######## block 1 ########
Fig. 1: block 1, clock routing
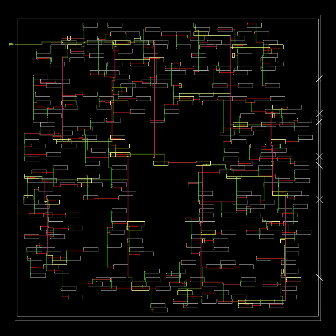
Fig. 2: block 1, a small window of the routed layout
Window x 23 to 73, y 120 to 170 um. Cells in grey, sequential cells in the stronger grey; small squares are vias.
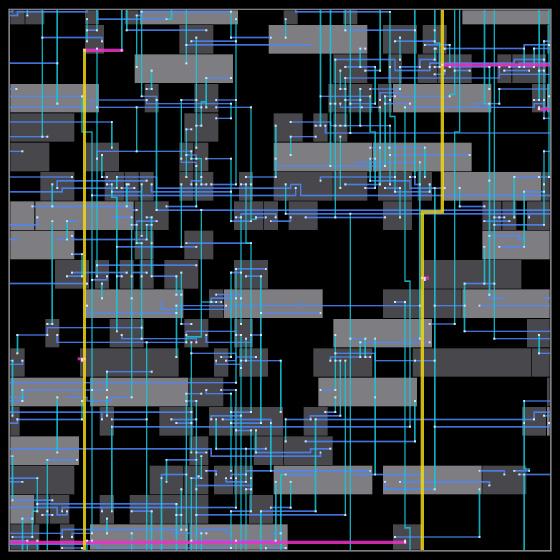
--- src/rtl/multi_timed_counter.sv ---
// multi_timed_counter: NCH-channel event counter over one shared, runtime
// programmable interval. All channel totals are latched together at each
// interval end with a one-cycle valid strobe and a wrapping sequence number.
// There is no dead cycle between consecutive intervals; only an
// interval_load cycle discards its input.
// Optional build macro MULTI_TIMED_COUNTER_SATURATE_EN: saturating
// accumulators with sticky per-channel overflow flags latched to count_ovf.
// Without it, accumulators wrap and count_ovf is tied to zero.
module multi_timed_counter #(
    parameter int NCH              = 4,
    parameter int INTERVAL_WIDTH   = 24,
    parameter int CNT_WIDTH        = 25,
    parameter int INTERVAL_DEFAULT = 1000,
    parameter int SEQ_WIDTH        = 8
) (
    input  logic                          clk,
    input  logic                          rst_n,
    input  logic [NCH-1:0]                count_in,
    input  logic [INTERVAL_WIDTH-1:0]     interval_in,
    input  logic                          interval_load,
    output logic [NCH*CNT_WIDTH-1:0]      count_out,
    output logic                          count_valid,
    output logic [SEQ_WIDTH-1:0]          count_seq,
    output logic [NCH-1:0]                count_ovf
);

    // Timer is one bit wider so it can reach 2^INTERVAL_WIDTH when interval_reg is 0.
    localparam int             TW        = INTERVAL_WIDTH + 1;
    localparam logic [TW-1:0]  TIMER_ONE = TW'(1);
    localparam logic [TW-1:0]  FULL_SPAN = TIMER_ONE << INTERVAL_WIDTH;
    localparam logic [INTERVAL_WIDTH-1:0] INTERVAL_RST = INTERVAL_WIDTH'(INTERVAL_DEFAULT);

    logic [INTERVAL_WIDTH-1:0] interval_q, interval_d;
    logic [TW-1:0]             timer_q, timer_d;
    logic [TW-1:0]             span;
    logic                      terminal;
    logic [NCH*CNT_WIDTH-1:0]  acc_q, acc_d;
    logic [NCH*CNT_WIDTH-1:0]  sum;
    logic [NCH*CNT_WIDTH-1:0]  out_q, out_d;
    logic                      valid_q, valid_d;
    logic [SEQ_WIDTH-1:0]      seq_q, seq_d;

`ifdef MULTI_TIMED_COUNTER_SATURATE_EN
    localparam logic [CNT_WIDTH-1:0] CNT_MAX = '1;
    logic [NCH-1:0]            blocked;
    logic [NCH-1:0]            ovf_acc_q, ovf_acc_d;
    logic [NCH-1:0]            ovf_out_q, ovf_out_d;
`endif

    // Effective interval length and terminal-cycle detection.
    always_comb begin
        span     = (interval_q == '0) ? FULL_SPAN : {1'b0, interval_q};
        terminal = (timer_q == span);
    end

    // Per-channel accumulator plus this cycle's input (wrapping or saturating).
    always_comb begin
        sum = '0;
`ifdef MULTI_TIMED_COUNTER_SATURATE_EN
        blocked = '0;
`endif
        for (int i = 0; i < NCH; i++) begin
`ifdef MULTI_TIMED_COUNTER_SATURATE_EN
            if (count_in[i] && (acc_q[i*CNT_WIDTH +: CNT_WIDTH] == CNT_MAX)) begin
                sum[i*CNT_WIDTH +: CNT_WIDTH] = CNT_MAX;
                blocked[i] = 1'b1;
            end else begin
                sum[i*CNT_WIDTH +: CNT_WIDTH] =
                    acc_q[i*CNT_WIDTH +: CNT_WIDTH] + CNT_WIDTH'(count_in[i]);
            end
`else
            sum[i*CNT_WIDTH +: CNT_WIDTH] =
                acc_q[i*CNT_WIDTH +: CNT_WIDTH] + CNT_WIDTH'(count_in[i]);
`endif
        end
    end

    // Next state: load beats terminal; terminal latches totals and restarts with no gap.
    always_comb begin
        interval_d = interval_q;
        timer_d    = timer_q + TIMER_ONE;
        acc_d      = sum;
        out_d      = out_q;
        valid_d    = 1'b0;
        seq_d      = seq_q;
`ifdef MULTI_TIMED_COUNTER_SATURATE_EN
        ovf_acc_d  = ovf_acc_q | blocked;
        ovf_out_d  = ovf_out_q;
`endif
        if (interval_load) begin
            interval_d = interval_in;
            timer_d    = TIMER_ONE;
            acc_d      = '0;
`ifdef MULTI_TIMED_COUNTER_SATURATE_EN
            ovf_acc_d  = '0;
`endif
        end else if (terminal) begin
            timer_d    = TIMER_ONE;
            out_d      = sum;
            acc_d      = '0;
            valid_d    = 1'b1;
            seq_d      = seq_q + SEQ_WIDTH'(1);
`ifdef MULTI_TIMED_COUNTER_SATURATE_EN
            ovf_out_d  = ovf_acc_q | blocked;
            ovf_acc_d  = '0;
`endif
        end
    end

    // State registers with asynchronous active-low reset.
    always_ff @(posedge clk or negedge rst_n) begin
        if (!rst_n) begin
            interval_q <= INTERVAL_RST;
            timer_q    <= TIMER_ONE;
            acc_q      <= '0;
            out_q      <= '0;
            valid_q    <= 1'b0;
            seq_q      <= '0;
`ifdef MULTI_TIMED_COUNTER_SATURATE_EN
            ovf_acc_q  <= '0;
            ovf_out_q  <= '0;
`endif
        end else begin
            interval_q <= interval_d;
            timer_q    <= timer_d;
            acc_q      <= acc_d;
            out_q      <= out_d;
            valid_q    <= valid_d;
            seq_q      <= seq_d;
`ifdef MULTI_TIMED_COUNTER_SATURATE_EN
            ovf_acc_q  <= ovf_acc_d;
            ovf_out_q  <= ovf_out_d;
`endif
        end
    end

    assign count_out   = out_q;
    assign count_valid = valid_q;
    assign count_seq   = seq_q;
`ifdef MULTI_TIMED_COUNTER_SATURATE_EN
    assign count_ovf   = ovf_out_q;
`else
    assign count_ovf   = '0;
`endif

endmodule

--- config.mk ---
export PLATFORM = sky130hd
export DESIGN_NAME = multi_timed_counter
export DESIGN_NICKNAME = d
export VERILOG_FILES = /design/src/rtl/multi_timed_counter.sv
export SDC_FILE = /design/constraint.sdc
export NUM_CORES = 1
export LEC_CHECK = 0
export CORE_UTILIZATION = 30
export CTS_CLUSTER_SIZE = 24
export DETAILED_ROUTE_END_ITERATION = 6
export PLACE_DENSITY = 0.51
export REMOVE_ABC_BUFFERS = 1
export SETUP_SLACK_MARGIN = 0.5
export SLEW_MARGIN = 20
export SYNTH_ARGS = -nofsm -noshare
export SYNTH_HDL_FRONTEND = slang
export SYNTH_SLANG_ARGS = --single-unit
--- constraint.sdc ---
create_clock -name clk -period 2.43 [get_ports clk]
set_clock_uncertainty 0.2 [all_clocks]
set_input_delay 0.486 -clock clk [delete_from_list [all_inputs] [get_ports clk]]
set_output_delay 0.486 -clock clk [all_outputs]
set_load 0.1 [all_outputs]
==> summary.txt <==
Implementation summary

The warning tally printed by Yosys for this design is 0. The number of setup buffers added after CTS is 7. Counting endpoints that fail hold in the final report gives 0. The routed length on met3 is about 1.1 mm. The post-synth register bit count is 258. The synthesis report lists the most area-consuming cells as dfrtp_1, xor2_1, nor2_1. Per the final report, the share of cell area in clock cells is 6.77%. The final critical-path share of the clock period is 111%. Together, buffers and inverters on the worst path number 5. Entering global routing, the biggest net connects approximately 64 pins. The total number of clock tree sinks is 258. The beginning of the critical path is interval_q[18]. Per the timing report, the most critical flop-to-flop path finishes at acc_q[29]. The placement summary gives the final routability congestion estimate as 0.778. In this run the count of I/O pins placed on the die edge is 144. The script parses the final routing iteration and logs DRC violations as 14. Looking at the critical path, the single cell with the biggest stage delay is or3_4.

The final count of negative-setup-slack endpoints is roughly 230. Across the whole layout, storage elements make up 43.4% of the cell area. The initialized floorplan defines ~69 standard-cell rows. The clock period minus worst slack is approximately 2.7 ns.

Buffers inserted to repair hold after CTS numbered 1. The number of iterations in the first detailed-routing pass is 7. In this run the tightest slew margin relative to its limit is 63.7%. The final reports fail on DRC, setup timing. The via count of the first global-routing pass is between 7k and 8k. The number of non-clock inverters in the layout is 7.

The number of cells traversed by the worst register-to-register path is 11. The number of antenna violations at the first check in global routing is 0. The final timing report gives a worst setup slack of -0.273 ns. The dominant cell type by area after synthesis is dfrtp_1.

The run finished, with violations left. The number of H-tree levels is 1.
Notes on Fig. 1 above:
Seq cells: 258
insertion delay at the late pin of the worst-skew pair: 0.55 ns
count of clock buffers in the final design: 43
total clock buffers created by CTS: 30
reported clock group power: 4.58 mW

Notes on Fig. 2 above:
cyan -> M2
yellow -> M4
blue -> M1
magenta -> M3
netlist names of flops here include = `acc_q` (15), `count_out` (7)
cells with their middle in the window = 111
most frequent = dfrtp_1 (22), nor2_1 (21), xor2_1 (10)
sequential cells in the window = 22

## state kept, by name, summed over array words and instances (netlist names)
name         flops
count_seq        8
count_out      100
timer_q         25
count_valid      1
acc_q          100
interval_q      24
## per-layer routing
layer  up-vias  global-route usage [%]
met5         -                       0
met4         0                    3.73
met3        33                    2.33
met2       134                    21.9
met1      3939                    20.5
li1       3898                       -
## report_power, final
part	total (mW)	leakage, nW	internal [mW]	switching, mW
logic	1.37	3.01	0.386	0.981
clock network	4.58	0.493	2.77	1.81
registers	4.55	3.43	4.45	0.104
total	10.5	6.93	7.61	2.89
## cells in the final DEF (no fill, tap or decap), types with 2 or more instances in the layout
master	count
clkbuf_1	8
dfstp_2	7
buf_16	7
buf_6	3
clkinv_2	5
and2_1	16
clkdlybuf4s50_1	29
nor3_1	6
and3_1	24
inv_1	7
buf_12	13
nand3_1	48
clkbuf_8	4
buf_4	191
xor2_1	102
buf_8	6
nand2_1	39
xnor2_1	42
nor4_4	2
clkbuf_16	39
mux2_2	25
conb_1	4
a21oi_1	93
bufinv_16	3
nor4_1	8
nor2_1	226
nand4_1	28
dfrtp_1	251
mux2_4	7
ha_1	10
and4_1	15

######## block 2 ########
Fig. 3: block 2, gate families picked out
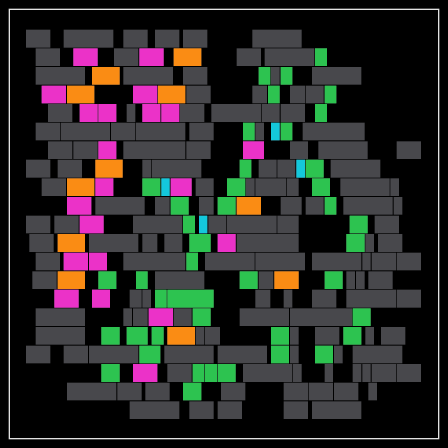
Fig. 4: block 2, clock routing
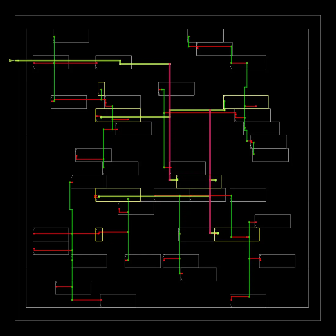
### src/rtl/bo_arbiter.sv
// Purpose : two-requester round-robin arbiter/sequencer in front of the shared
//           polynomial datapath; loads the winner's operand, holds dp_inicio for
//           one control-block pass, captures the result and answers req/done.
// Latency : request sampled at E0 -> done/y_out valid after E(SEQ_LEN+1).
// Backpressure: a waiting requester is held off until the current job's
//           4-phase handshake completes; done is held until its req drops.
//
// Ports:
//   clk, reset         - clock, synchronous active-low reset
//   req0/x0, req1/x1   - per-requester request level and operand
//   done0/done1, y_out - per-requester completion flag and captured result
//   grant, busy        - one-hot current owner, non-idle indicator
//   dp_x, dp_inicio    - operand and start/enable towards datapath/control block
//   dp_result          - datapath result register
module bo_arbiter #(
  parameter int DATA_W  = 8,
  parameter int SEQ_LEN = 20
) (
  input  logic              clk,
  input  logic              reset,
  input  logic              req0,
  input  logic [DATA_W-1:0] x0,
  input  logic              req1,
  input  logic [DATA_W-1:0] x1,
  output logic              done0,
  output logic              done1,
  output logic [DATA_W-1:0] y_out,
  output logic [1:0]        grant,
  output logic              busy,
  output logic [DATA_W-1:0] dp_x,
  output logic              dp_inicio,
  input  logic [DATA_W-1:0] dp_result
);

  typedef enum logic [1:0] {
    IDLE    = 2'd0,
    RUN     = 2'd1,
    CAPTURE = 2'd2,
    RESP    = 2'd3
  } state_t;

  // Last RUN cycle: cnt counts 0..SEQ_LEN-1 while dp_inicio is high.
  localparam logic [7:0] LAST_CNT = 8'(SEQ_LEN - 1);

  state_t            state_q, state_d;
  logic [7:0]        cnt_q, cnt_d;
  logic              lp_q, lp_d;     // index of the last requester served
  logic              g_q, g_d;       // index of the current owner
  logic [1:0]        grant_q, grant_d;
  logic              done0_q, done0_d;
  logic              done1_q, done1_d;
  logic [DATA_W-1:0] y_q, y_d;
  logic [DATA_W-1:0] dp_x_q, dp_x_d;
  logic              inicio_q, inicio_d;
  logic              busy_q, busy_d;

  // Arbitration (only acted on in IDLE): on a tie the requester that was not
  // served last wins; otherwise whoever is asking wins.
  logic any_req;
  logic win;
  logic req_g;

  always_comb begin
    any_req = req0 | req1;
    if (req0 && req1) begin
      win = ~lp_q;
    end else begin
      win = req1;
    end
    req_g = g_q ? req1 : req0;
  end

  always_comb begin
    state_d  = state_q;
    cnt_d    = cnt_q;
    lp_d     = lp_q;
    g_d      = g_q;
    grant_d  = grant_q;
    done0_d  = done0_q;
    done1_d  = done1_q;
    y_d      = y_q;
    dp_x_d   = dp_x_q;
    inicio_d = inicio_q;

    case (state_q)
      IDLE: begin
        if (any_req) begin
          g_d      = win;
          grant_d  = win ? 2'b10 : 2'b01;
          dp_x_d   = win ? x1 : x0;
          inicio_d = 1'b1;
          cnt_d    = 8'd0;
          state_d  = RUN;
        end
      end

      RUN: begin
        // The owner's req is deliberately ignored here: a started control
        // sequence always runs to completion.
        if (cnt_q == LAST_CNT) begin
          inicio_d = 1'b0;
          state_d  = CAPTURE;
        end else begin
          cnt_d = cnt_q + 8'd1;
        end
      end

      CAPTURE: begin
        // dp_result is taken one cycle after dp_inicio falls.
        y_d = dp_result;
        if (g_q) begin
          done1_d = 1'b1;
        end else begin
          done0_d = 1'b1;
        end
        state_d = RESP;
      end

      RESP: begin
        if (!req_g) begin
          done0_d = 1'b0;
          done1_d = 1'b0;
          grant_d = 2'b00;
          lp_d    = g_q;
          state_d = IDLE;
        end
      end

      default: begin
        state_d = IDLE;
      end
    endcase

    busy_d = (state_d != IDLE);
  end

  always_ff @(posedge clk) begin
    if (!reset) begin
      state_q  <= IDLE;
      cnt_q    <= 8'd0;
      lp_q     <= 1'b1;
      g_q      <= 1'b0;
      grant_q  <= 2'b00;
      done0_q  <= 1'b0;
      done1_q  <= 1'b0;
      y_q      <= '0;
      dp_x_q   <= '0;
      inicio_q <= 1'b0;
      busy_q   <= 1'b0;
    end else begin
      state_q  <= state_d;
      cnt_q    <= cnt_d;
      lp_q     <= lp_d;
      g_q      <= g_d;
      grant_q  <= grant_d;
      done0_q  <= done0_d;
      done1_q  <= done1_d;
      y_q      <= y_d;
      dp_x_q   <= dp_x_d;
      inicio_q <= inicio_d;
      busy_q   <= busy_d;
    end
  end

  assign done0     = done0_q;
  assign done1     = done1_q;
  assign y_out     = y_q;
  assign grant     = grant_q;
  assign busy      = busy_q;
  assign dp_x      = dp_x_q;
  assign dp_inicio = inicio_q;

endmodule

### config.mk
export PLATFORM = sky130hd
export DESIGN_NAME = bo_arbiter
export DESIGN_NICKNAME = d
export VERILOG_FILES = /design/src/rtl/bo_arbiter.sv
export SDC_FILE = /design/constraint.sdc
export NUM_CORES = 1
export LEC_CHECK = 0
export CAP_MARGIN = 20
export CORE_MARGIN = 2
export CORE_UTILIZATION = 46
export CTS_BUF_LIST = sky130_fd_sc_hd__clkbuf_16
export DETAILED_ROUTE_END_ITERATION = 7
export GPL_ROUTABILITY_DRIVEN = 1
export PLACE_DENSITY_LB_ADDON = 0.25
export SYNTH_ARGS = -nofsm -noshare
export SYNTH_HDL_FRONTEND = slang
export SYNTH_SLANG_ARGS = --single-unit
### constraint.sdc
create_clock -name clk -period 2.1 [get_ports clk]
set_clock_uncertainty 0.1 [all_clocks]
set_input_delay 0.21 -clock clk [delete_from_list [all_inputs] [get_ports clk]]
set_output_delay 0.21 -clock clk [all_outputs]
set_load 0.01 [all_outputs]
==> summary.txt <==
Implementation summary

The tally of filler cells in the layout is 286. According to the timing report, the data required time at the worst endpoint equals 2.16 ns. The number of top-level pins is 50. The number of placed instances, taps included is 254. The class occupying the most area after layout is reported as combinational gates. The biggest area contributor in the post-synthesis netlist is dfxtp_1.

The timing report gives the worst reg2reg path a setup slack of 0.31 ns. The largest part of the power goes to registers. The flow ran to the end, and the final reports show no timing, DRC or antenna violations.

The first detailed-routing pass ran for 4 iterations. In the finished layout, the clock tree contains a buffer count of 5. On the final layout, the worst hold slack is 0.361 ns. Before any placement, the netlist area is recorded as 1580 um2.

The x dimension of the die is 62.7 um. The worst max-slew margin expressed relative to the limit is 61.5%. Max-cap violations in this run came to 0. The share of the core filled by cells before placement is approximately 48%. The floorplan report lists the tap cell count as 46. The number of pins exceeding their max-slew limit in the final report is 0.

The setup slack at placement is 0.157 ns. The startpoint of the most critical register-to-register path is cnt_q[0]. The TritonCTS clock tree is done. The post-route DRC violation count is 0. The total overflow reported by the global router is 0. The top-area cell type share of the netlist area is 43.0%. The final critical-path share of the clock period is 85.1%. Hold repair after CTS inserted 0 buffers. In this run, synthesis produced a sequential element count of 34. Per STA, the worst path is made up of ha_1, nor4b_1, a211oi_1, o21a_1.

The number of flops mapped to enable cells by yosys is 0. The initialized floorplan defines 21 standard-cell rows. The combinational power is 259 uW. Counting I/O delays and the setup requirement, the final critical path takes 1.79 ns.

Summing over every cut layer, the via total after detailed routing is 1416. For this run, the leading register cell type out of synthesis is dfxtp_1. The worst setup path is launched from a register.

The non-clock buffering overhead in the final layout is 22.6%. The switching portion of total power comes to 22.2%. The number of warnings the tools reported is 26. The HPWL after detailed placement is 2.64 mm.

The count of input and output buffers is 49. Entering global routing, the biggest net connects 19 pins. The switching component of the power was reported as approximately 360 uW.
Notes on Fig. 3 above:
cyan -> inv cells  # cells 4, where centre
magenta -> non-inverting ao/oa cells  # cells 21
orange -> mux cells  # cells 11
green -> aoi and oai cells  # cells 42
post-layout instance count excluding filler cells: 261
highest-count logic cell in the final layout: clkdlybuf4s50_1
Comb/total area: 37.7%

Notes on Fig. 4 above:
insertion delay at the late pin of the worst-skew pair: 0.27 ns
reported clock group power: 661 uW
total clock buffers created by CTS: 5
number of clock sinks: 34

==> per-layer routing <==
layer  GRT usage, %  vias to the layer above  routed length, um
li1               -                      704                  -
met3           6.85                        6                195
met1           23.4                      670               1530
met5              0                        -                  0
met2           36.4                       36               1870
met4           5.83                        0                 48
==> flip-flops by register name, indices dropped and copies added (netlist names) <==
name	count
lp_q	1
g_q	1
done0	1
done1	1
dp_inicio	1
cnt_q	8
y_out	8
busy	1
dp_x	8
grant	2
state_q	2
==> logic make-up (layout without fill, tap and decap cells) <==
logic type               after synthesis  count (layout)  share of synthesized area [%]
AND-OR/OR-AND                         63              63                           29.9
multiplexers                          11              11                           7.66
AND/OR/NAND/NOR                       44              44                           14.9
buffers and inverters                 13              62                           3.79
flip-flops                            34              34                           43.0
adder cells (fa/ha/maj)                1               1                          0.790
==> worst max-delay path by stage <==
stage | from | slack [ns] | to | cells past startpoint
after floorplan | cnt_q[0] | 0.57 | state_q[0] | 4
after global placement | req1 | 0.21 | dp_x[0] | 4
after detailed placement | req1 | 0.16 | dp_x[7] | 4
after CTS | cnt_q[0] | 0.30 | state_q[0] | 4
after global routing | cnt_q[0] | 0.13 | state_q[0] | 4
final | cnt_q[0] | 0.31 | state_q[0] | 4

######## block 3 ########
Fig. 5: block 3, power grid
Pins as bars on the die edge.
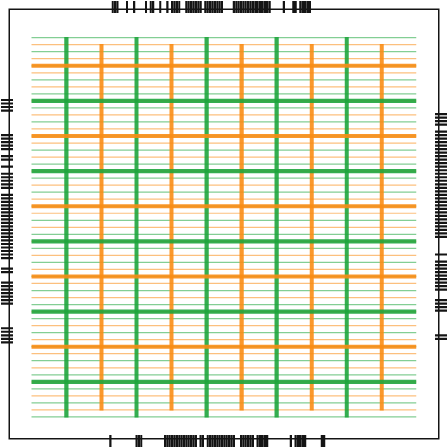
===== config.mk =====
export PLATFORM = sky130hd
export DESIGN_NAME = load_store_unit
export DESIGN_NICKNAME = d
export VERILOG_FILES = /design/src/rtl/load_store_unit.sv
export SDC_FILE = /design/constraint.sdc
export NUM_CORES = 1
export LEC_CHECK = 0
export CORE_MARGIN = 8
export CORE_UTILIZATION = 25
export CTS_CLUSTER_SIZE = 8
export DETAILED_ROUTE_END_ITERATION = 10
export HOLD_SLACK_MARGIN = 0.08
export PLACE_DENSITY = 0.48
export SYNTH_ARGS = -nofsm -noshare
export SYNTH_HDL_FRONTEND = slang
export SYNTH_SLANG_ARGS = --single-unit

===== constraint.sdc =====
create_clock -name clk -period 4.9 [get_ports clk]
set_input_delay 0.98 -clock clk [delete_from_list [all_inputs] [get_ports clk]]
set_output_delay 0.98 -clock clk [all_outputs]
set_load 0.02 [all_outputs]

===== src/rtl/load_store_unit.sv =====
// Load/store unit: one request at a time into a word-wide RAM; sub-word stores are read-modify-write.
// Latency accept->resp_valid: load 3, word store 2, sub-word store 4; req_ready low from accept until DONE exits.
module load_store_unit (
  input  logic        clk,
  input  logic        reset,
  input  logic        req_valid,
  output logic        req_ready,
  input  logic        req_write,
  input  logic [1:0]  req_size,
  input  logic        req_signed,
  input  logic [31:0] req_addr,
  input  logic [31:0] req_wdata,
  output logic        resp_valid,
  output logic [31:0] resp_rdata,
  output logic        ram_read,
  output logic        ram_write,
  output logic        ram_word,
  output logic        ram_sign,
  output logic [31:0] ram_address,
  output logic [31:0] ram_dataIn,
  input  logic [31:0] ram_dataOut
);

  typedef enum logic [2:0] {IDLE, RD, CAP, WR, DONE} state_t;

  state_t      state_q, state_d;
  logic        write_q, write_d;
  logic [1:0]  size_q, size_d;
  logic        sgn_q, sgn_d;
  logic [31:0] addr_q, addr_d;
  logic [31:0] wdata_q, wdata_d;
  logic [31:0] old_q, old_d;
  logic [31:0] rdata_q, rdata_d;
  logic [31:0] load_ext;
  logic [31:0] merged;

  // Extension works on the word arriving in CAP so the result is ready on entry to DONE.
  always_comb begin
    load_ext = ram_dataOut;
    case (size_q)
      2'd0:    load_ext = {{24{sgn_q & ram_dataOut[7]}}, ram_dataOut[7:0]};
      2'd1:    load_ext = {{16{sgn_q & ram_dataOut[15]}}, ram_dataOut[15:0]};
      default: load_ext = ram_dataOut;
    endcase
  end

  always_comb begin
    merged = wdata_q;
    case (size_q)
      2'd0:    merged = {old_q[31:8], wdata_q[7:0]};
      2'd1:    merged = {old_q[31:16], wdata_q[15:0]};
      default: merged = wdata_q;
    endcase
  end

  always_comb begin
    state_d = state_q;
    write_d = write_q;
    size_d  = size_q;
    sgn_d   = sgn_q;
    addr_d  = addr_q;
    wdata_d = wdata_q;
    old_d   = old_q;
    rdata_d = rdata_q;
    case (state_q)
      IDLE: begin
        if (req_valid) begin
          write_d = req_write;
          size_d  = req_size;
          sgn_d   = req_signed;
          addr_d  = req_addr;
          wdata_d = req_wdata;
          // size 3 is treated as a word, so size[1] alone marks a full-word access
          state_d = (req_write && req_size[1]) ? WR : RD;
        end
      end
      RD:  state_d = CAP;
      CAP: begin
        old_d = ram_dataOut;
        if (write_q) begin
          state_d = WR;
        end else begin
          rdata_d = load_ext;
          state_d = DONE;
        end
      end
      WR: begin
        rdata_d = 32'd0;
        state_d = DONE;
      end
      DONE:    state_d = IDLE;
      default: state_d = IDLE;
    endcase
  end

  always_comb begin
    req_ready   = (state_q == IDLE);
    resp_valid  = (state_q == DONE);
    resp_rdata  = rdata_q;
    ram_read    = (state_q == RD);
    ram_write   = (state_q == WR);
    ram_word    = 1'b1;
    ram_sign    = 1'b0;
    ram_address = (state_q == RD || state_q == CAP || state_q == WR) ? addr_q : 32'd0;
    ram_dataIn  = (state_q == WR) ? merged : 32'd0;
  end

  always_ff @(posedge clk or posedge reset) begin
    if (reset) begin
      state_q <= IDLE;
      write_q <= 1'b0;
      size_q  <= 2'd0;
      sgn_q   <= 1'b0;
      addr_q  <= 32'd0;
      wdata_q <= 32'd0;
      old_q   <= 32'd0;
      rdata_q <= 32'd0;
    end else begin
      state_q <= state_d;
      write_q <= write_d;
      size_q  <= size_d;
      sgn_q   <= sgn_d;
      addr_q  <= addr_d;
      wdata_q <= wdata_d;
      old_q   <= old_d;
      rdata_q <= rdata_d;
    end
  end

endmodule


==> summary.txt <==
Implementation summary

The compound-gate portion of the synthesized area is 7.16%. Total power normalized to cell area comes to 666 nW/um2. By startpoint and endpoint, the worst setup path is classified as register to primary output. The slew check shows that the tightest pin keeps a relative margin of 27.4%. The clock network power consumption is 1.31 mW. After floorplanning, the core was sized to cover 21900 um2. The kind of end point of the critical path is a primary output. The endpoint of the most critical register-to-register path is resp_rdata[17]. Per the layout report, the design carries 2146 filler cells. The maximum single-stage delay on the critical path is 0.77 ns.

In the global route stage, met2 resource usage came out at 20.3%. After synthesis, the largest area contributor takes up 56.7% of total cell area. The report lists the cells along the critical path as nor2_1, nor2_2, and2_1, clkdlybuf4s50_1. Per the post-synthesis report, the number of cells in the design is 434. Setup repair after global routing left no endpoint under its margin.

The standard cell with the maximum stage delay on the critical path is nor2_2. The area growth from synthesis to layout is 50.9%. The biggest power consumer among the groups is combinational cells. Ranked by instance count, the synthesized netlist is headed by dfrtp_1, mux2_2, and2_1. The floorplan report gives the top-level pin count as between 200 and 250. Summed over all failing endpoints, the final setup total negative slack is 0 ns.

The maximum number of pins on one net before global-route repair is 106. The worst hold path terminates at addr_q[3]. The share of final-layout standard cells stronger than drive strength 1 is a little under a quarter. According to the CTS report, the clock sink count is 127. The placer congestion estimate is 0.739. The final count of negative-setup-slack endpoints is 0.

The per-cell via count in the routed design is 4.44. The number of gates resized after CTS was 0. From left edge to right edge, the die measures about 170 um. The number of buffers added to fix hold violations after cts is 0. Routing resource usage on met3 recorded by global route was 5.66%. The flow ran to the end, and the final reports show no timing, DRC or antenna violations.

The number of antenna violations at the first check in global routing is 0. The total die size is 27500 um2. By area the synthesized netlist is led by dfrtp_1, mux2_2, and2_1. The finished layout holds a little over 900 standard cells, fillers aside. The XOR/XNOR share of the synthesized area is 0%. The wire length the detailed router placed on met1 is about 7.4 mm.
About Fig. 5:
green -> VSS
orange -> VDD
rows = 54
signal pins = 205
met1 rails = 55
met5 straps = 10

sequential cells by signal (all words and copies together), names as in the netlist:
signal and flops:
addr_q 32, resp_rdata 32, wdata_q 32, old_q 24, state_q 3, size_q 2
sgn_q 1, write_q 1
area by class of cell:
| cell class | instances | area [um2] | share of cell area [%] |
|---|---|---|---|
| multi-input cells | 268 | 2240 | 26.5 |
| flip-flops and latches | 127 | 3180 | 37.6 |
| inverters | 3 | 16.3 | 0.192 |
| clock inverters | 10 | 135 | 1.60 |
| clock buffers | 22 | 474 | 5.61 |
| well taps | 280 | 350 | 4.14 |
| repair buffers | 207 | 2060 | 24.3 |
per-stage QoR:
| step | total power, mW | area, um2 | util (%) | hold WS (ns) | setup slack, ns |
|---|---|---|---|---|---|
| floorplan | 3.39 | 5610 | - | 0.472 | 0.536 |
| global placement | 4.34 | 7850 | 35.9 | 0.483 | 1.62 |
| detailed placement | 4.39 | 7850 | 35.9 | 0.481 | 1.48 |
| CTS | 5.74 | 8460 | 38.6 | 0.502 | 1.02 |
| global route | 6.00 | 8460 | 38.6 | 0.512 | 0.801 |
| finish | 5.63 | 8460 | 38.6 | 0.496 | 1.09 |

######## block 4 ########
Fig. 6: block 4, a small window of the routed layout
Window x 0 to 50, y 51 to 101 um. Cells in grey, sequential cells in the stronger grey; small squares are vias.
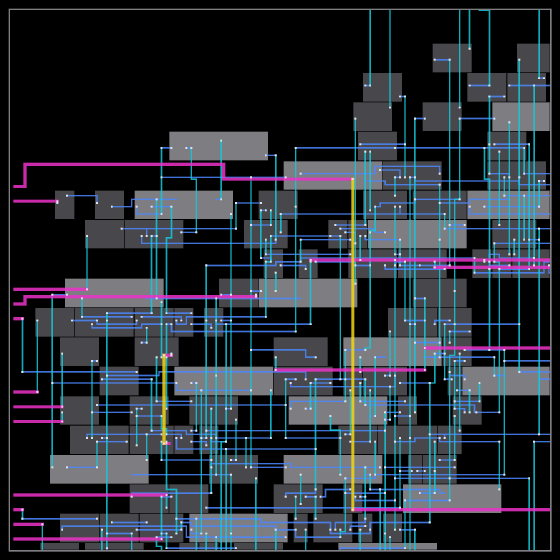
Fig. 7: block 4, gate families picked out
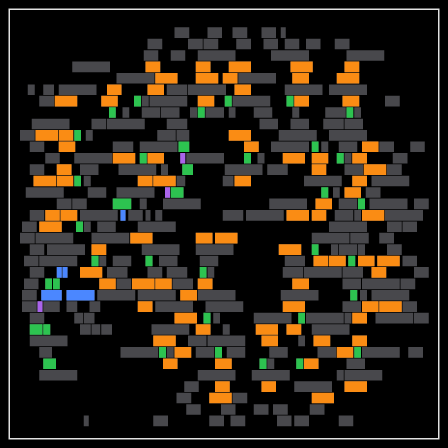
## src/rtl/rv523_pc_pkg.sv

```systemverilog
// Shared definitions for the RV523 program-counter sequencer.
// Holds the sequencer state encoding and the default PC width, reset
// vector and fetch increment used by pc_fetch_seq and pc_inc.
package rv523_pc_pkg;

    localparam int          XLEN_DEF      = 32;
    localparam logic [31:0] RESET_VEC_DEF = 32'h0000_0000;
    localparam int          INC_DEF       = 4;

    typedef enum logic [1:0] {
        ST_BOOT = 2'd0,
        ST_IDLE = 2'd1,
        ST_REQ  = 2'd2
    } pc_state_e;

endpackage

```

## src/rtl/pc_inc.sv

```systemverilog
// Structural PC incrementer: adds INC (a power of two >= 4) to a word-aligned
// PC as a ripple chain of half adders starting at bit log2(INC). Bits below
// that position pass through unchanged. The carry out of the top bit is
// dropped, so the sum wraps modulo 2^XLEN.
// Ports:
//   i_a   [XLEN-1:0]  PC in
//   o_sum [XLEN-1:0]  PC + INC
module pc_ha (
    input  logic i_a,
    input  logic i_b,
    output logic o_s,
    output logic o_c
);
    assign o_s = i_a ^ i_b;
    assign o_c = i_a & i_b;
endmodule

module pc_inc
    import rv523_pc_pkg::*;
#(
    parameter int XLEN = XLEN_DEF,
    parameter int INC  = INC_DEF
) (
    input  logic [XLEN-1:0] i_a,
    output logic [XLEN-1:0] o_sum
);
    localparam int LSB = $clog2(INC);

    logic [XLEN-1:LSB] w_carry;

    // Adding a single power of two is a constant carry-in at bit LSB.
    assign w_carry[LSB]     = 1'b1;
    assign o_sum[LSB-1:0]   = i_a[LSB-1:0];

    genvar g;
    generate
        for (g = LSB; g < XLEN - 1; g++) begin : g_ha
            pc_ha u_ha (
                .i_a (i_a[g]),
                .i_b (w_carry[g]),
                .o_s (o_sum[g]),
                .o_c (w_carry[g+1])
            );
        end
    endgenerate

    // Top bit needs no carry out: the wrap past 2^XLEN is silent.
    assign o_sum[XLEN-1] = i_a[XLEN-1] ^ w_carry[XLEN-1];

endmodule

```

## src/rtl/pc_fetch_seq.sv

```systemverilog
// Program-counter sequencer for the RV523 core. Holds the PC, issues fetch
// requests with a REQ/ACK handshake, parks redirects that arrive while a
// request is outstanding, and flags the acked fetch as wrong-path (SQUASH)
// when a redirect overtakes it.
// Ports:
//   CLK        clock, rising edge
//   RN         asynchronous active-low reset
//   STALL      blocks raising a new request; never drops an outstanding one
//   REDIR      one-cycle redirect strobe
//   REDIR_ADDR redirect target, bits [1:0] ignored
//   REQ        fetch request valid
//   ADDR       fetch address (current PC)
//   ACK        fetch stage accepted ADDR this cycle (only while REQ=1)
//   SQUASH     one-cycle pulse: previous-cycle acked fetch is wrong-path
module pc_fetch_seq
    import rv523_pc_pkg::*;
#(
    parameter int              XLEN      = XLEN_DEF,
    parameter logic [XLEN-1:0] RESET_VEC = XLEN'(RESET_VEC_DEF),
    parameter int              INC       = INC_DEF
) (
    input  logic            CLK,
    input  logic            RN,
    input  logic            STALL,
    input  logic            REDIR,
    input  logic [XLEN-1:0] REDIR_ADDR,
    output logic            REQ,
    output logic [XLEN-1:0] ADDR,
    input  logic            ACK,
    output logic            SQUASH
);
    localparam logic [XLEN-1:0] ALIGN_MASK = ~(XLEN'(2'd3));
    localparam logic [XLEN-1:0] RESET_PC   = RESET_VEC & ALIGN_MASK;

    pc_state_e       r_state;
    pc_state_e       w_state_nxt;
    logic [XLEN-1:0] r_pc;
    logic [XLEN-1:0] w_pc_nxt;
    logic [XLEN-1:0] w_pc_inc;
    logic [XLEN-1:0] w_redir_addr;
    logic            r_pend_valid;
    logic            w_pend_valid_nxt;
    logic [XLEN-1:0] r_pend_addr;
    logic [XLEN-1:0] w_pend_addr_nxt;
    logic            r_squash;
    logic            w_squash_nxt;

    assign w_redir_addr = REDIR_ADDR & ALIGN_MASK;

    pc_inc #(
        .XLEN (XLEN),
        .INC  (INC)
    ) u_pc_inc (
        .i_a   (r_pc),
        .o_sum (w_pc_inc)
    );

    // State register.
    always_ff @(posedge CLK or negedge RN) begin
        if (!RN) begin
            r_state <= ST_BOOT;
        end else begin
            r_state <= w_state_nxt;
        end
    end

    // Next-state logic: BOOT lasts one cycle; a request holds until ACK.
    always_comb begin
        w_state_nxt = r_state;
        case (r_state)
            ST_BOOT: begin
                w_state_nxt = ST_IDLE;
            end
            ST_IDLE: begin
                if (!STALL) begin
                    w_state_nxt = ST_REQ;
                end else begin
                    w_state_nxt = ST_IDLE;
                end
            end
            ST_REQ: begin
                if (ACK) begin
                    w_state_nxt = STALL ? ST_IDLE : ST_REQ;
                end else begin
                    w_state_nxt = ST_REQ;
                end
            end
            default: begin
                w_state_nxt = ST_BOOT;
            end
        endcase
    end

    // Datapath next values: PC selection, pending redirect, squash flag.
    always_comb begin
        w_pc_nxt         = r_pc;
        w_pend_valid_nxt = r_pend_valid;
        w_pend_addr_nxt  = r_pend_addr;
        w_squash_nxt     = 1'b0;
        case (r_state)
            ST_BOOT, ST_IDLE: begin
                // No fetch in flight, so a redirect just moves the PC.
                if (REDIR) begin
                    w_pc_nxt = w_redir_addr;
                end else begin
                    w_pc_nxt = r_pc;
                end
            end
            ST_REQ: begin
                if (ACK) begin
                    // Same-cycle redirect beats a parked one, which beats +INC.
                    if (REDIR) begin
                        w_pc_nxt = w_redir_addr;
                    end else if (r_pend_valid) begin
                        w_pc_nxt = r_pend_addr;
                    end else begin
                        w_pc_nxt = w_pc_inc;
                    end
                    w_squash_nxt     = REDIR | r_pend_valid;
                    w_pend_valid_nxt = 1'b0;
                end else begin
                    // ADDR must stay stable, so park the redirect instead.
                    if (REDIR) begin
                        w_pend_valid_nxt = 1'b1;
                        w_pend_addr_nxt  = w_redir_addr;
                    end else begin
                        w_pend_valid_nxt = r_pend_valid;
                    end
                end
            end
            default: begin
                w_pc_nxt = r_pc;
            end
        endcase
    end

    // Datapath registers.
    always_ff @(posedge CLK or negedge RN) begin
        if (!RN) begin
            r_pc         <= RESET_PC;
            r_pend_valid <= 1'b0;
            r_pend_addr  <= {XLEN{1'b0}};
            r_squash     <= 1'b0;
        end else begin
            r_pc         <= w_pc_nxt;
            r_pend_valid <= w_pend_valid_nxt;
            r_pend_addr  <= w_pend_addr_nxt;
            r_squash     <= w_squash_nxt;
        end
    end

    // Outputs are direct decodes of registers.
    always_comb begin
        REQ    = (r_state == ST_REQ);
        ADDR   = r_pc;
        SQUASH = r_squash;
    end

endmodule

```

## config.mk

```make
export PLATFORM = sky130hd
export DESIGN_NAME = pc_fetch_seq
export DESIGN_NICKNAME = d
export VERILOG_FILES = /design/src/rtl/rv523_pc_pkg.sv /design/src/rtl/pc_inc.sv /design/src/rtl/pc_fetch_seq.sv
export SDC_FILE = /design/constraint.sdc
export NUM_CORES = 1
export LEC_CHECK = 0
export CORE_MARGIN = 2
export CORE_UTILIZATION = 40
export DETAILED_ROUTE_END_ITERATION = 12
export HOLD_SLACK_MARGIN = 0.02
export PLACE_DENSITY = 0.69
export SETUP_SLACK_MARGIN = 0.02
export SLEW_MARGIN = 20
export SYNTH_ARGS = -nofsm -noshare
export SYNTH_HDL_FRONTEND = slang
export SYNTH_SLANG_ARGS = --single-unit
```

## constraint.sdc

```tcl
create_clock -name CLK -period 7.4 [get_ports CLK]
set_input_delay 0.74 -clock CLK [delete_from_list [all_inputs] [get_ports CLK]]
set_output_delay 0.74 -clock CLK [all_outputs]
set_load 0.05 [all_outputs]
```

==> summary.txt <==
Implementation summary

The power per cell area is 441 nW/um2. The overall die size recorded for this design is 10400 um2. The synthesis report gives the async set-or-reset register share as 100%. The run finished with clean final reports. The post-synthesis cell type count is 30. The required time reported for the critical path endpoint is 7.61 ns.

The most frequently used library cell after synthesis is dfrtp_1. The final critical-path share of the clock period is between 90 and 100%. Looking at the power breakdown, the clock network takes 14.1% of the total. The number of top-level pins is 71. The number of standard cells reported by yosys is 312. The number of buffers added to fix hold violations after cts is 0. The number of cells on the worst hold path is 1. The worst setup path is launched from a register.

The multi-input combinational cells in the finished layout cover a total of 1870 um2. Ranked by total cell area, the synthesized netlist is headed by dfrtp_1, mux2_4, ha_1. Of the total synthesized cell area, the portion taken by AND, OR, NAND and NOR gates is 6.00%.

TritonCTS built the clock tree. The count of inserted antenna diode cells is 0. The number of placed instances, taps included, is 464. The post-placement cell area is between 4000 and 5000 um2.

The post-detailed-route count of antenna-violating nets is 0. The flow reports that sequential cells draw 33.2% of the design power. The critical setup path kind is register to register. The number of buffers between clock root and the deepest sink is 2. The number of antenna violations at the first check in global routing is 0. The layout has around 860 filler cells. The most used flip-flop cell after synthesis is dfrtp_1. The maximum frequency from static timing analysis is between 100 and 150 MHz.

The routed layout has 2417 vias. Of the total power, combinational logic draws 52.7%. Summing the areas of all compound-gate instances in the mapped netlist gives under 10% of the synthesized area. The final worst slack is 0.718 ns.

The share of final-layout standard cells stronger than drive strength 1 is 23.6%.
## Picture notes: Fig. 6
magenta -> M3
cyan -> M2
yellow -> M4
blue -> M1
netlist names of flops here include = `ADDR` (9), `r_pend_addr` (7)
most frequent = dfrtp_1 (16), clkdlybuf4s50_1 (16), nand3_1 (8)
sequential cells in the window = 16
cells with their middle in the window = 89

## Picture notes: Fig. 7
green -> aoi and oai cells  # cells 37
blue -> nor cells  # cells 5, where middle left
purple -> inv cells  # cells 3
orange -> mux cells  # cells 86, where spread over the die
highest-count logic cell in the final layout: clkdlybuf4s50_1
post-layout instance count excluding filler cells: 477
Comb/total area: 41.3%

==> per-layer routing <==
| layer | global-route usage [%] | part of all wire, % | wire [um] | up-vias |
|---|---|---|---|---|
| li1 | - | - | - | 1142 |
| met1 | 21.7 | 45 | 3660 | 1202 |
| met2 | 26.1 | 48 | 3890 | 67 |
| met3 | 6.29 | 5.7 | 464 | 6 |
| met4 | 4.21 | 0.84 | 68 | 0 |
| met5 | 0 | 0 | 0 | - |
==> power groups by stage <==
stage	Combinational, mW	Clock (mW)	Sequential, mW
floorplan	0.906	0	0.623
global placement	1.03	0	0.662
detailed placement	1.06	0	0.669
CTS	1.06	0.293	0.665
global route	1.13	0.306	0.688
finish	1.05	0.282	0.662
==> worst max-delay path, delay by kind of cell (launching register included) <==
family          cells  cell delay, ns
fa+ha+maj          28            5.67
flops               1            0.42
mux                 2            0.39
compound gates      1            0.07
==> cell type report <==
| type | instances | share of cell area (%) |
|---|---|---|
| clock buffer | 13 | 3.95 |
| inverter | 3 | 0.249 |
| multi-input combinational | 196 | 41.3 |
| sequential | 64 | 35.4 |
| tap | 129 | 3.57 |
| timing repair buffer | 72 | 15.5 |

######## block 5 ########
Fig. 8: block 5, gate families picked out
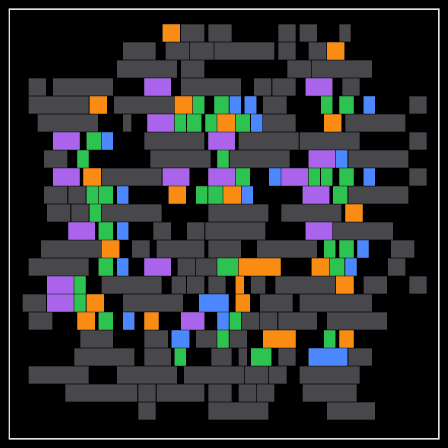
[src/rtl/fifo_get_stage_pkg.sv]
// Shared constants and helpers for the FIFO get stage.
`timescale 1ns/1ps
package fifo_get_stage_pkg;

  localparam int DATA_WIDTH_DEF = 16;
  localparam int WORD_COUNT_W   = 16;
  localparam int SKID_DEPTH     = 2;

  typedef logic [1:0] occ_t;

  // True when a word requested now will still have a buffer slot when it lands.
  function automatic logic room_for_read(input occ_t count, input logic inflight,
                                         input logic pop);
    logic [2:0] committed;
    committed = {1'b0, count} + {2'b00, inflight} - {2'b00, pop};
    return committed < 3'(SKID_DEPTH);
  endfunction

endpackage

[src/rtl/fifo_get_stage_skid_buffer.sv]
// Two-entry in-order buffer: head entry is presented, tail holds the next word.
`timescale 1ns/1ps
module get_skid_buffer
  import fifo_get_stage_pkg::*;
#(
  parameter int DATA_WIDTH = DATA_WIDTH_DEF
) (
  input  logic                  clk_i,
  input  logic                  rst_ni,
  input  logic                  push_i,
  input  logic                  pop_i,
  input  logic [DATA_WIDTH-1:0] data_i,
  output logic [DATA_WIDTH-1:0] head_o,
  output occ_t                  count_o
);

  logic [DATA_WIDTH-1:0] head_q, head_d;
  logic [DATA_WIDTH-1:0] tail_q, tail_d;
  occ_t                  count_q, count_d;

  always_comb begin
    head_d  = head_q;
    tail_d  = tail_q;
    count_d = count_q;
    unique case ({push_i, pop_i})
      2'b10: begin
        if (count_q == 2'd0) head_d = data_i;
        else                 tail_d = data_i;
        count_d = count_q + 2'd1;
      end
      2'b01: begin
        head_d  = tail_q;
        count_d = count_q - 2'd1;
      end
      2'b11: begin
        // Occupancy is unchanged; the new word lands behind whatever remains.
        if (count_q == 2'd2) begin
          head_d = tail_q;
          tail_d = data_i;
        end else begin
          head_d = data_i;
        end
      end
      default: ;
    endcase
  end

  always_ff @(posedge clk_i or negedge rst_ni) begin
    if (!rst_ni) begin
      head_q  <= '0;
      tail_q  <= '0;
      count_q <= '0;
    end else begin
      head_q  <= head_d;
      tail_q  <= tail_d;
      count_q <= count_d;
    end
  end

  assign head_o  = head_q;
  assign count_o = count_q;

endmodule

[src/rtl/fifo_get_stage.sv]
// Pulls words from a 1-cycle-latency FIFO and presents them to a core with valid/enable.
// Optional FIFO_GET_COUNT_EN adds the WORD_COUNT delivered-word counter.
`timescale 1ns/1ps
module fifo_get_stage
  import fifo_get_stage_pkg::*;
#(
  parameter int DATA_WIDTH = DATA_WIDTH_DEF
) (
  input  logic                    CLK,
  input  logic                    RESET,
  input  logic                    EMPTY,
  output logic                    FIFO_READ_EN,
  input  logic [DATA_WIDTH-1:0]   FIFO_DATA,
  input  logic                    ENABLE,
  output logic [DATA_WIDTH-1:0]   DATA_OUT,
  output logic                    DATA_VALID
`ifdef FIFO_GET_COUNT_EN
  ,
  output logic [WORD_COUNT_W-1:0] WORD_COUNT
`endif
);

  logic inflight_q, inflight_d;
  logic pop;
  occ_t count;

  assign DATA_VALID = (count != 2'd0);
  assign pop        = DATA_VALID & ENABLE;

  // Reads are gated by RESET so nothing is requested while reset is held.
  assign FIFO_READ_EN = RESET & ~EMPTY & room_for_read(count, inflight_q, pop);
  assign inflight_d   = FIFO_READ_EN;

  always_ff @(posedge CLK or negedge RESET) begin
    if (!RESET) inflight_q <= 1'b0;
    else        inflight_q <= inflight_d;
  end

  get_skid_buffer #(
    .DATA_WIDTH (DATA_WIDTH)
  ) u_skid (
    .clk_i   (CLK),
    .rst_ni  (RESET),
    .push_i  (inflight_q),
    .pop_i   (pop),
    .data_i  (FIFO_DATA),
    .head_o  (DATA_OUT),
    .count_o (count)
  );

`ifdef FIFO_GET_COUNT_EN
  logic [WORD_COUNT_W-1:0] word_count_q, word_count_d;

  assign word_count_d = pop ? word_count_q + 1'b1 : word_count_q;

  always_ff @(posedge CLK or negedge RESET) begin
    if (!RESET) word_count_q <= '0;
    else        word_count_q <= word_count_d;
  end

  assign WORD_COUNT = word_count_q;
`else
`endif

endmodule

[config.mk]
export PLATFORM = sky130hd
export DESIGN_NAME = fifo_get_stage
export DESIGN_NICKNAME = d
export VERILOG_FILES = /design/src/rtl/fifo_get_stage_pkg.sv /design/src/rtl/fifo_get_stage_skid_buffer.sv /design/src/rtl/fifo_get_stage.sv
export SDC_FILE = /design/constraint.sdc
export NUM_CORES = 1
export LEC_CHECK = 0
export CORE_MARGIN = 1.5
export CORE_UTILIZATION = 45
export CTS_CLUSTER_SIZE = 28
export DETAILED_ROUTE_END_ITERATION = 8
export PLACE_DENSITY = 0.76
export SLEW_MARGIN = 0
export SYNTH_ARGS = -nofsm -noshare
export SYNTH_HDL_FRONTEND = slang
export SYNTH_SLANG_ARGS = --single-unit
[constraint.sdc]
create_clock -name CLK -period 2.03 [get_ports CLK]
set_input_delay 0.5075 -clock CLK [delete_from_list [all_inputs] [get_ports CLK]]
set_output_delay 0.5075 -clock CLK [all_outputs]
set_load 0.1 [all_outputs]
==> summary.txt <==
Implementation summary

In the layout the commonest cells are dfrtp_1, buf_4, clkdlybuf4s50_1. In the Yosys stats the netlist draws on 30 distinct library cells. The final count of negative-setup-slack endpoints is 1.

The post-route DRC violation count is 0. For this run, asynchronously set or reset flops after synthesis account for 100%. The net count entering floorplan is 173.

The layout report lists the non-clock buffer share of cell area as between 10% and 20%. The checks that failed: setup timing. The total number of clock tree sinks is 35.

The layout buffer count excluding clock buffers is 50. The count of input and output buffers is 37. The post-route report lists met1 wire length as 1.49 mm. The maximum single-stage delay on the critical path is 0.53 ns.

Hold timing on the final database bottoms out at a slack of roughly 0.31 ns. In the final layout, multi-input gates take up between 30% and 40% of the cell area. The net count reported at finish is 216. The count of synthesis-stage warnings from yosys is 0. In the synthesized netlist, the cells that appear most often are dfrtp_1, nor3_1, a31oi_1, nand3b_1, o21ai_0. The post-detailed-route count of antenna-violating nets is 0. The total non-filler cell area in the finished layout is 2310 um2. The x dimension of the die is 64.7 um.

The share of the core filled by cells before placement is a little under half. The clock arrives with 0.00573 ns of skew. The worst-margin pin slew is 0.761 ns. The tally of filler cells in the layout is between 300 and 400. The first global-routing pass estimated 6.28 mm of wire. TritonCTS built the clock tree.

The met2 wirelength from detailed routing is around 1.9 mm. 38 I/O pins were placed. The final timing report gives a worst setup slack of -0.568 ns. Sequential elements use 51.2% of the synthesized area.

The total die size is 4180 um2. By area, sequential cells come first. After global routing, the most crowded layer is met2. The routed layout has approximately 1.3k vias. The commonest register cell is dfrtp_1. The critical path's slowest stage uses the library cell fa_2. Leaving out the clock tree, the finished layout contains an inverter count of 1. The area taken by flip-flops and latches is 876 um2.

The layout report lists the multi-input gate area as 781 um2. STA puts the critical path data arrival time at around 2.1 ns. Per the cell usage report, the commonest logic cell in the layout is dfrtp_1. By startpoint and endpoint, the worst setup path is classified as input port to primary output.

The run finished, with violations left.
About Fig. 8:
green -> aoi and oai cells  # cells 35
purple -> mux cells  # cells 17
orange -> nand cells  # cells 21
blue -> nor cells  # cells 19

==> registers in the layout, indices dropped and copies added, names as in the netlist <==
signal,count
u_skid.count_o,2
u_skid.head_o,16
inflight_q,1
u_skid.tail_q,16
==> final timing paths <==
path | from | to | slack [ns] | cells past startpoint
max | ENABLE | FIFO_READ_EN | -0.57 | 8
min | RESET | u_skid.tail_q[11] | 0.31 | 2
max reg2reg | u_skid.count_o[0] | inflight_q | 0.34 | 6
min reg2reg | u_skid.tail_q[2] | u_skid.tail_q[2] | 0.51 | 1
max in group asynchronous | RESET | u_skid.tail_q[14] | 1.41 | 2
min in group CLK | u_skid.tail_q[2] | u_skid.tail_q[2] | 0.51 | 1
==> stage by stage <==
step	std cells	setup TNS [ns]
2_1_floorplan	152	-1.25
3_3_place_gp	236	-0.965
3_5_place_dp	236	-1.06
4_1_cts	244	-0.628
5_1_grt	244	-0.657
6_report	244	-0.568
==> cell families after synthesis <==
family,share of synthesized area [%]
xor+xnor,1.02
flops,51.2
buf+inv,5.34
mux,11.1
compound gates,12.6
fa+ha+maj,1.17
simple gates,17.5

######## block 6 ########
--- config.mk ---
export PLATFORM = sky130hd
export DESIGN_NAME = bcd_addsub_seq_ctrl
export DESIGN_NICKNAME = d
export VERILOG_FILES = /design/src/rtl/bcd_addsub_seq_ctrl.sv
export SDC_FILE = /design/constraint.sdc
export NUM_CORES = 1
export LEC_CHECK = 0
export CAP_MARGIN = 20
export CORE_MARGIN = 5
export CORE_UTILIZATION = 55
export CTS_CLUSTER_DIAMETER = 60
export CTS_CLUSTER_SIZE = 12
export DETAILED_ROUTE_END_ITERATION = 16
export GPL_ROUTABILITY_DRIVEN = 1
export PLACE_DENSITY = 0.81
export SYNTH_ARGS = -nofsm -noshare
export SYNTH_HDL_FRONTEND = slang
export SYNTH_SLANG_ARGS = --single-unit
--- constraint.sdc ---
create_clock -name clk -period 7.65 [get_ports clk]
set_clock_uncertainty 0.05 [all_clocks]
set_input_delay 2.295 -clock clk [delete_from_list [all_inputs] [get_ports clk]]
set_output_delay 2.295 -clock clk [all_outputs]
set_load 0.02 [all_outputs]
--- src/rtl/bcd_addsub_seq_ctrl.sv ---
// Sequencing controller for a 3-digit BCD add/subtract, one digit per clock, LSD first.
// Optional abort input enabled by defining BCD_ADDSUB_ABORT_EN.
module bcd_addsub_seq_ctrl #(
    parameter int CMP_STAGE = 1
) (
    input  logic        clk,
    input  logic        rst,
    input  logic        start,
    input  logic        op,
    input  logic [11:0] a,
    input  logic [11:0] b,
`ifdef BCD_ADDSUB_ABORT_EN
    input  logic        abort,
`endif
    output logic        ready,
    output logic        busy,
    output logic        done,
    output logic [11:0] result,
    output logic        sign,
    output logic        overflow,
    output logic        invalid
);

    typedef enum logic [1:0] {IDLE, CMP, DIGIT, DONE} state_t;

    state_t      state, state_next;
    logic [11:0] x_q, y_q;
    logic        op_q, lt_q, eq_q, carry_q;
    logic [1:0]  idx_q;
    logic [7:0]  acc_q;

    logic [11:0] cmp_a, cmp_b;
    logic        lt, eq, bad_in, abort_req, swap_in;
    logic [3:0]  dig;
    logic        c_next;
    logic [11:0] final_val;

    function automatic logic bad_bcd(input logic [11:0] v);
        return (v[3:0] > 4'd9) || (v[7:4] > 4'd9) || (v[11:8] > 4'd9);
    endfunction

    function automatic logic [3:0] nib(input logic [11:0] v, input logic [1:0] i);
        case (i)
            2'd0:    return v[3:0];
            2'd1:    return v[7:4];
            default: return v[11:8];
        endcase
    endfunction

    // Returns {carry_out, digit}; subtraction adds the nine's complement of y.
    function automatic logic [4:0] digit_add(input logic [3:0] x, input logic [3:0] y,
                                             input logic c, input logic sub);
        logic [3:0] ye;
        logic [4:0] s;
        ye = sub ? (4'd9 - y) : y;
        s  = {1'b0, x} + {1'b0, ye} + {4'd0, c};
        if (s > 5'd9)
            return {1'b1, s[3:0] + 4'd6};
        return {1'b0, s[3:0]};
    endfunction

`ifdef BCD_ADDSUB_ABORT_EN
    assign abort_req = abort;
`else
    assign abort_req = 1'b0;
`endif

    // Magnitude comparator: latched operands when staged, raw inputs otherwise.
    assign cmp_a   = (CMP_STAGE != 0) ? x_q : a;
    assign cmp_b   = (CMP_STAGE != 0) ? y_q : b;
    assign lt      = cmp_a < cmp_b;
    assign eq      = cmp_a == cmp_b;
    assign swap_in = op && lt;
    assign bad_in  = bad_bcd(a) || bad_bcd(b);

    assign {c_next, dig} = digit_add(nib(x_q, idx_q), nib(y_q, idx_q), carry_q, op_q);
    assign final_val     = {dig, acc_q};

    assign ready = (state == IDLE);
    assign busy  = (state == CMP) || (state == DIGIT);
    assign done  = (state == DONE);

    always_comb begin
        state_next = state;
        case (state)
            IDLE: begin
                if (start) begin
                    if (bad_in)
                        state_next = DONE;
                    else if (CMP_STAGE != 0)
                        state_next = CMP;
                    else
                        state_next = DIGIT;
                end
            end
            CMP: begin
                if (abort_req)
                    state_next = IDLE;
                else
                    state_next = DIGIT;
            end
            DIGIT: begin
                if (abort_req)
                    state_next = IDLE;
                else if (idx_q == 2'd2)
                    state_next = DONE;
            end
            default: state_next = IDLE;
        endcase
    end

    always_ff @(posedge clk) begin
        if (rst) begin
            state    <= IDLE;
            result   <= 12'h000;
            sign     <= 1'b0;
            overflow <= 1'b0;
            invalid  <= 1'b0;
        end else begin
            state <= state_next;
            if (state == IDLE && start && bad_in) begin
                result   <= 12'h000;
                sign     <= 1'b0;
                overflow <= 1'b0;
                invalid  <= 1'b1;
            end else if (state == DIGIT && state_next == DONE) begin
                result   <= final_val;
                sign     <= op_q && lt_q && !eq_q && (final_val != 12'h000);
                overflow <= !op_q && c_next;
                invalid  <= 1'b0;
            end
        end
    end

    // Datapath registers carry no reset; the state machine qualifies them.
    always_ff @(posedge clk) begin
        case (state)
            IDLE: begin
                if (start && !bad_in) begin
                    op_q    <= op;
                    carry_q <= op;
                    idx_q   <= 2'd0;
                    if (CMP_STAGE != 0) begin
                        x_q <= a;
                        y_q <= b;
                    end else begin
                        lt_q <= lt;
                        eq_q <= eq;
                        x_q  <= swap_in ? b : a;
                        y_q  <= swap_in ? a : b;
                    end
                end
            end
            CMP: begin
                lt_q <= lt;
                eq_q <= eq;
                if (op_q && lt) begin
                    x_q <= y_q;
                    y_q <= x_q;
                end
            end
            DIGIT: begin
                carry_q <= c_next;
                idx_q   <= idx_q + 2'd1;
                if (idx_q == 2'd0)
                    acc_q[3:0] <= dig;
                else if (idx_q == 2'd1)
                    acc_q[7:4] <= dig;
            end
            default: ;
        endcase
    end

endmodule

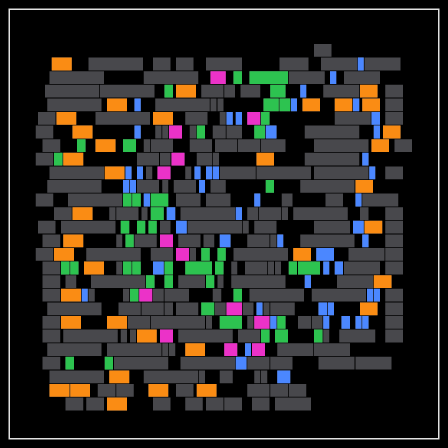
Fig. 9. Gate families picked out (block 6).
magenta -> non-inverting ao/oa cells  # cells 13
orange -> mux cells  # cells 36, where spread over the die
blue -> nor cells  # cells 51
green -> aoi and oai cells  # cells 45
post-layout instance count excluding filler cells: 408
Comb/total area: 40.8%
highest-count logic cell in the final layout: clkdlybuf4s50_1

==> summary.txt <==
Implementation summary

The startpoint identified for the worst hold timing path is invalid. The per-cell via count in the routed design is 5.49. Across all register-to-register paths, the minimum setup slack is 3.22 ns.

The average wire per standard cell is 15.1 um. The number of standard cells reported by yosys is 289. The area of the placeable core is ~5500 um2. After layout, the design draws a total of 1.27 mW.

Once detail routing completed, the nets flagged for antenna violations numbered 0. The number of core rows is 27. The x dimension of the die is 85.6 um. In the synthesized netlist, mux cells make up 12.4% of the area. The synthesized netlist has a Yosys-reported chip area of 3140 um2. The count of buffers added on input and output ports is 45. The number of top-level pins is ~46. The simple-gate share of the synthesized area is 11.3%. The flow ran to the end, and the final reports show no timing, DRC or antenna violations. The worst setup path is launched from an input port. The net switching power is roughly 500 uW. The worst VDD IR drop from the latest analysis is 0.000171 V. The destination of the worst hold path is invalid.

The adder and majority cell fraction of the synthesized area is 11.2%.
-- worst min-delay path: stages (launching register included) --
cell and delay, ns:
dfxtp_1 0.32, nand2_1 0.05, a21oi_1 0.06
-- cell type report --
cell class / instances / area share (%)
Clock inverter: 1 / 0.133
Timing Repair Buffer: 48 / 12.8
Clock buffer: 7 / 2.03
Inverter: 25 / 2.50
Sequential cell: 55 / 39.4
Tap cell: 72 / 2.40
Multi-Input combinational cell: 200 / 40.8
-- sequential cells by signal, indices dropped and copies added, names as in the netlist --
signal	flops
lt_q	1
result	12
state	2
overflow	1
cmp_b	12
op_q	1
sign	1
invalid	1
carry_q	1
idx_q	2
cmp_a	12
acc_q	8
eq_q	1
-- through the flow --
stage	instance area, um2	utilization [%]
floorplan	3140	-
global placement	3660	66.1
detailed placement	3680	66.4
CTS	3760	67.9
global route	3760	67.9
finish	3760	67.9
-- per-layer routing --
layer | GRT usage (%) | part of all wire [%]
met5 | 0 | 0
met4 | 4.75 | 0.76
met3 | 2.69 | 4.5
met2 | 33.2 | 53
met1 | 20.1 | 42

######## block 7 ########
==> src/rtl/pipe_credit_fifo.sv <==
`default_nettype none
// ---------------------------------------------------------------------------
// pipe_credit_fifo : credit-gated catch buffer behind a non-stallable pipeline
// Revision: 1.0
// ---------------------------------------------------------------------------
module pipe_credit_fifo #(
  parameter int W     = 8,
  parameter int DEPTH = 4,
  localparam int CW   = $clog2(DEPTH + 1),
  localparam int PW   = (DEPTH > 1) ? $clog2(DEPTH) : 1
) (
  input  logic          CLK,
  input  logic          RSTN,
  input  logic          ISSUE_VALID,
  output logic          ISSUE_READY,
  input  logic          RES_VALID,
  input  logic [W-1:0]  RES_DATA,
  output logic          OUT_VALID,
  input  logic          OUT_READY,
  output logic [W-1:0]  OUT_DATA,
  output logic [CW-1:0] CREDITS,
  output logic          OVF_ERR
);

  localparam logic [CW-1:0] C_DEPTH = CW'(DEPTH);
  localparam logic [PW-1:0] C_LAST  = PW'(DEPTH - 1);

  logic [CW-1:0] cr_q,  cr_d;
  logic [CW-1:0] cnt_q, cnt_d;
  logic [PW-1:0] wp_q,  wp_d;
  logic [PW-1:0] rp_q,  rp_d;
  logic          ovf_q, ovf_d;
  logic [W-1:0]  mem_q [DEPTH];

  logic w_issue;
  logic w_pop;
  logic w_full;
  logic w_push;
  logic w_drop;

  assign w_issue = ISSUE_VALID && (cr_q != '0);
  assign w_pop   = OUT_READY && (cnt_q != '0);
  assign w_full  = (cnt_q == C_DEPTH);
  // A full buffer still accepts a result when the head leaves in the same cycle.
  assign w_push  = RES_VALID && (!w_full || w_pop);
  assign w_drop  = RES_VALID && w_full && !w_pop;

  always_comb begin
    cr_d  = cr_q;
    cnt_d = cnt_q;
    wp_d  = wp_q;
    rp_d  = rp_q;
    ovf_d = ovf_q || w_drop;

    case ({w_issue, w_pop})
      2'b10:   cr_d = cr_q - CW'(1);
      2'b01:   cr_d = cr_q + CW'(1);
      default: cr_d = cr_q;
    endcase

    case ({w_push, w_pop})
      2'b10:   cnt_d = cnt_q + CW'(1);
      2'b01:   cnt_d = cnt_q - CW'(1);
      default: cnt_d = cnt_q;
    endcase

    if (w_push) begin
      wp_d = (wp_q == C_LAST) ? '0 : wp_q + PW'(1);
    end
    if (w_pop) begin
      rp_d = (rp_q == C_LAST) ? '0 : rp_q + PW'(1);
    end
  end

  always_ff @(posedge CLK or negedge RSTN) begin
    if (!RSTN) begin
      cr_q  <= C_DEPTH;
      cnt_q <= '0;
      wp_q  <= '0;
      rp_q  <= '0;
      ovf_q <= 1'b0;
      for (int i = 0; i < DEPTH; i++) begin
        mem_q[i] <= '0;
      end
    end else begin
      cr_q  <= cr_d;
      cnt_q <= cnt_d;
      wp_q  <= wp_d;
      rp_q  <= rp_d;
      ovf_q <= ovf_d;
      if (w_push) begin
        mem_q[wp_q] <= RES_DATA;
      end
    end
  end

  assign ISSUE_READY = (cr_q != '0);
  assign OUT_VALID   = (cnt_q != '0);
  assign OUT_DATA    = mem_q[rp_q];
  assign CREDITS     = cr_q;
  assign OVF_ERR     = ovf_q;

endmodule
`default_nettype wire

==> config.mk <==
export PLATFORM = sky130hd
export DESIGN_NAME = pipe_credit_fifo
export DESIGN_NICKNAME = d
export VERILOG_FILES = /design/src/rtl/pipe_credit_fifo.sv
export SDC_FILE = /design/constraint.sdc
export NUM_CORES = 1
export LEC_CHECK = 0
export CORE_ASPECT_RATIO = 0.5
export CORE_MARGIN = 2
export CORE_UTILIZATION = 50
export DETAILED_ROUTE_END_ITERATION = 16
export PLACE_DENSITY = 0.72
export SLEW_MARGIN = 30
export SYNTH_ARGS = -nofsm -noshare
export SYNTH_HDL_FRONTEND = slang
export SYNTH_SLANG_ARGS = --single-unit
==> constraint.sdc <==
create_clock -name CLK -period 2.4 [get_ports CLK]
set_input_delay 0.48 -clock CLK [delete_from_list [all_inputs] [get_ports CLK]]
set_output_delay 0.48 -clock CLK [all_outputs]
set_load 0.03 [all_outputs]
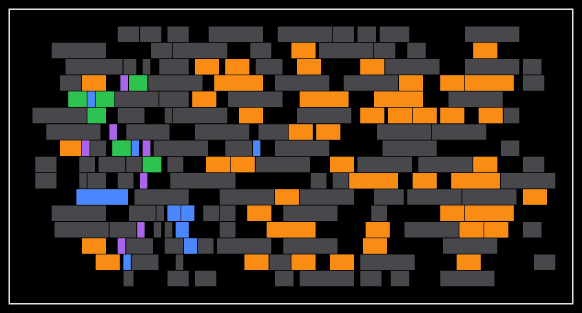
Fig. 10. Gate families picked out (block 7).
purple -> inv cells  # cells 7
orange -> mux cells  # cells 46
green -> xor and xnor cells  # cells 6
blue -> nor cells  # cells 9
highest-count logic cell in the final layout: dfrtp_1
Comb/total area: 35.9%
post-layout instance count excluding filler cells: 229

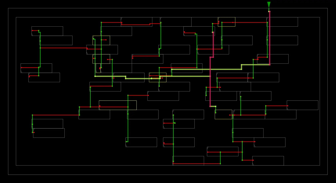
Fig. 11. Clock routing (block 7).
insertion delay at the late pin of the worst-skew pair: 0.29 ns
reported clock group power: 534 uW
worst setup skew after layout: 0.00547 ns
Seq cells: 43
number of clock sinks: 43

==> summary.txt <==
Implementation summary

The post-route DRC violation count is 0. The number of top-level pins is 27. TritonCTS created 5 clock buffers. The final core utilization is 64.8%. The final max-slew violation count recorded for this run is 0.

The count of synthesis-stage warnings from yosys is 0. The area of the placeable core is 3880 um2. The DRC marker count from the first detailed-route iteration is 46. The per-cell via count in the routed design is slightly above 5. The maximum ir drop on the vdd rail is 0.000722 V. The post-detailed-route count of antenna-violating nets is 0. The via count of the first global-routing pass is between 1k and 1.5k. The beginning of the critical path is cnt_q[0]. The global routing report lists met1 layer usage as 23.8%. Of the total synthesized cell area, the portion taken by AND-OR and OR-AND cells is 0.434%. The setup slack at placement is -0.0769 ns. The share of flip-flops with an asynchronous set or reset is 100%. The run finished with clean final reports. Per the detail_route report, routed wire per instance is between 10 and 15 um. The placed instances occupy a cell area of 2420 um2. The uppermost layer routed is met4.

The XOR/XNOR share of the synthesized area is 2.61%. After layout, the minimum clock period comes to 2.30 ns. Of all nets on the critical path, the largest fanout is 4.

The number of placed instances, taps included is roughly 220. Of all cell types, the one taking the most synthesized area is dfrtp_1. The number of nets handed over by synthesis was roughly 150.

On the final layout, the worst hold slack is 0.164 ns. The stat command in Yosys gives a chip area of 2020 um2. The simple-gate share of the synthesized area is 5.40%. The main combinational cell family by area after synthesis is multiplexers. The average size of a mapped cell is 15.3 um2. The area growth from synthesis to layout is 24.8%. The share of the core filled by cells before placement is between 50% and 60%. The leakage power in the latest report is roughly 1.1 nW. The mapped netlist covers around 2000 um2.

Per the OpenROAD floorplan log, the height of the die is about 50 um.
-- cell type report --
class | count | share of cell area (%)
clock buffer | 6 | 2.88
inverter | 7 | 1.04
tap | 54 | 2.68
clock inverter | 1 | 1.19
multi-input combinational | 80 | 35.9
timing repair buffer | 38 | 13.5
sequential | 43 | 42.8
-- what timing repair did --
item	4_1_cts	5_1_grt
gates cloned	0	0
resized	7	1
pin swaps	0	0
endpoints found under the setup margin	7	1
-- flip-flops by register name (all words and copies together) (netlist names) --
register,flops
OVF_ERR,1
cnt_q,3
mem_q,32
rp_q,2
wp_q,2
CREDITS,3
-- power by group --
group / total (mW) / switching (mW) / internal [mW] / leakage, nW
combinational: 1.86 / 0.875 / 0.985 / 0.558
clock: 0.534 / 0.229 / 0.305 / 0.0513
sequential: 1.36 / 0.249 / 1.11 / 0.505
-- logic make-up (layout without fill, tap and decap cells) --
family          count (synthesis)  in the layout
compound gates                  1              1
simple gates                   18             18
flops                          43             43
mux                            46             46
buf+inv                         9             52
fa+ha+maj                       9              9
xor+xnor                        6              6
-- worst max-delay path, stage by stage (launching register included) --
cell and delay, ns:
dfrtp_1 0.44, or3_2 0.48, clkdlybuf4s50_1 0.61

######## block 8 ########
===== src/rtl/addr_unsigned_serial_tr.sv =====
// Digit-serial unsigned adder with time redundancy: two passes, compare, bounded retry.
// Optional build macro ADDR_SERIAL_FAULT_INJECT_EN adds an inject port that corrupts PASS2 digits.
module addr_unsigned_serial_tr #(
   parameter int WIDTH     = 8,
   parameter int DIGIT     = 2,
   parameter int MAX_RETRY = 2,
   localparam int RW       = ($clog2(MAX_RETRY + 1) > 1) ? $clog2(MAX_RETRY + 1) : 1
) (
   input  logic             clk,
   input  logic             rst,
   input  logic             in_valid,
   output logic             in_ready,
   input  logic [WIDTH-1:0] a,
   input  logic [WIDTH-1:0] b,
   output logic             out_valid,
   input  logic             out_ready,
   output logic [WIDTH:0]   sum,
   output logic             fault,
   output logic [RW-1:0]    retries,
   output logic [2:0]       dbg_state
`ifdef ADDR_SERIAL_FAULT_INJECT_EN
   ,
   input  logic             inject
`endif
);

   localparam int D  = WIDTH / DIGIT;
   localparam int CW = (D > 1) ? $clog2(D) : 1;

   localparam logic [2:0] IDLE  = 3'd0;
   localparam logic [2:0] PASS1 = 3'd1;
   localparam logic [2:0] PASS2 = 3'd2;
   localparam logic [2:0] CHECK = 3'd3;
   localparam logic [2:0] DONE  = 3'd4;

   // Handshakes: a transfer happens on a rising edge where valid and ready are both high;
   // out_valid and the result stay stable until out_ready is seen.
   logic [2:0]       state;
   logic [WIDTH-1:0] op_a, op_b;
   logic [WIDTH:0]   res1, res2;
   logic             c1, c2;
   logic [CW-1:0]    k;
   logic [RW-1:0]    rcnt;
   logic             fault_q;

   logic [DIGIT-1:0] a_k, b_k, d2;
   logic [DIGIT:0]   s1, s2;
   logic             last;

   always_comb begin
      a_k  = op_a[k*DIGIT +: DIGIT];
      b_k  = op_b[k*DIGIT +: DIGIT];
      s1   = {1'b0, a_k} + {1'b0, b_k} + {{DIGIT{1'b0}}, c1};
      // Second pass uses swapped operand order and its own carry chain.
      s2   = {1'b0, b_k} + {1'b0, a_k} + {{DIGIT{1'b0}}, c2};
      d2   = s2[DIGIT-1:0];
`ifdef ADDR_SERIAL_FAULT_INJECT_EN
      d2[0] = s2[0] ^ inject;
`endif
      last = (k == CW'(D - 1));
   end

   always_ff @(posedge clk) begin
      if (rst) begin
         state   <= IDLE;
         op_a    <= '0;
         op_b    <= '0;
         res1    <= '0;
         res2    <= '0;
         c1      <= 1'b0;
         c2      <= 1'b0;
         k       <= '0;
         rcnt    <= '0;
         fault_q <= 1'b0;
      end else begin
         case (state)
            IDLE: begin
               if (in_valid) begin
                  op_a    <= a;
                  op_b    <= b;
                  rcnt    <= '0;
                  fault_q <= 1'b0;
                  k       <= '0;
                  c1      <= 1'b0;
                  state   <= PASS1;
               end
            end
            PASS1: begin
               res1[k*DIGIT +: DIGIT] <= s1[DIGIT-1:0];
               if (last) begin
                  res1[WIDTH] <= s1[DIGIT];
                  c1          <= 1'b0;
                  c2          <= 1'b0;
                  k           <= '0;
                  state       <= PASS2;
               end else begin
                  c1 <= s1[DIGIT];
                  k  <= k + CW'(1);
               end
            end
            PASS2: begin
               res2[k*DIGIT +: DIGIT] <= d2;
               if (last) begin
                  res2[WIDTH] <= s2[DIGIT];
                  c2          <= 1'b0;
                  k           <= '0;
                  state       <= CHECK;
               end else begin
                  c2 <= s2[DIGIT];
                  k  <= k + CW'(1);
               end
            end
            CHECK: begin
               if (res1 == res2) begin
                  fault_q <= 1'b0;
                  state   <= DONE;
               end else if (32'(rcnt) < MAX_RETRY) begin
                  // Retry recomputes both passes from the latched operands.
                  rcnt  <= rcnt + RW'(1);
                  c1    <= 1'b0;
                  state <= PASS1;
               end else begin
                  fault_q <= 1'b1;
                  state   <= DONE;
               end
            end
            DONE: begin
               if (out_ready) state <= IDLE;
            end
            default: state <= IDLE;
         endcase
      end
   end

   assign in_ready  = (state == IDLE) && !rst;
   assign out_valid = (state == DONE);
   assign sum       = res1;
   assign fault     = fault_q;
   assign retries   = rcnt;
   assign dbg_state = state;

endmodule


===== config.mk =====
export PLATFORM = sky130hd
export DESIGN_NAME = addr_unsigned_serial_tr
export DESIGN_NICKNAME = d
export VERILOG_FILES = /design/src/rtl/addr_unsigned_serial_tr.sv
export SDC_FILE = /design/constraint.sdc
export NUM_CORES = 1
export LEC_CHECK = 0
export ABC_AREA = 1
export CAP_MARGIN = 30
export CORE_UTILIZATION = 55
export CTS_BUF_LIST = sky130_fd_sc_hd__clkbuf_4 sky130_fd_sc_hd__clkbuf_8
export DETAILED_ROUTE_END_ITERATION = 10
export PLACE_DENSITY = 0.79
export SLEW_MARGIN = 30
export SYNTH_ARGS = -nofsm -noshare
export SYNTH_HDL_FRONTEND = slang
export SYNTH_SLANG_ARGS = --single-unit

===== constraint.sdc =====
create_clock -name clk -period 3.7 [get_ports clk]
set_clock_uncertainty 0.2 [all_clocks]
set_input_delay 0.37 -clock clk [delete_from_list [all_inputs] [get_ports clk]]
set_output_delay 0.37 -clock clk [all_outputs]
set_load 0.02 [all_outputs]

==> summary.txt <==
Implementation summary

The area of the placeable core is 3800 um2. For this run the aggregate overflow at the end of global routing stands at 0. The routed design has 5.21 mm of wire. The wire length of the first global-routing pass is 8.96 mm. The number of iterations in the first detailed-routing pass is 4. The total power consumption of the routed design is 1.19 mW. The main combinational cell family by area after synthesis is simple AND/OR/NAND/NOR gates. Entering global routing, the biggest net connects 24 pins.

According to the floorplan report, the total die area is 4380 um2. Counting every net in the synthesized netlist gives between 300 and 400. After layout, the worst setup slack is 0.763 ns.

The number of pins exceeding their max-slew limit in the final report is 0. Per the hold report, the tightest min-delay path originates at fault. Per the synthesis report, the simple-gate share of the synthesized area is 26.6%. The later-pin clock latency in the skew report is roughly 0.3 ns. Per the layout report, the design carries 337 filler cells. The flow ran to the end, and the final reports show no timing, DRC or antenna violations. The cell count after synthesis is 312. Summing over the stages, the warning tally comes to 31. According to the timing report, the data required time at the worst endpoint equals 3.73 ns. In this run the clock root is driven by a clkbuf_8. The capturing instance or port of the critical path is res2[7]. Detailed-route iteration 0 reported a violation count of roughly 130. For the final routed database, the setup TNS stands at 0 ns.
==> power by group <==
| group | internal [mW] | switching [mW] | leakage (nW) | total (mW) |
|---|---|---|---|---|
| sequential | 0.505 | 0.0288 | 0.359 | 0.534 |
| clock | 0.149 | 0.164 | 0.0510 | 0.313 |
| combinational | 0.127 | 0.215 | 0.729 | 0.342 |
==> sequential cells by signal, indices dropped and copies added (netlist names), 2 cells and up <==
register / cells
op_b: 8
dbg_state: 3
res2: 9
sum: 9
op_a: 8
k: 2
retries: 2
==> area by class of cell <==
type	instances	area [um2]	share of cell area, %
flip-flops and latches	44	881	32.0
well taps	48	60.1	2.18
clock inverters	2	10.0	0.363
repair buffers	38	375	13.6
multi-input cells	226	1220	44.4
inverters	33	124	4.49
clock buffers	6	82.6	3.00
==> layer usage <==
metal / global-route usage [%] / vias up / part of all wire, %
li1: - / 1092 / -
met3: 5.86 / 7 / 4.9
met5: 0 / - / 0
met1: 36.0 / 986 / 48
met4: 7.18 / 0 / 1.1
met2: 43.6 / 54 / 46
==> tightest hold or removal path, delay by kind of cell (launching register included) <==
kind	cells	cell delay [ns]
AND/OR/NAND/NOR	1	0.06
AND-OR/OR-AND	1	0.05
flip-flops	1	0.32
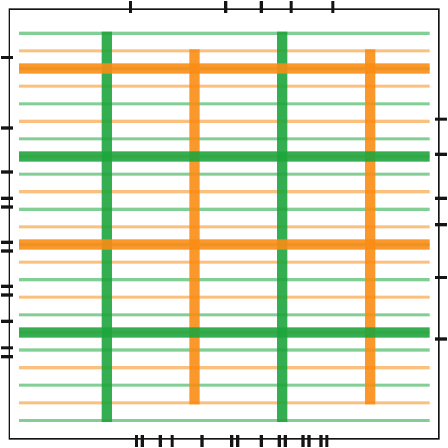
Fig. 12. Power grid (block 8).
Pins as bars on the die edge.
orange -> VDD
green -> VSS
met4 straps = 4
met1 rails = 23
met5 straps = 4
signal pins = 37
rows = 22
die width: 66.2 um
worst-case vdd ir drop: 0.000267 V
Die Ht: 66.2 um

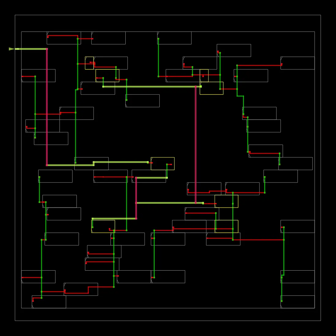
Fig. 13. Clock routing (block 8).
number of clock sinks: 44
count of clock buffers in the final design: 6


######## block 9 ########
Fig. 14: block 9, sequential cells coloured by netlist name
Other sequential cells in the stronger grey, the rest of the logic in the fainter grey.
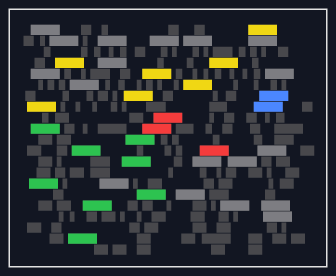
File: config.mk
export PLATFORM = sky130hd
export DESIGN_NAME = serial_adder
export DESIGN_NICKNAME = d
export VERILOG_FILES = /design/src/rtl/serial_adder.sv
export SDC_FILE = /design/constraint.sdc
export NUM_CORES = 1
export LEC_CHECK = 0
export CAP_MARGIN = 40
export CELL_PAD_IN_SITES_DETAIL_PLACEMENT = 1
export CELL_PAD_IN_SITES_GLOBAL_PLACEMENT = 1
export CORE_ASPECT_RATIO = 0.8
export CORE_MARGIN = 2
export CORE_UTILIZATION = 35
export DETAILED_ROUTE_END_ITERATION = 16
export HOLD_SLACK_MARGIN = 0.05
export PLACE_DENSITY_LB_ADDON = 0.05
export SLEW_MARGIN = 20
export SYNTH_ARGS = -nofsm -noshare
export SYNTH_HDL_FRONTEND = slang
export SYNTH_SLANG_ARGS = --single-unit
File: constraint.sdc
create_clock -name clk -period 1.6 [get_ports clk]
set_input_delay 0.32 -clock clk [delete_from_list [all_inputs] [get_ports clk]]
set_output_delay 0.32 -clock clk [all_outputs]
set_load 0.05 [all_outputs]
File: src/rtl/serial_adder.sv
// Bit-serial adder: two half adders and an OR form a full adder,
// a carry flip-flop closes the loop across WIDTH clock cycles.
module half_adder (
    input  logic x,
    input  logic y,
    output logic s,
    output logic c
);
    assign s = x ^ y;
    assign c = x & y;
endmodule

module serial_adder #(
    parameter int WIDTH = 8
) (
    input  logic             clk,
    input  logic             rst,
    input  logic             start,
    input  logic [WIDTH-1:0] a,
    input  logic [WIDTH-1:0] b,
    input  logic             cin,
    output logic             busy,
    output logic             done,
    output logic [WIDTH-1:0] sum,
    output logic             cout
);
    localparam int CW = $clog2(WIDTH);

    typedef enum logic [1:0] {IDLE, RUN, DONE} state_t;

    state_t          state;
    state_t          state_nx;
    logic [WIDTH-1:0] a_sh;
    logic [WIDTH-1:0] b_sh;
    logic [WIDTH-1:0] res_sh;
    logic [WIDTH-1:0] res_nx;
    logic            carry;
    logic [CW-1:0]   cnt;
    logic            load;
    logic            step;
    logic            last;
    logic            p;
    logic            g;
    logic            s_bit;
    logic            pc;
    logic            c_nx;

    half_adder u_ha0 (.x(a_sh[0]), .y(b_sh[0]), .s(p),     .c(g));
    half_adder u_ha1 (.x(p),       .y(carry),   .s(s_bit), .c(pc));

    assign c_nx   = g | pc;
    assign last   = (cnt == CW'(WIDTH - 1));
    assign res_nx = {s_bit, res_sh[WIDTH-1:1]};

    always_comb begin
        state_nx = state;
        load     = 1'b0;
        step     = 1'b0;
        busy     = 1'b0;
        done     = 1'b0;
        unique case (state)
            IDLE: begin
                if (start) begin
                    load     = 1'b1;
                    state_nx = RUN;
                end
            end
            RUN: begin
                busy = 1'b1;
                step = 1'b1;
                if (last) state_nx = DONE;
            end
            DONE: begin
                // Accepting here gives back-to-back operation.
                done = 1'b1;
                if (start) begin
                    load     = 1'b1;
                    state_nx = RUN;
                end else begin
                    state_nx = IDLE;
                end
            end
            default: state_nx = IDLE;
        endcase
    end

    always_ff @(posedge clk) begin
        if (rst) begin
            state  <= IDLE;
            a_sh   <= '0;
            b_sh   <= '0;
            res_sh <= '0;
            carry  <= 1'b0;
            cnt    <= '0;
            sum    <= '0;
            cout   <= 1'b0;
        end else begin
            state <= state_nx;
            if (load) begin
                a_sh  <= a;
                b_sh  <= b;
                carry <= cin;
                cnt   <= '0;
            end
            if (step) begin
                a_sh   <= {1'b0, a_sh[WIDTH-1:1]};
                b_sh   <= {1'b0, b_sh[WIDTH-1:1]};
                res_sh <= res_nx;
                carry  <= c_nx;
                cnt    <= cnt + CW'(1);
                if (last) begin
                    sum  <= res_nx;
                    cout <= c_nx;
                end
            end
        end
    end
endmodule

==> summary.txt <==
Implementation summary

The via count of the first global-routing pass is between 1k and 1.5k. The timing report notes that buffer and inverter cells on the critical path total 2. The clock arrives with roughly 0.0048 ns of skew. In this run, CTS created clock tree buffers numbering 5. The standard cell with the maximum stage delay on the critical path is dfxtp_1. The dominant cell type by area after synthesis is dfxtp_1. 116 cells are multi-input combinational gates. The number of flops mapped to enable cells by yosys is 0. In this run the most critical hold path is launched from sum[0]. In this run, post-CTS repair resized a total of 0 instances. As reported, the later end of the worst-skew pair has a clock insertion delay of 0.29 ns.

The average wire per standard cell is ~13 um. The critical path endpoint has a required time of 1.28 ns. The number of pins exceeding their max-slew limit in the final report is 0. The most frequently used cell type in the post-synthesis netlist is dfxtp_1. The flow ran to the end, and the final reports show no timing, DRC or antenna violations.

The number of cells on the worst reg-to-reg path is 5. The number of antenna violations at the first check in global routing came to 0. The leakage power in the latest report is 0.800 nW. Per Yosys stat, the portion of area used by sequential elements is 49.3%.

The critical path goes through nand2b_1, inv_1, buf_4. The clock-pin slew reported for the worst setup and hold paths after clock tree synthesis is ~0.07 ns. Per the placement report, the placed cell count is 248. The signed area change from the synthesized netlist to the final layout is 26.9%.

The count of input and output buffers is 30. The number of core rows is 21. The cell type taking the most area is sequential cells.

The synthesized netlist has a Yosys-reported chip area of approximately 1500 um2. The final tally of hold violations is 0. Summed over its instances, the top area cell type makes up around 49% of the synthesized netlist area. The count of synthesis-stage warnings from yosys is 0. The worst setup path is captured at a primary output. Leaving out filler cells and counting taps, the final layout contains between 200 and 300.

Summed over all layers, the global routing overflow is 0. The post-detailed-route count of antenna-violating nets is 0. The number of sequential cells reported for the layout is 38. Yosys attributes the largest share of cell area to dfxtp_1, mux2i_1, a211oi_1.

The sum of negative setup slack is 0 ns. The placer congestion estimate is 0.718. The number of buffers between clock root and the deepest sink is 2. The combinational cell area excluding buffers and inverters is 698 um2. From bottom edge to top edge, the die measures 63.4 um. Of the total standard cell area in the layout, the multi-input combinational portion is 35.6%. The worst setup path is launched from a register.
About Fig. 14:
red -> `cnt`  # placed flops 3
blue -> `state`  # placed flops 2
green -> `b_sh`  # placed flops 8
yellow -> `res_sh`  # placed flops 7
not coloured = 18

-- worst max-delay path by stage --
stage                     startpoint  endpoint  slack (ns)  depth (start not counted)
after floorplan             state[1]      done        0.26                          1
after global placement         start   a_sh[0]        0.04                          4
after detailed placement       start   b_sh[5]       -0.05                          4
after CTS                   state[1]      busy        0.12                          3
after global routing        state[0]      busy        0.04                          3
final                       state[1]      busy        0.14                          3
-- layer usage --
metal	GRT usage, %	share of wire [%]	up-vias
li1	-	-	633
met4	6.58	1.2	0
met2	23.0	45	25
met3	4.30	4.1	6
met1	20.6	49	579
met5	0	0	-
-- cell families after synthesis --
family | synth area share (%)
fa+ha+maj | 2.92
compound gates | 13.9
flops | 49.3
mux | 11.0
buf+inv | 5.51
simple gates | 17.3
-- cell usage in the layout, fill, tap and decap left out, types with 6 or more instances in the layout --
master	instances
buf_4	15
clkdlybuf4s50_1	19
dfxtp_1	38
clkbuf_8	6
nand2_1	25
mux2i_1	17
a21oi_1	19
a211oi_1	15
nand3_1	12
nor2_1	17
-- report_power, final --
group	switching (mW)	internal, mW
sequential	0.0304	0.996
clock	0.313	0.332
combinational	0.132	0.129
total	0.475	1.46

######## block 10 ########
Fig. 15: block 10, sequential cells coloured by netlist name
Other sequential cells in the stronger grey, the rest of the logic in the fainter grey.
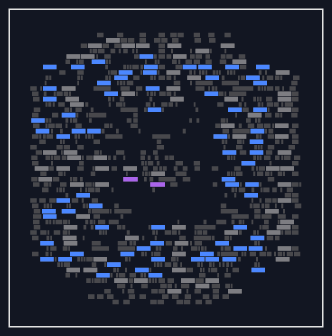
Fig. 16: block 10, gate families picked out
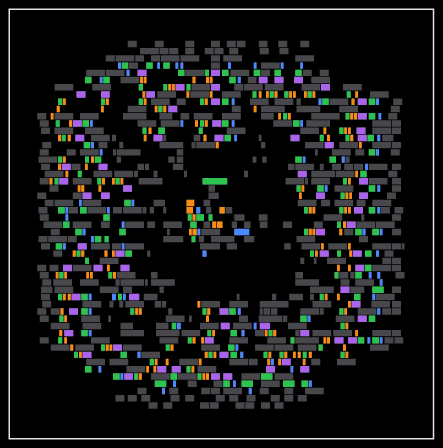
Fig. 17: block 10, a small window of the routed layout
Window x 15 to 65, y 96 to 146 um. Cells in grey, sequential cells in the stronger grey; small squares are vias.
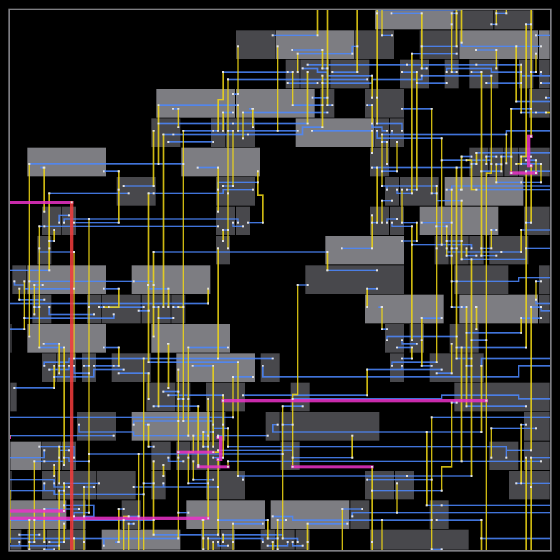
--- config.mk ---
export PLATFORM = sky130hd
export DESIGN_NAME = pipe_skid_stage_flat
export DESIGN_NICKNAME = d
export VERILOG_FILES = /design/src/rtl/pipe_skid_stage_pkg.sv /design/src/rtl/pipe_skid_stage_if.sv /design/src/rtl/pipe_skid_stage_perf_cnt.sv /design/src/rtl/pipe_skid_stage.sv /design/src/flat_wrapper.sv
export SDC_FILE = /design/constraint.sdc
export NUM_CORES = 1
export LEC_CHECK = 0
export CORE_AREA = 10 10 149 151
export DETAILED_ROUTE_END_ITERATION = 8
export DIE_AREA = 0 0 159 161
export GPL_TIMING_DRIVEN = 0
export SYNTH_ARGS = -nofsm -noshare
export SYNTH_HDL_FRONTEND = slang
export SYNTH_HIERARCHICAL = 1
export SYNTH_SLANG_ARGS = --single-unit
--- constraint.sdc ---
create_clock -name clk -period 1.95 [get_ports clk]
set_clock_uncertainty 0.1 [all_clocks]
set_input_delay 0.39 -clock clk [delete_from_list [all_inputs] [get_ports clk]]
set_output_delay 0.39 -clock clk [all_outputs]
set_load 0.02 [all_outputs]
--- src/rtl/pipe_skid_stage_pkg.sv ---
// Shared types for the pipeline stage registers: byte order, exception codes, stage state and payload.
package pipe_skid_stage_pkg;

    localparam int unsigned ORDER     = 0;  // byte order of the databus: 0 = little-endian
    localparam int unsigned DATA_W_DEF = 32;
    localparam int unsigned PC_W_DEF   = 32;
    localparam int unsigned EXC_W_DEF  = 5;
    localparam int unsigned CNT_W_DEF  = 32;
    localparam logic [31:0] RESET_PC_DEF = 32'h0000_3000;

    typedef enum logic [4:0] {
        EXC_INT  = 5'd0,
        EXC_MOD  = 5'd1,
        EXC_TLBL = 5'd2,
        EXC_TLBS = 5'd3,
        EXC_ADEL = 5'd4,
        EXC_ADES = 5'd5,
        EXC_SYS  = 5'd8,
        EXC_BP   = 5'd9,
        EXC_RI   = 5'd10,
        EXC_CPU  = 5'd11,
        EXC_OV   = 5'd12
    } ExcCode_Define;

    typedef enum logic [1:0] {
        EMPTY = 2'd0,
        ONE   = 2'd1,
        FULL  = 2'd2
    } pipe_state_e;

    typedef struct packed {
        logic [DATA_W_DEF-1:0] instr;
        logic [PC_W_DEF-1:0]   pc;
        logic                  bd;
        logic [EXC_W_DEF-1:0]  exc;
    } pipe_payload_t;

endpackage

--- src/rtl/pipe_skid_stage_if.sv ---
// Upstream/downstream handshake bundle of one pipeline stage; slave = the stage, master = its surroundings.
interface pipe_skid_stage_if
    import pipe_skid_stage_pkg::*;
#(
    parameter int unsigned DATA_W = DATA_W_DEF,
    parameter int unsigned PC_W   = PC_W_DEF,
    parameter int unsigned EXC_W  = EXC_W_DEF
);
    logic              flush;
    logic              in_valid;
    logic              in_ready;
    logic [DATA_W-1:0] in_instr;
    logic [PC_W-1:0]   in_pc;
    logic              in_bd;
    logic [EXC_W-1:0]  in_exc;
    logic              out_valid;
    logic              out_ready;
    logic [DATA_W-1:0] out_instr;
    logic [PC_W-1:0]   out_pc;
    logic              out_bd;
    logic [EXC_W-1:0]  out_exc;

    modport master (
        output flush, in_valid, in_instr, in_pc, in_bd, in_exc, out_ready,
        input  in_ready, out_valid, out_instr, out_pc, out_bd, out_exc
    );

    modport slave (
        input  flush, in_valid, in_instr, in_pc, in_bd, in_exc, out_ready,
        output in_ready, out_valid, out_instr, out_pc, out_bd, out_exc
    );
endinterface

--- src/rtl/pipe_skid_stage_perf_cnt.sv ---
// Saturating up-counter with synchronous clear; used for stage stall/bubble statistics.
module pipe_perf_cnt
    import pipe_skid_stage_pkg::*;
#(
    parameter int unsigned CNT_W = CNT_W_DEF
) (
    input  logic             clk,
    input  logic             reset,
    input  logic             clear_i,
    input  logic             inc_i,
    output logic [CNT_W-1:0] cnt_o
);
    logic [CNT_W-1:0] cnt_q, cnt_d;

    always_comb begin
        cnt_d = cnt_q;
        if (clear_i) begin
            cnt_d = '0;
        end else if (inc_i && (cnt_q != '1)) begin
            cnt_d = cnt_q + CNT_W'(1);
        end
    end

    always_ff @(posedge clk) begin
        if (reset) begin
            cnt_q <= '0;
        end else begin
            cnt_q <= cnt_d;
        end
    end

    assign cnt_o = cnt_q;
endmodule

--- src/rtl/pipe_skid_stage.sv ---
// Pipeline stage register with valid/ready handshake, flush and a 2-entry skid buffer.
// Optional macro PIPE_SKID_PERF_EN adds stall_cnt/bubble_cnt performance counters.
module pipe_skid_stage
    import pipe_skid_stage_pkg::*;
#(
    parameter int unsigned    DATA_W   = DATA_W_DEF,
    parameter int unsigned    PC_W     = PC_W_DEF,
    parameter int unsigned    EXC_W    = EXC_W_DEF,
    parameter logic [PC_W-1:0] RESET_PC = PC_W'(RESET_PC_DEF)
`ifdef PIPE_SKID_PERF_EN
    ,
    parameter int unsigned    CNT_W    = CNT_W_DEF
`endif
) (
    input  logic               clk,
    input  logic               reset,
    pipe_skid_stage_if.slave   bus
`ifdef PIPE_SKID_PERF_EN
    ,
    output logic [CNT_W-1:0]   stall_cnt,
    output logic [CNT_W-1:0]   bubble_cnt
`endif
);
    localparam int unsigned PAY_W = DATA_W + PC_W + 1 + EXC_W;

    localparam logic [1:0] ST_EMPTY = 2'(EMPTY);
    localparam logic [1:0] ST_ONE   = 2'(ONE);
    localparam logic [1:0] ST_FULL  = 2'(FULL);

    logic [1:0]       state_q, state_d;
    logic [PAY_W-1:0] main_q, main_d;
    logic [PAY_W-1:0] skid_q, skid_d;
    logic             out_valid_q, out_valid_d;
    logic             in_ready_q, in_ready_d;
    logic [PAY_W-1:0] in_pay;
    logic             push, pop;

    assign in_pay = {bus.in_instr, bus.in_pc, bus.in_bd, bus.in_exc};
    assign push   = bus.in_valid & in_ready_q;
    assign pop    = out_valid_q & bus.out_ready;

    // Next state: main register is the head, skid holds the one payload accepted during a stall
    always_comb begin
        state_d = state_q;
        main_d  = main_q;
        skid_d  = skid_q;
        case (state_q)
            ST_EMPTY: begin
                if (push) begin
                    state_d = ST_ONE;
                    main_d  = in_pay;
                end
            end
            ST_ONE: begin
                if (push && pop) begin
                    main_d = in_pay;
                end else if (push) begin
                    state_d = ST_FULL;
                    skid_d  = in_pay;
                end else if (pop) begin
                    state_d = ST_EMPTY;
                end
            end
            ST_FULL: begin
                if (pop) begin
                    state_d = ST_ONE;
                    main_d  = skid_q;
                end
            end
            default: state_d = ST_EMPTY;
        endcase
        // Flush drops every entry (and any offered push) but leaves the payload fields untouched
        if (bus.flush) begin
            state_d = ST_EMPTY;
            main_d  = main_q;
            skid_d  = skid_q;
        end
        out_valid_d = (state_d != ST_EMPTY);
        in_ready_d  = (state_d != ST_FULL);
    end

    always_ff @(posedge clk) begin
        if (reset) begin
            state_q     <= ST_EMPTY;
            main_q      <= {DATA_W'(0), RESET_PC, 1'b0, EXC_W'(0)};
            skid_q      <= '0;
            out_valid_q <= 1'b0;
            in_ready_q  <= 1'b1;
        end else begin
            state_q     <= state_d;
            main_q      <= main_d;
            skid_q      <= skid_d;
            out_valid_q <= out_valid_d;
            in_ready_q  <= in_ready_d;
        end
    end

    assign bus.in_ready  = in_ready_q;
    assign bus.out_valid = out_valid_q;
    assign {bus.out_instr, bus.out_pc, bus.out_bd, bus.out_exc} = main_q;

`ifdef PIPE_SKID_PERF_EN
    pipe_perf_cnt #(.CNT_W(CNT_W)) u_stall_cnt (
        .clk     (clk),
        .reset   (reset),
        .clear_i (1'b0),
        .inc_i   (out_valid_q & ~bus.out_ready),
        .cnt_o   (stall_cnt)
    );

    pipe_perf_cnt #(.CNT_W(CNT_W)) u_bubble_cnt (
        .clk     (clk),
        .reset   (reset),
        .clear_i (1'b0),
        .inc_i   (~out_valid_q),
        .cnt_o   (bubble_cnt)
    );
`endif

endmodule
--- src/flat_wrapper.sv ---
// flat-port wrapper written by rule: the top's interface ports become plain ports
module pipe_skid_stage_flat import pipe_skid_stage_pkg::*;
#(
    parameter int unsigned    DATA_W   = DATA_W_DEF,
    parameter int unsigned    PC_W     = PC_W_DEF,
    parameter int unsigned    EXC_W    = EXC_W_DEF,
    parameter logic [PC_W-1:0] RESET_PC = PC_W'(RESET_PC_DEF)

)
  (clk, reset, bus_flush, bus_in_valid, bus_in_instr, bus_in_pc, bus_in_bd, bus_in_exc, bus_out_ready, bus_in_ready, bus_out_valid, bus_out_instr, bus_out_pc, bus_out_bd, bus_out_exc);
  pipe_skid_stage_if #(.DATA_W(DATA_W), .PC_W(PC_W), .EXC_W(EXC_W)) bus_i ();
  input  logic clk;
  input  logic reset;
  input wire logic [$bits(bus_i.flush)-1:0] bus_flush;
  input wire logic [$bits(bus_i.in_valid)-1:0] bus_in_valid;
  input wire logic [$bits(bus_i.in_instr)-1:0] bus_in_instr;
  input wire logic [$bits(bus_i.in_pc)-1:0] bus_in_pc;
  input wire logic [$bits(bus_i.in_bd)-1:0] bus_in_bd;
  input wire logic [$bits(bus_i.in_exc)-1:0] bus_in_exc;
  input wire logic [$bits(bus_i.out_ready)-1:0] bus_out_ready;
  output wire logic [$bits(bus_i.in_ready)-1:0] bus_in_ready;
  output wire logic [$bits(bus_i.out_valid)-1:0] bus_out_valid;
  output wire logic [$bits(bus_i.out_instr)-1:0] bus_out_instr;
  output wire logic [$bits(bus_i.out_pc)-1:0] bus_out_pc;
  output wire logic [$bits(bus_i.out_bd)-1:0] bus_out_bd;
  output wire logic [$bits(bus_i.out_exc)-1:0] bus_out_exc;
  assign bus_i.flush = bus_flush;
  assign bus_i.in_valid = bus_in_valid;
  assign bus_i.in_instr = bus_in_instr;
  assign bus_i.in_pc = bus_in_pc;
  assign bus_i.in_bd = bus_in_bd;
  assign bus_i.in_exc = bus_in_exc;
  assign bus_i.out_ready = bus_out_ready;
  assign bus_in_ready = bus_i.in_ready;
  assign bus_out_valid = bus_i.out_valid;
  assign bus_out_instr = bus_i.out_instr;
  assign bus_out_pc = bus_i.out_pc;
  assign bus_out_bd = bus_i.out_bd;
  assign bus_out_exc = bus_i.out_exc;
  pipe_skid_stage #(.DATA_W(DATA_W), .PC_W(PC_W), .EXC_W(EXC_W), .RESET_PC(RESET_PC)) u_core (.clk(clk), .reset(reset), .bus(bus_i));
endmodule
==> summary.txt <==
Implementation summary

The total non-filler cell area in the finished layout is 8200 um2. Together, buffers and inverters on the worst path number 1. The final max-slew violation count recorded for this run is 0. The synthesis report gives the async set-or-reset register share as 0%. The final timing summary puts the cycle share of the worst path at 96.7%. The run finished with clean final reports. The total overflow reported by the global router is 0. The analysis attributes to net switching a power of 1.84 mW.

Note that the worst hold path type here is register to register. The number of antenna violations at the first check in global routing is 1. The capturing instance or port of the critical path is bus_out_instr[4].

In this run, synthesis inferred 0 flip-flops with an integrated enable. At the pin with the least slew margin, the transition time is 0.628 ns. Before placement the cells fill slightly below 30% of the core. The clock-pin slew reported for the worst setup and hold paths after clock tree synthesis is about 0.06 ns. The number of max-cap violations is 0. The cell family contributing the most delay on the critical path is buffers and inverters.

The non-clock buffering overhead in the final layout is about 22%. The count of clock-net buffers in the final layout is 22. The startpoint identified for the worst hold timing path is u_core/skid_q[4]. The area of the placeable core is 19200 um2. The total power consumption of the routed design is around 7.4 mW. At the end of the flow, the number of nets in the layout was 888. The global routing met3 resource utilization is 4.65%. The overall routing resource usage is 13.3%. The worst slack on hold paths is 0.352 ns. In the post-synthesis netlist, the cell with the most instances is dfxtp_1. TritonCTS built the clock tree. Per the synthesis report, the adder-cell share of the synthesized area is 0%. The per-cell via count in the routed design is 4.55.

The end-of-flow timing check tallies setup violations at 0. The area recorded from the Yosys report for this design is 5650 um2. The tally of filler cells in the layout is around 1.9k. The standard cell with the maximum stage delay on the critical path is clkdlybuf4s50_1.

The combinational cell area excluding buffers and inverters is 2560 um2. The endpoint identified for the worst register-to-register timing path is u_core/main_q[59]. The synthesis report lists the most area-consuming cells as dfxtp_1, mux2i_1, nand2_1. Per the log, the first TritonRoute iteration ended with a DRC count of 206. Net switching is between 20% and 30% of the power.
## Picture notes: Fig. 15
blue -> `u_core/skid_q`  # placed flops 70, where spread over the die
purple -> `u_core/state_q`  # placed flops 2
not coloured = 72
post-layout util: 42.7%
power in sequential cells: 3.15 mW
footprint of the flip-flops and latches: 2890 um2
flip-flop and latch share of the layout cell area: 35.2%

## Picture notes: Fig. 16
green -> aoi and oai cells  # cells 146, where spread over the die
purple -> mux cells  # cells 70, where spread over the die
orange -> nand cells  # cells 148, where spread over the die
blue -> nor cells  # cells 76, where spread over the die
Comb/total area: 31.2%
post-layout instance count excluding filler cells: 1091

## Picture notes: Fig. 17
red -> M4
yellow -> M2
blue -> M1
magenta -> M3
netlist names of flops here include = `u_core/skid_q` (14), `u_core/main_q` (9)
cells with their middle in the window = 125
most frequent = nand2_1 (27), dfxtp_1 (23), a21oi_1 (15)
sequential cells in the window = 23

==> power groups by stage <==
stage          Combinational (mW)  Clock, mW  Sequential (mW)
6_report                     1.02       3.26             3.15
3_5_place_dp                0.993          0             3.21
3_3_place_gp                0.991          0             3.21
4_1_cts                      1.02       3.35             3.15
2_1_floorplan               0.340          0             3.34
5_1_grt                      1.12       3.48             3.16
==> cells in the final DEF, fill, tap and decap left out, types with 15 or more instances in the layout <==
| cell type | count |
|---|---|
| a21oi_1 | 74 |
| clkdlybuf4s50_1 | 140 |
| nor2_1 | 71 |
| buf_2 | 15 |
| mux2i_1 | 68 |
| clkbuf_1 | 16 |
| clkbuf_16 | 17 |
| dfxtp_1 | 142 |
| nand2_1 | 142 |
| a211oi_1 | 63 |
==> per-stage QoR <==
stage | util, % | cells
5_1_grt | 42.7 | 1091
6_report | 42.7 | 1091
3_3_place_gp | 38.7 | 1053
4_1_cts | 42.2 | 1089
2_1_floorplan | - | 643
3_5_place_dp | 38.7 | 1053
==> metal layers <==
layer / routed length, um / up-vias
met4: 130 / 2
met1: 8400 / 2289
met3: 1030 / 9
met5: 8 / -
li1: - / 2544
met2: 7690 / 125

######## block 11 ########
## src/rtl/car_pkg.sv

```systemverilog
// Car driving-state encoding shared by the state controller, the manual-driving
// block and the display logic.
package car_pkg;

    localparam int unsigned STATE_W = 2;

    typedef enum logic [STATE_W-1:0] {
        POWER_OFF    = 2'b00,
        NOT_STARTING = 2'b01,
        STARTING     = 2'b10,
        MOVING       = 2'b11
    } car_state_e;

endpackage

```

## src/rtl/car_state_ctrl_if.sv

```systemverilog
// Link between the car state controller (master) and the manual-driving block (slave).
interface car_state_ctrl_if;

    logic                        man_en;
    logic [car_pkg::STATE_W-1:0] man_cur;
    logic [car_pkg::STATE_W-1:0] state;
    logic                        power_led;
    logic                        hold_busy;

    modport master (
        input  man_en,
        input  man_cur,
        output state,
        output power_led,
        output hold_busy
    );

    modport slave (
        output man_en,
        output man_cur,
        input  state,
        input  power_led,
        input  hold_busy
    );

endinterface

```

## src/rtl/car_state_ctrl_btn_sync.sv

```systemverilog
// Two-flop synchroniser bringing a raw board button into the clk domain.
module btn_sync (
    input  logic clk,
    input  logic rst_n,
    input  logic btn,
    output logic sync
);

    logic meta;

    always_ff @(posedge clk or negedge rst_n) begin
        if (!rst_n) begin
            meta <= 1'b0;
            sync <= 1'b0;
        end else begin
            meta <= btn;
            sync <= meta;
        end
    end

endmodule

```

## src/rtl/car_state_ctrl.sv

```systemverilog
// Sole owner of the car driving-state register: power-on hold, immediate
// power-off, and hand-off of state updates to the manual-driving block.
module car_state_ctrl
    import car_pkg::*;
#(
    parameter int unsigned HOLD_CYCLES = 100_000_000,
    parameter int unsigned CNT_W       = 27
) (
    input  logic                    clk,
    input  logic                    rst_n,
    input  logic                    power_on_btn,
    input  logic                    power_off_btn,
    car_state_ctrl_if.master        man_if
);

    localparam logic [CNT_W-1:0] HOLD_LAST = CNT_W'(HOLD_CYCLES - 1);

    logic             on_s;
    logic             off_s;
    car_state_e       state_q;
    car_state_e       state_d;
    logic [CNT_W-1:0] cnt_q;
    logic [CNT_W-1:0] cnt_d;

    btn_sync u_on_sync (
        .clk   (clk),
        .rst_n (rst_n),
        .btn   (power_on_btn),
        .sync  (on_s)
    );

    btn_sync u_off_sync (
        .clk   (clk),
        .rst_n (rst_n),
        .btn   (power_off_btn),
        .sync  (off_s)
    );

    always_ff @(posedge clk or negedge rst_n) begin
        if (!rst_n) begin
            state_q <= POWER_OFF;
            cnt_q   <= '0;
        end else begin
            state_q <= state_d;
            cnt_q   <= cnt_d;
        end
    end

    // Counter defaults to 0 so it only survives while a hold is in progress.
    always_comb begin
        state_d = state_q;
        cnt_d   = '0;
        if (off_s) begin
            state_d = POWER_OFF;
        end else if (state_q == POWER_OFF) begin
            if (on_s) begin
                if (cnt_q == HOLD_LAST) begin
                    state_d = NOT_STARTING;
                end else begin
                    cnt_d = cnt_q + CNT_W'(1);
                end
            end
        end else if (man_if.man_en) begin
            state_d = car_state_e'(man_if.man_cur);
        end
    end

    assign man_if.state     = state_q;
    assign man_if.power_led = (state_q != POWER_OFF);
    assign man_if.hold_busy = (state_q == POWER_OFF) && on_s && (cnt_q != '0);

endmodule
```

## src/flat_wrapper.sv

```systemverilog
// flat-port wrapper written by rule: the top's interface ports become plain ports
module car_state_ctrl_flat import car_pkg::*;
#(
    parameter int unsigned HOLD_CYCLES = 100_000_000,
    parameter int unsigned CNT_W       = 27
)
  (clk, rst_n, power_on_btn, power_off_btn, man_if_man_en, man_if_man_cur, man_if_state, man_if_power_led, man_if_hold_busy);
  car_state_ctrl_if man_if_i ();
  input  logic clk;
  input  logic rst_n;
  input  logic power_on_btn;
  input  logic power_off_btn;
  input wire logic [$bits(man_if_i.man_en)-1:0] man_if_man_en;
  input wire logic [$bits(man_if_i.man_cur)-1:0] man_if_man_cur;
  output wire logic [$bits(man_if_i.state)-1:0] man_if_state;
  output wire logic [$bits(man_if_i.power_led)-1:0] man_if_power_led;
  output wire logic [$bits(man_if_i.hold_busy)-1:0] man_if_hold_busy;
  assign man_if_i.man_en = man_if_man_en;
  assign man_if_i.man_cur = man_if_man_cur;
  assign man_if_state = man_if_i.state;
  assign man_if_power_led = man_if_i.power_led;
  assign man_if_hold_busy = man_if_i.hold_busy;
  car_state_ctrl #(.HOLD_CYCLES(HOLD_CYCLES), .CNT_W(CNT_W)) u_core (.clk(clk), .rst_n(rst_n), .power_on_btn(power_on_btn), .power_off_btn(power_off_btn), .man_if(man_if_i));
endmodule
```

## config.mk

```make
export PLATFORM = sky130hd
export DESIGN_NAME = car_state_ctrl_flat
export DESIGN_NICKNAME = d
export VERILOG_FILES = /design/src/rtl/car_pkg.sv /design/src/rtl/car_state_ctrl_if.sv /design/src/rtl/car_state_ctrl_btn_sync.sv /design/src/rtl/car_state_ctrl.sv /design/src/flat_wrapper.sv
export SDC_FILE = /design/constraint.sdc
export NUM_CORES = 1
export LEC_CHECK = 0
export CELL_PAD_IN_SITES_DETAIL_PLACEMENT = 1
export CELL_PAD_IN_SITES_GLOBAL_PLACEMENT = 1
export CORE_MARGIN = 5
export CORE_UTILIZATION = 41
export CTS_CLUSTER_SIZE = 14
export DETAILED_ROUTE_END_ITERATION = 16
export GPL_ROUTABILITY_DRIVEN = 1
export GPL_TIMING_DRIVEN = 0
export PLACE_DENSITY_LB_ADDON = 0.1
export SETUP_SLACK_MARGIN = 0.15
export SLEW_MARGIN = 10
export SYNTH_ARGS = -nofsm -noshare
export SYNTH_HDL_FRONTEND = slang
export SYNTH_SLANG_ARGS = --single-unit
```

## constraint.sdc

```tcl
create_clock -name clk -period 2.37 [get_ports clk]
set_clock_uncertainty 0.15 [all_clocks]
set_input_delay 0.237 -clock clk [delete_from_list [all_inputs] [get_ports clk]]
set_output_delay 0.237 -clock clk [all_outputs]
set_load 0.02 [all_outputs]
```

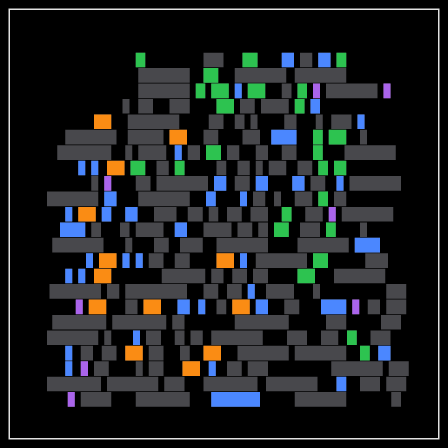
Fig. 18. Gate families picked out (block 11).
blue -> nor cells  # cells 40
purple -> inv cells  # cells 8, where spread over the die
orange -> xor and xnor cells  # cells 13
green -> aoi and oai cells  # cells 26
Comb/total area: 42.6%
highest-count logic cell in the final layout: dfrtp_1
post-layout instance count excluding filler cells: 270

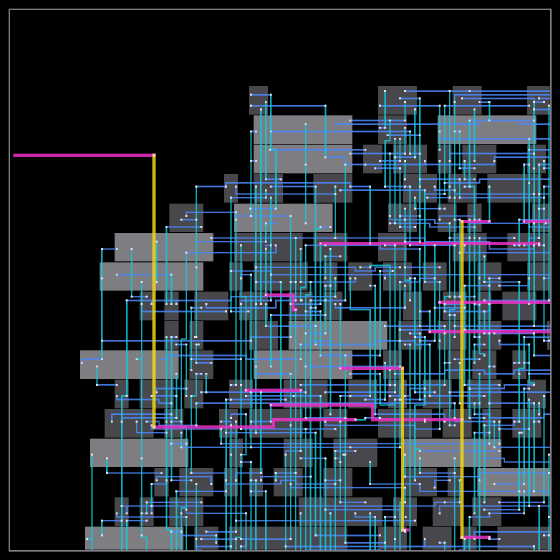
Fig. 19. A small window of the routed layout (block 11).
Window x 0 to 50, y 25 to 75 um. Cells in grey, sequential cells in the stronger grey; small squares are vias.
yellow -> M4
cyan -> M2
magenta -> M3
blue -> M1
most frequent = nor2_1 (13), dfrtp_1 (12), buf_4 (8)
sequential cells in the window = 13
cells with their middle in the window = 111
netlist names of flops here include = `u_core.cnt_q` (13)

==> summary.txt <==
Implementation summary

The mapped netlist covers between 1500 and 2000 um2. STA reports the tightest min-delay check as being of type register to register. met3 track demand over resource after global routing is 4.88%. The average size of a mapped cell is 9.34 um2.

Counting the inverters off the clock network in the layout gives 8. The total overflow reported by the global router is 0. The capture point of the worst register-to-register path is recorded as u_core.cnt_q[23]. From left edge to right edge, the die measures about 75 um. The report gives the cell count of the worst hold path as 0. Detailed routing inserted a total of approximately 1.6k vias. Of the total synthesized cell area, the portion taken by AND, OR, NAND and NOR gates is around 31%. Across the run, the number of max-cap violations was 0.

The number of tapcells is roughly 50. In the final layout, the share of cells above drive strength 1 is 25.9%. Yosys reported that registers with async set or reset make up 100%. After synthesis, the most frequently instantiated cells are dfrtp_1, nor2_1. The flow ran to the end, and the final reports show no timing, DRC or antenna violations.

Port buffering added 10 buffers. Sorting the synthesized cells by area gives the leading types as dfrtp_1, nor2_1, nor4_1. Per the final report, the share of cell area in clock cells is slightly above 5%. The main combinational cell family by area after synthesis is simple AND/OR/NAND/NOR gates.

The number of antenna violations at the first check in global routing was 0. The kind of end point of the critical path is a primary output. The most common logic cells in the final layout are dfrtp_1, nor2_1, buf_4. The post-placement cell area is 1910 um2.

Summed over all nets, the half-perimeter wirelength after detailed placement is 3.24 mm.
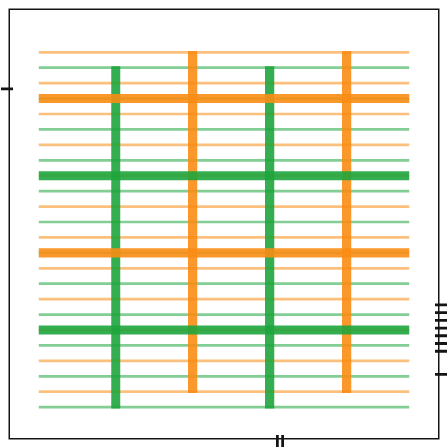
Fig. 20. Power grid (block 11).
Pins as bars on the die edge.
green -> VSS
orange -> VDD
met1 rails = 24
met5 straps = 4
met4 straps = 4
rows = 23
signal pins = 11

==> repair_timing <==
action	CTS	global route
endpoints found under the hold margin	33	0
resized	20	24
pin swaps	1	4
endpoints found under the setup margin	22	22
buffers inserted	2	11
hold buffers	1	0
==> worst max-delay path: stages (launching register included) <==
cell and delay, ns:
dfrtp_1 0.43, nor4_2 0.45, nand4_1 0.19, nor2_2 0.16, nor3b_2 0.06, clkdlybuf4s15_2 0.25
==> worst min path at each step <==
| stage | start | to |
|---|---|---|
| 5_1_grt | u_core.u_on_sync.meta | u_core.u_on_sync.sync |
| 3_3_place_gp | u_core.u_off_sync.meta | u_core.u_off_sync.sync |
| 4_1_cts | u_core.u_on_sync.meta | u_core.u_on_sync.sync |
| 2_1_floorplan | rst_n | u_core.cnt_q[0] |
| 6_report | u_core.u_on_sync.meta | u_core.u_on_sync.sync |
| 3_5_place_dp | u_core.u_on_sync.meta | u_core.u_on_sync.sync |
==> power by group <==
part	internal [mW]	leakage, nW	switching, mW
clock	0.315	0.0543	0.224
sequential	0.568	0.439	0.00410
combinational	0.0251	0.365	0.0325
total	0.908	0.858	0.261

######## block 12 ########
### config.mk
export PLATFORM = sky130hd
export DESIGN_NAME = alu_move_sched
export DESIGN_NICKNAME = d
export VERILOG_FILES = /design/src/rtl/alu_move_sched_pkg.sv /design/src/rtl/alu_move_sched.sv
export SDC_FILE = /design/constraint.sdc
export NUM_CORES = 1
export LEC_CHECK = 0
export CORE_ASPECT_RATIO = 0.75
export CORE_MARGIN = 10
export CORE_UTILIZATION = 56
export DETAILED_ROUTE_END_ITERATION = 16
export PLACE_DENSITY = 0.84
export SYNTH_ARGS = -nofsm -noshare
export SYNTH_HDL_FRONTEND = slang
export SYNTH_SLANG_ARGS = --single-unit
export TNS_END_PERCENT = 30
### constraint.sdc
create_clock -name clock -period 5.1 [get_ports clock]
set_clock_uncertainty 0.2 [all_clocks]
set_input_delay 1.275 -clock clock [delete_from_list [all_inputs] [get_ports clock]]
set_output_delay 1.275 -clock clock [all_outputs]
set_load 0.03 [all_outputs]
### src/rtl/alu_move_sched_pkg.sv
// Shared ALU opcode values, direction encoding and scheduler state type.
// The CPU decode logic uses the same opcode values.
package alu_move_sched_pkg;

    localparam logic [4:0] OP_AND = 5'b00010;
    localparam logic [4:0] OP_OR  = 5'b00011;
    localparam logic [4:0] OP_SUR = 5'b00110;
    localparam logic [4:0] OP_SUL = 5'b00111;
    localparam logic [4:0] OP_SDR = 5'b10110;
    localparam logic [4:0] OP_SDL = 5'b10111;

    localparam logic [1:0] DIR_UR = 2'd0;
    localparam logic [1:0] DIR_UL = 2'd1;
    localparam logic [1:0] DIR_DR = 2'd2;
    localparam logic [1:0] DIR_DL = 2'd3;

    typedef enum logic [1:0] {
        ST_IDLE = 2'd0,
        ST_RUN  = 2'd1,
        ST_DONE = 2'd2
    } state_t;

    // Diagonal shift opcode for a direction.
    function automatic logic [4:0] shift_op(input logic [1:0] dir);
        case (dir)
            DIR_UR:  return OP_SUR;
            DIR_UL:  return OP_SUL;
            DIR_DR:  return OP_SDR;
            default: return OP_SDL;
        endcase
    endfunction

endpackage

### src/rtl/alu_move_sched.sv
// Borrows idle cycles of the shared CPU ALU to build checkers single-step
// move masks. Each direction takes three ALU ops: shift, AND empty, OR acc.
// Per-direction results are staged and only published when a scan completes,
// so an aborted scan leaves the previous results visible.
module alu_move_sched
    import alu_move_sched_pkg::*;
#(
    parameter logic MEN_UP = 1'b1
) (
    input  logic        clock,
    input  logic        reset,
    input  logic        start,
    input  logic        abort,
    input  logic [31:0] men,
    input  logic [31:0] kings,
    input  logic [31:0] empty,
    input  logic        cpu_alu_req,
    input  logic [31:0] alu_result,
    output logic        alu_sel,
    output logic [31:0] alu_opA,
    output logic [31:0] alu_opB,
    output logic [4:0]  alu_opcode,
    output logic        busy,
    output logic        done,
    output logic [31:0] mask_ur,
    output logic [31:0] mask_ul,
    output logic [31:0] mask_dr,
    output logic [31:0] mask_dl,
    output logic [31:0] mask_all,
    output logic        any_move
);

    state_t            state_q, state_d;
    logic [1:0]        dir_q, dir_d;
    logic [1:0]        step_q, step_d;
    logic [31:0]       men_q, men_d, kings_q, kings_d, empty_q, empty_d;
    logic [31:0]       tmp_q, tmp_d, acc_q, acc_d;
    logic [3:0][31:0]  stg_q, stg_d;
    logic [3:0][31:0]  pub_q, pub_d;
    logic [31:0]       all_q, all_d;
    logic              any_q, any_d;
    logic              busy_q, busy_d;
    logic              done_q, done_d;
    logic              men_dir;

    // The CPU always wins the ALU; we only issue in RUN on idle cycles.
    assign alu_sel = (state_q == ST_RUN) & ~cpu_alu_req;

    // Men move only in their own two directions; kings in all four.
    assign men_dir = MEN_UP ? ~dir_q[1] : dir_q[1];

    // Present the pending op; held while stalled, zero outside RUN.
    always_comb begin
        alu_opcode = 5'd0;
        alu_opA    = 32'd0;
        alu_opB    = 32'd0;
        if (state_q == ST_RUN) begin
            case (step_q)
                2'd0: begin
                    alu_opcode = shift_op(dir_q);
                    alu_opA    = men_dir ? (men_q | kings_q) : kings_q;
                end
                2'd1: begin
                    alu_opcode = OP_AND;
                    alu_opA    = tmp_q;
                    alu_opB    = empty_q;
                end
                default: begin
                    alu_opcode = OP_OR;
                    alu_opA    = acc_q;
                    alu_opB    = tmp_q;
                end
            endcase
        end
    end

    // Scan sequencing, result capture on granted cycles, publish at completion.
    always_comb begin
        state_d = state_q;
        dir_d   = dir_q;
        step_d  = step_q;
        men_d   = men_q;
        kings_d = kings_q;
        empty_d = empty_q;
        tmp_d   = tmp_q;
        acc_d   = acc_q;
        stg_d   = stg_q;
        pub_d   = pub_q;
        all_d   = all_q;
        any_d   = any_q;
        busy_d  = busy_q;
        done_d  = 1'b0;
        case (state_q)
            ST_IDLE: begin
                if (start && !abort) begin
                    men_d   = men;
                    kings_d = kings;
                    empty_d = empty;
                    tmp_d   = 32'd0;
                    acc_d   = 32'd0;
                    dir_d   = DIR_UR;
                    step_d  = 2'd0;
                    busy_d  = 1'b1;
                    state_d = ST_RUN;
                end
            end
            ST_RUN: begin
                if (abort) begin
                    busy_d  = 1'b0;
                    state_d = ST_IDLE;
                end else if (alu_sel) begin
                    case (step_q)
                        2'd0: begin
                            tmp_d  = alu_result;
                            step_d = 2'd1;
                        end
                        2'd1: begin
                            tmp_d        = alu_result;
                            stg_d[dir_q] = alu_result;
                            step_d       = 2'd2;
                        end
                        default: begin
                            acc_d  = alu_result;
                            step_d = 2'd0;
                            if (dir_q == DIR_DL) begin
                                pub_d   = stg_q;
                                all_d   = alu_result;
                                any_d   = |alu_result;
                                done_d  = 1'b1;
                                busy_d  = 1'b0;
                                state_d = ST_DONE;
                            end else begin
                                dir_d = dir_q + 2'd1;
                            end
                        end
                    endcase
                end
            end
            default: begin
                state_d = ST_IDLE;
            end
        endcase
    end

    // State and datapath registers, cleared asynchronously.
    always_ff @(posedge clock or negedge reset) begin
        if (!reset) begin
            state_q <= ST_IDLE;
            dir_q   <= 2'd0;
            step_q  <= 2'd0;
            men_q   <= 32'd0;
            kings_q <= 32'd0;
            empty_q <= 32'd0;
            tmp_q   <= 32'd0;
            acc_q   <= 32'd0;
            stg_q   <= '0;
            pub_q   <= '0;
            all_q   <= 32'd0;
            any_q   <= 1'b0;
            busy_q  <= 1'b0;
            done_q  <= 1'b0;
        end else begin
            state_q <= state_d;
            dir_q   <= dir_d;
            step_q  <= step_d;
            men_q   <= men_d;
            kings_q <= kings_d;
            empty_q <= empty_d;
            tmp_q   <= tmp_d;
            acc_q   <= acc_d;
            stg_q   <= stg_d;
            pub_q   <= pub_d;
            all_q   <= all_d;
            any_q   <= any_d;
            busy_q  <= busy_d;
            done_q  <= done_d;
        end
    end

    assign busy     = busy_q;
    assign done     = done_q;
    assign mask_ur  = pub_q[DIR_UR];
    assign mask_ul  = pub_q[DIR_UL];
    assign mask_dr  = pub_q[DIR_DR];
    assign mask_dl  = pub_q[DIR_DL];
    assign mask_all = all_q;
    assign any_move = any_q;

endmodule

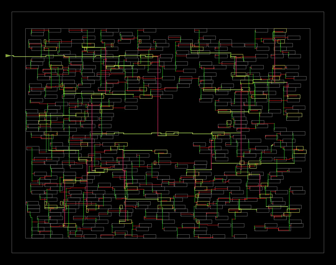
Fig. 21. Clock routing (block 12).
count of clock buffers in the final design: 68
total clock buffers created by CTS: 44
number of clock sinks: 457

==> stage by stage <==
step | power (mW) | cell area (um2)
after floorplan | 4.85 | 18700
after detailed placement | 5.39 | 22600
final | 8.69 | 24100
after global placement | 5.32 | 22600
after CTS | 8.73 | 24100
after global routing | 9.03 | 24100
==> flip-flops by register name, summed over array words and instances (netlist names), 32 cells and up <==
register,count
mask_dl,32
tmp_q,32
acc_q,32
mask_ul,32
mask_ur,32
mask_dr,32
mask_all,32
empty_q,32
men_q,32
kings_q,32
stg_q,128
==> cell type report <==
cell class	count	area share, %
Multi-Input combinational cell	988	27.8
Tap cell	442	2.30
Inverter	5	0.0780
Clock inverter	11	0.723
Timing Repair Buffer	396	16.2
Clock buffer	68	5.41
Sequential cell	457	47.5
==> power groups by stage <==
stage	clock [mW]	sequential, mW	combinational, mW
finish	3.34	4.19	1.17
global route	3.54	4.22	1.27
CTS	3.39	4.18	1.17
detailed placement	0	4.24	1.15
global placement	0	4.21	1.11
floorplan	0	4.14	0.704
==> summary.txt <==
Implementation summary

The run finished with clean final reports. Counting buffers and inverters, the worst setup path is 5 cells deep. For reference, the final report shows the max-slew violation count at 0. The maximum frequency from static timing analysis is 218 MHz. The number of buffers added to fix hold violations after cts is 0.

The sum of buffers and inverters on the critical path is 2. The commonest cells after synthesis are dfrtp_1, nand2_1, mux2_2. The final core utilization is 73.6%. The proportion of power drawn by the clock network is 38.4%. The destination of the worst hold path is men_q[0].

The post-route DRC violation count is 0. According to the floorplan report, the total die area is 41200 um2. Setup repair after global routing left no endpoint under its margin. The multiplexer share of the synthesized area is 17.4%. The finished design was reported to have a net count of 2029.

Per the post-route antenna check, the number of violating nets is 0. STA lists the maximum fanout along the critical path as 40. The power per cell area is 361 nW/um2. Post-CTS repair ended up resizing 0 cells.

The final antenna diode tally reported by the flow is 0. The routing layer with the top usage in global route is met2. The synthesis-stage register bit count is ~460. On met3, the global router reports a usage of approximately 8.2%.

The data arrival at the endpoint of the critical path is 3.12 ns. The capturing instance or port of the critical path is alu_opA[23]. Per the CTS log, the buffer count on the longest clock path is 3. The critical setup path kind is register to primary output. The synthesized netlist has a Yosys-reported chip area of approximately 19000 um2. The global routing usage on met2 is 41.8%. Measured in cells, the most critical reg-to-reg path has a length of 5. STA classifies the critical path startpoint as a register.

The combinational cell area excluding buffers and inverters is 6680 um2. The most frequently used cell type in the post-synthesis netlist is dfrtp_1. The maximum ir drop on the vdd rail is 0.000251 V. The final critical path takes up 90.1% of the cycle. The worst setup path is captured at a primary output.

After routing, the total negative slack on setup checks comes to 0 ns.


## Gallery

Clock routing.
panel A
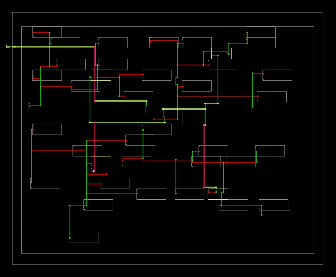
panel B
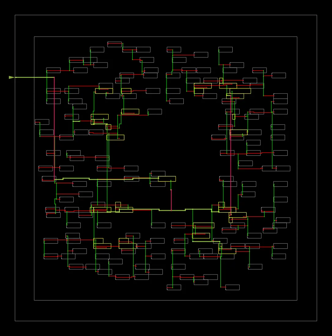
panel C
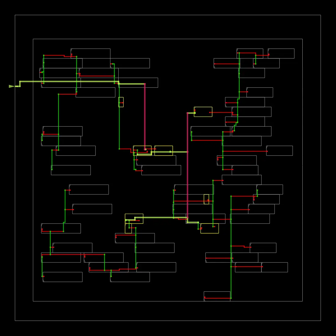
panel D
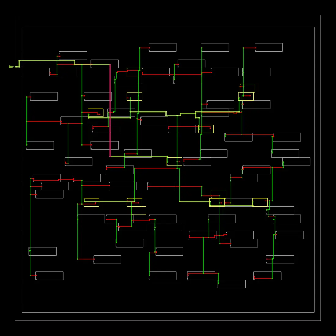
panel E
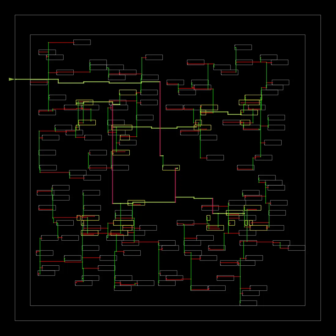
panel F
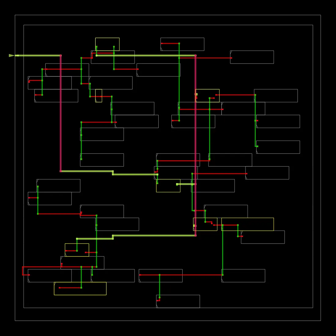
panel C -> block 6
panel E -> block 3
panel D -> block 4
panel F -> block 5
panel A -> block 9
panel B -> block 10


## Gallery

Gate families picked out.
picture 1
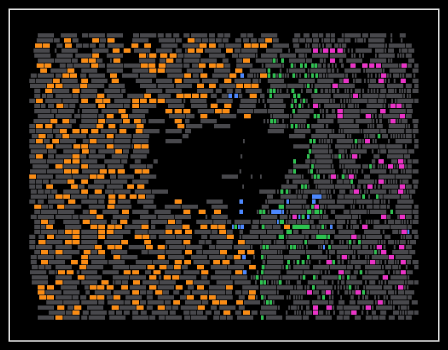
picture 2
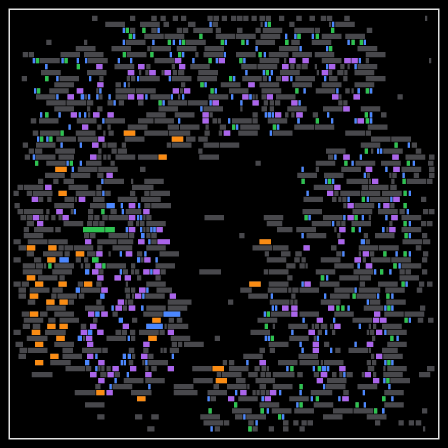
picture 3
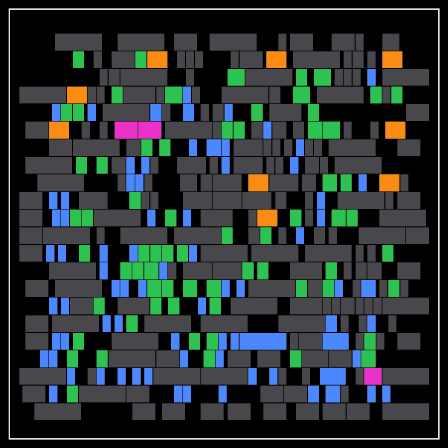
picture 4
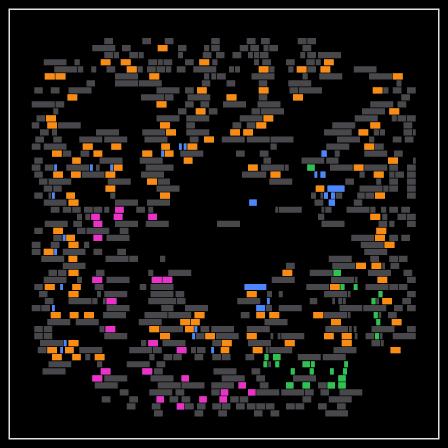
picture 5
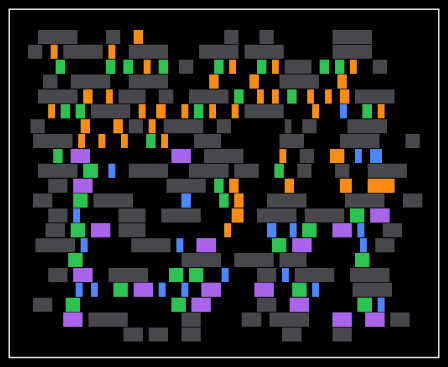
- picture 3 = block 8
- picture 2 = block 1
- picture 4 = block 3
- picture 1 = block 12
- picture 5 = block 9

Key to picture 4:
orange -> mux cells  # cells 110, where spread over the die
magenta -> non-inverting ao/oa cells  # cells 24
blue -> nor cells  # cells 27
green -> aoi and oai cells  # cells 25, where lower right

Power and IR drop assume default switching activity.
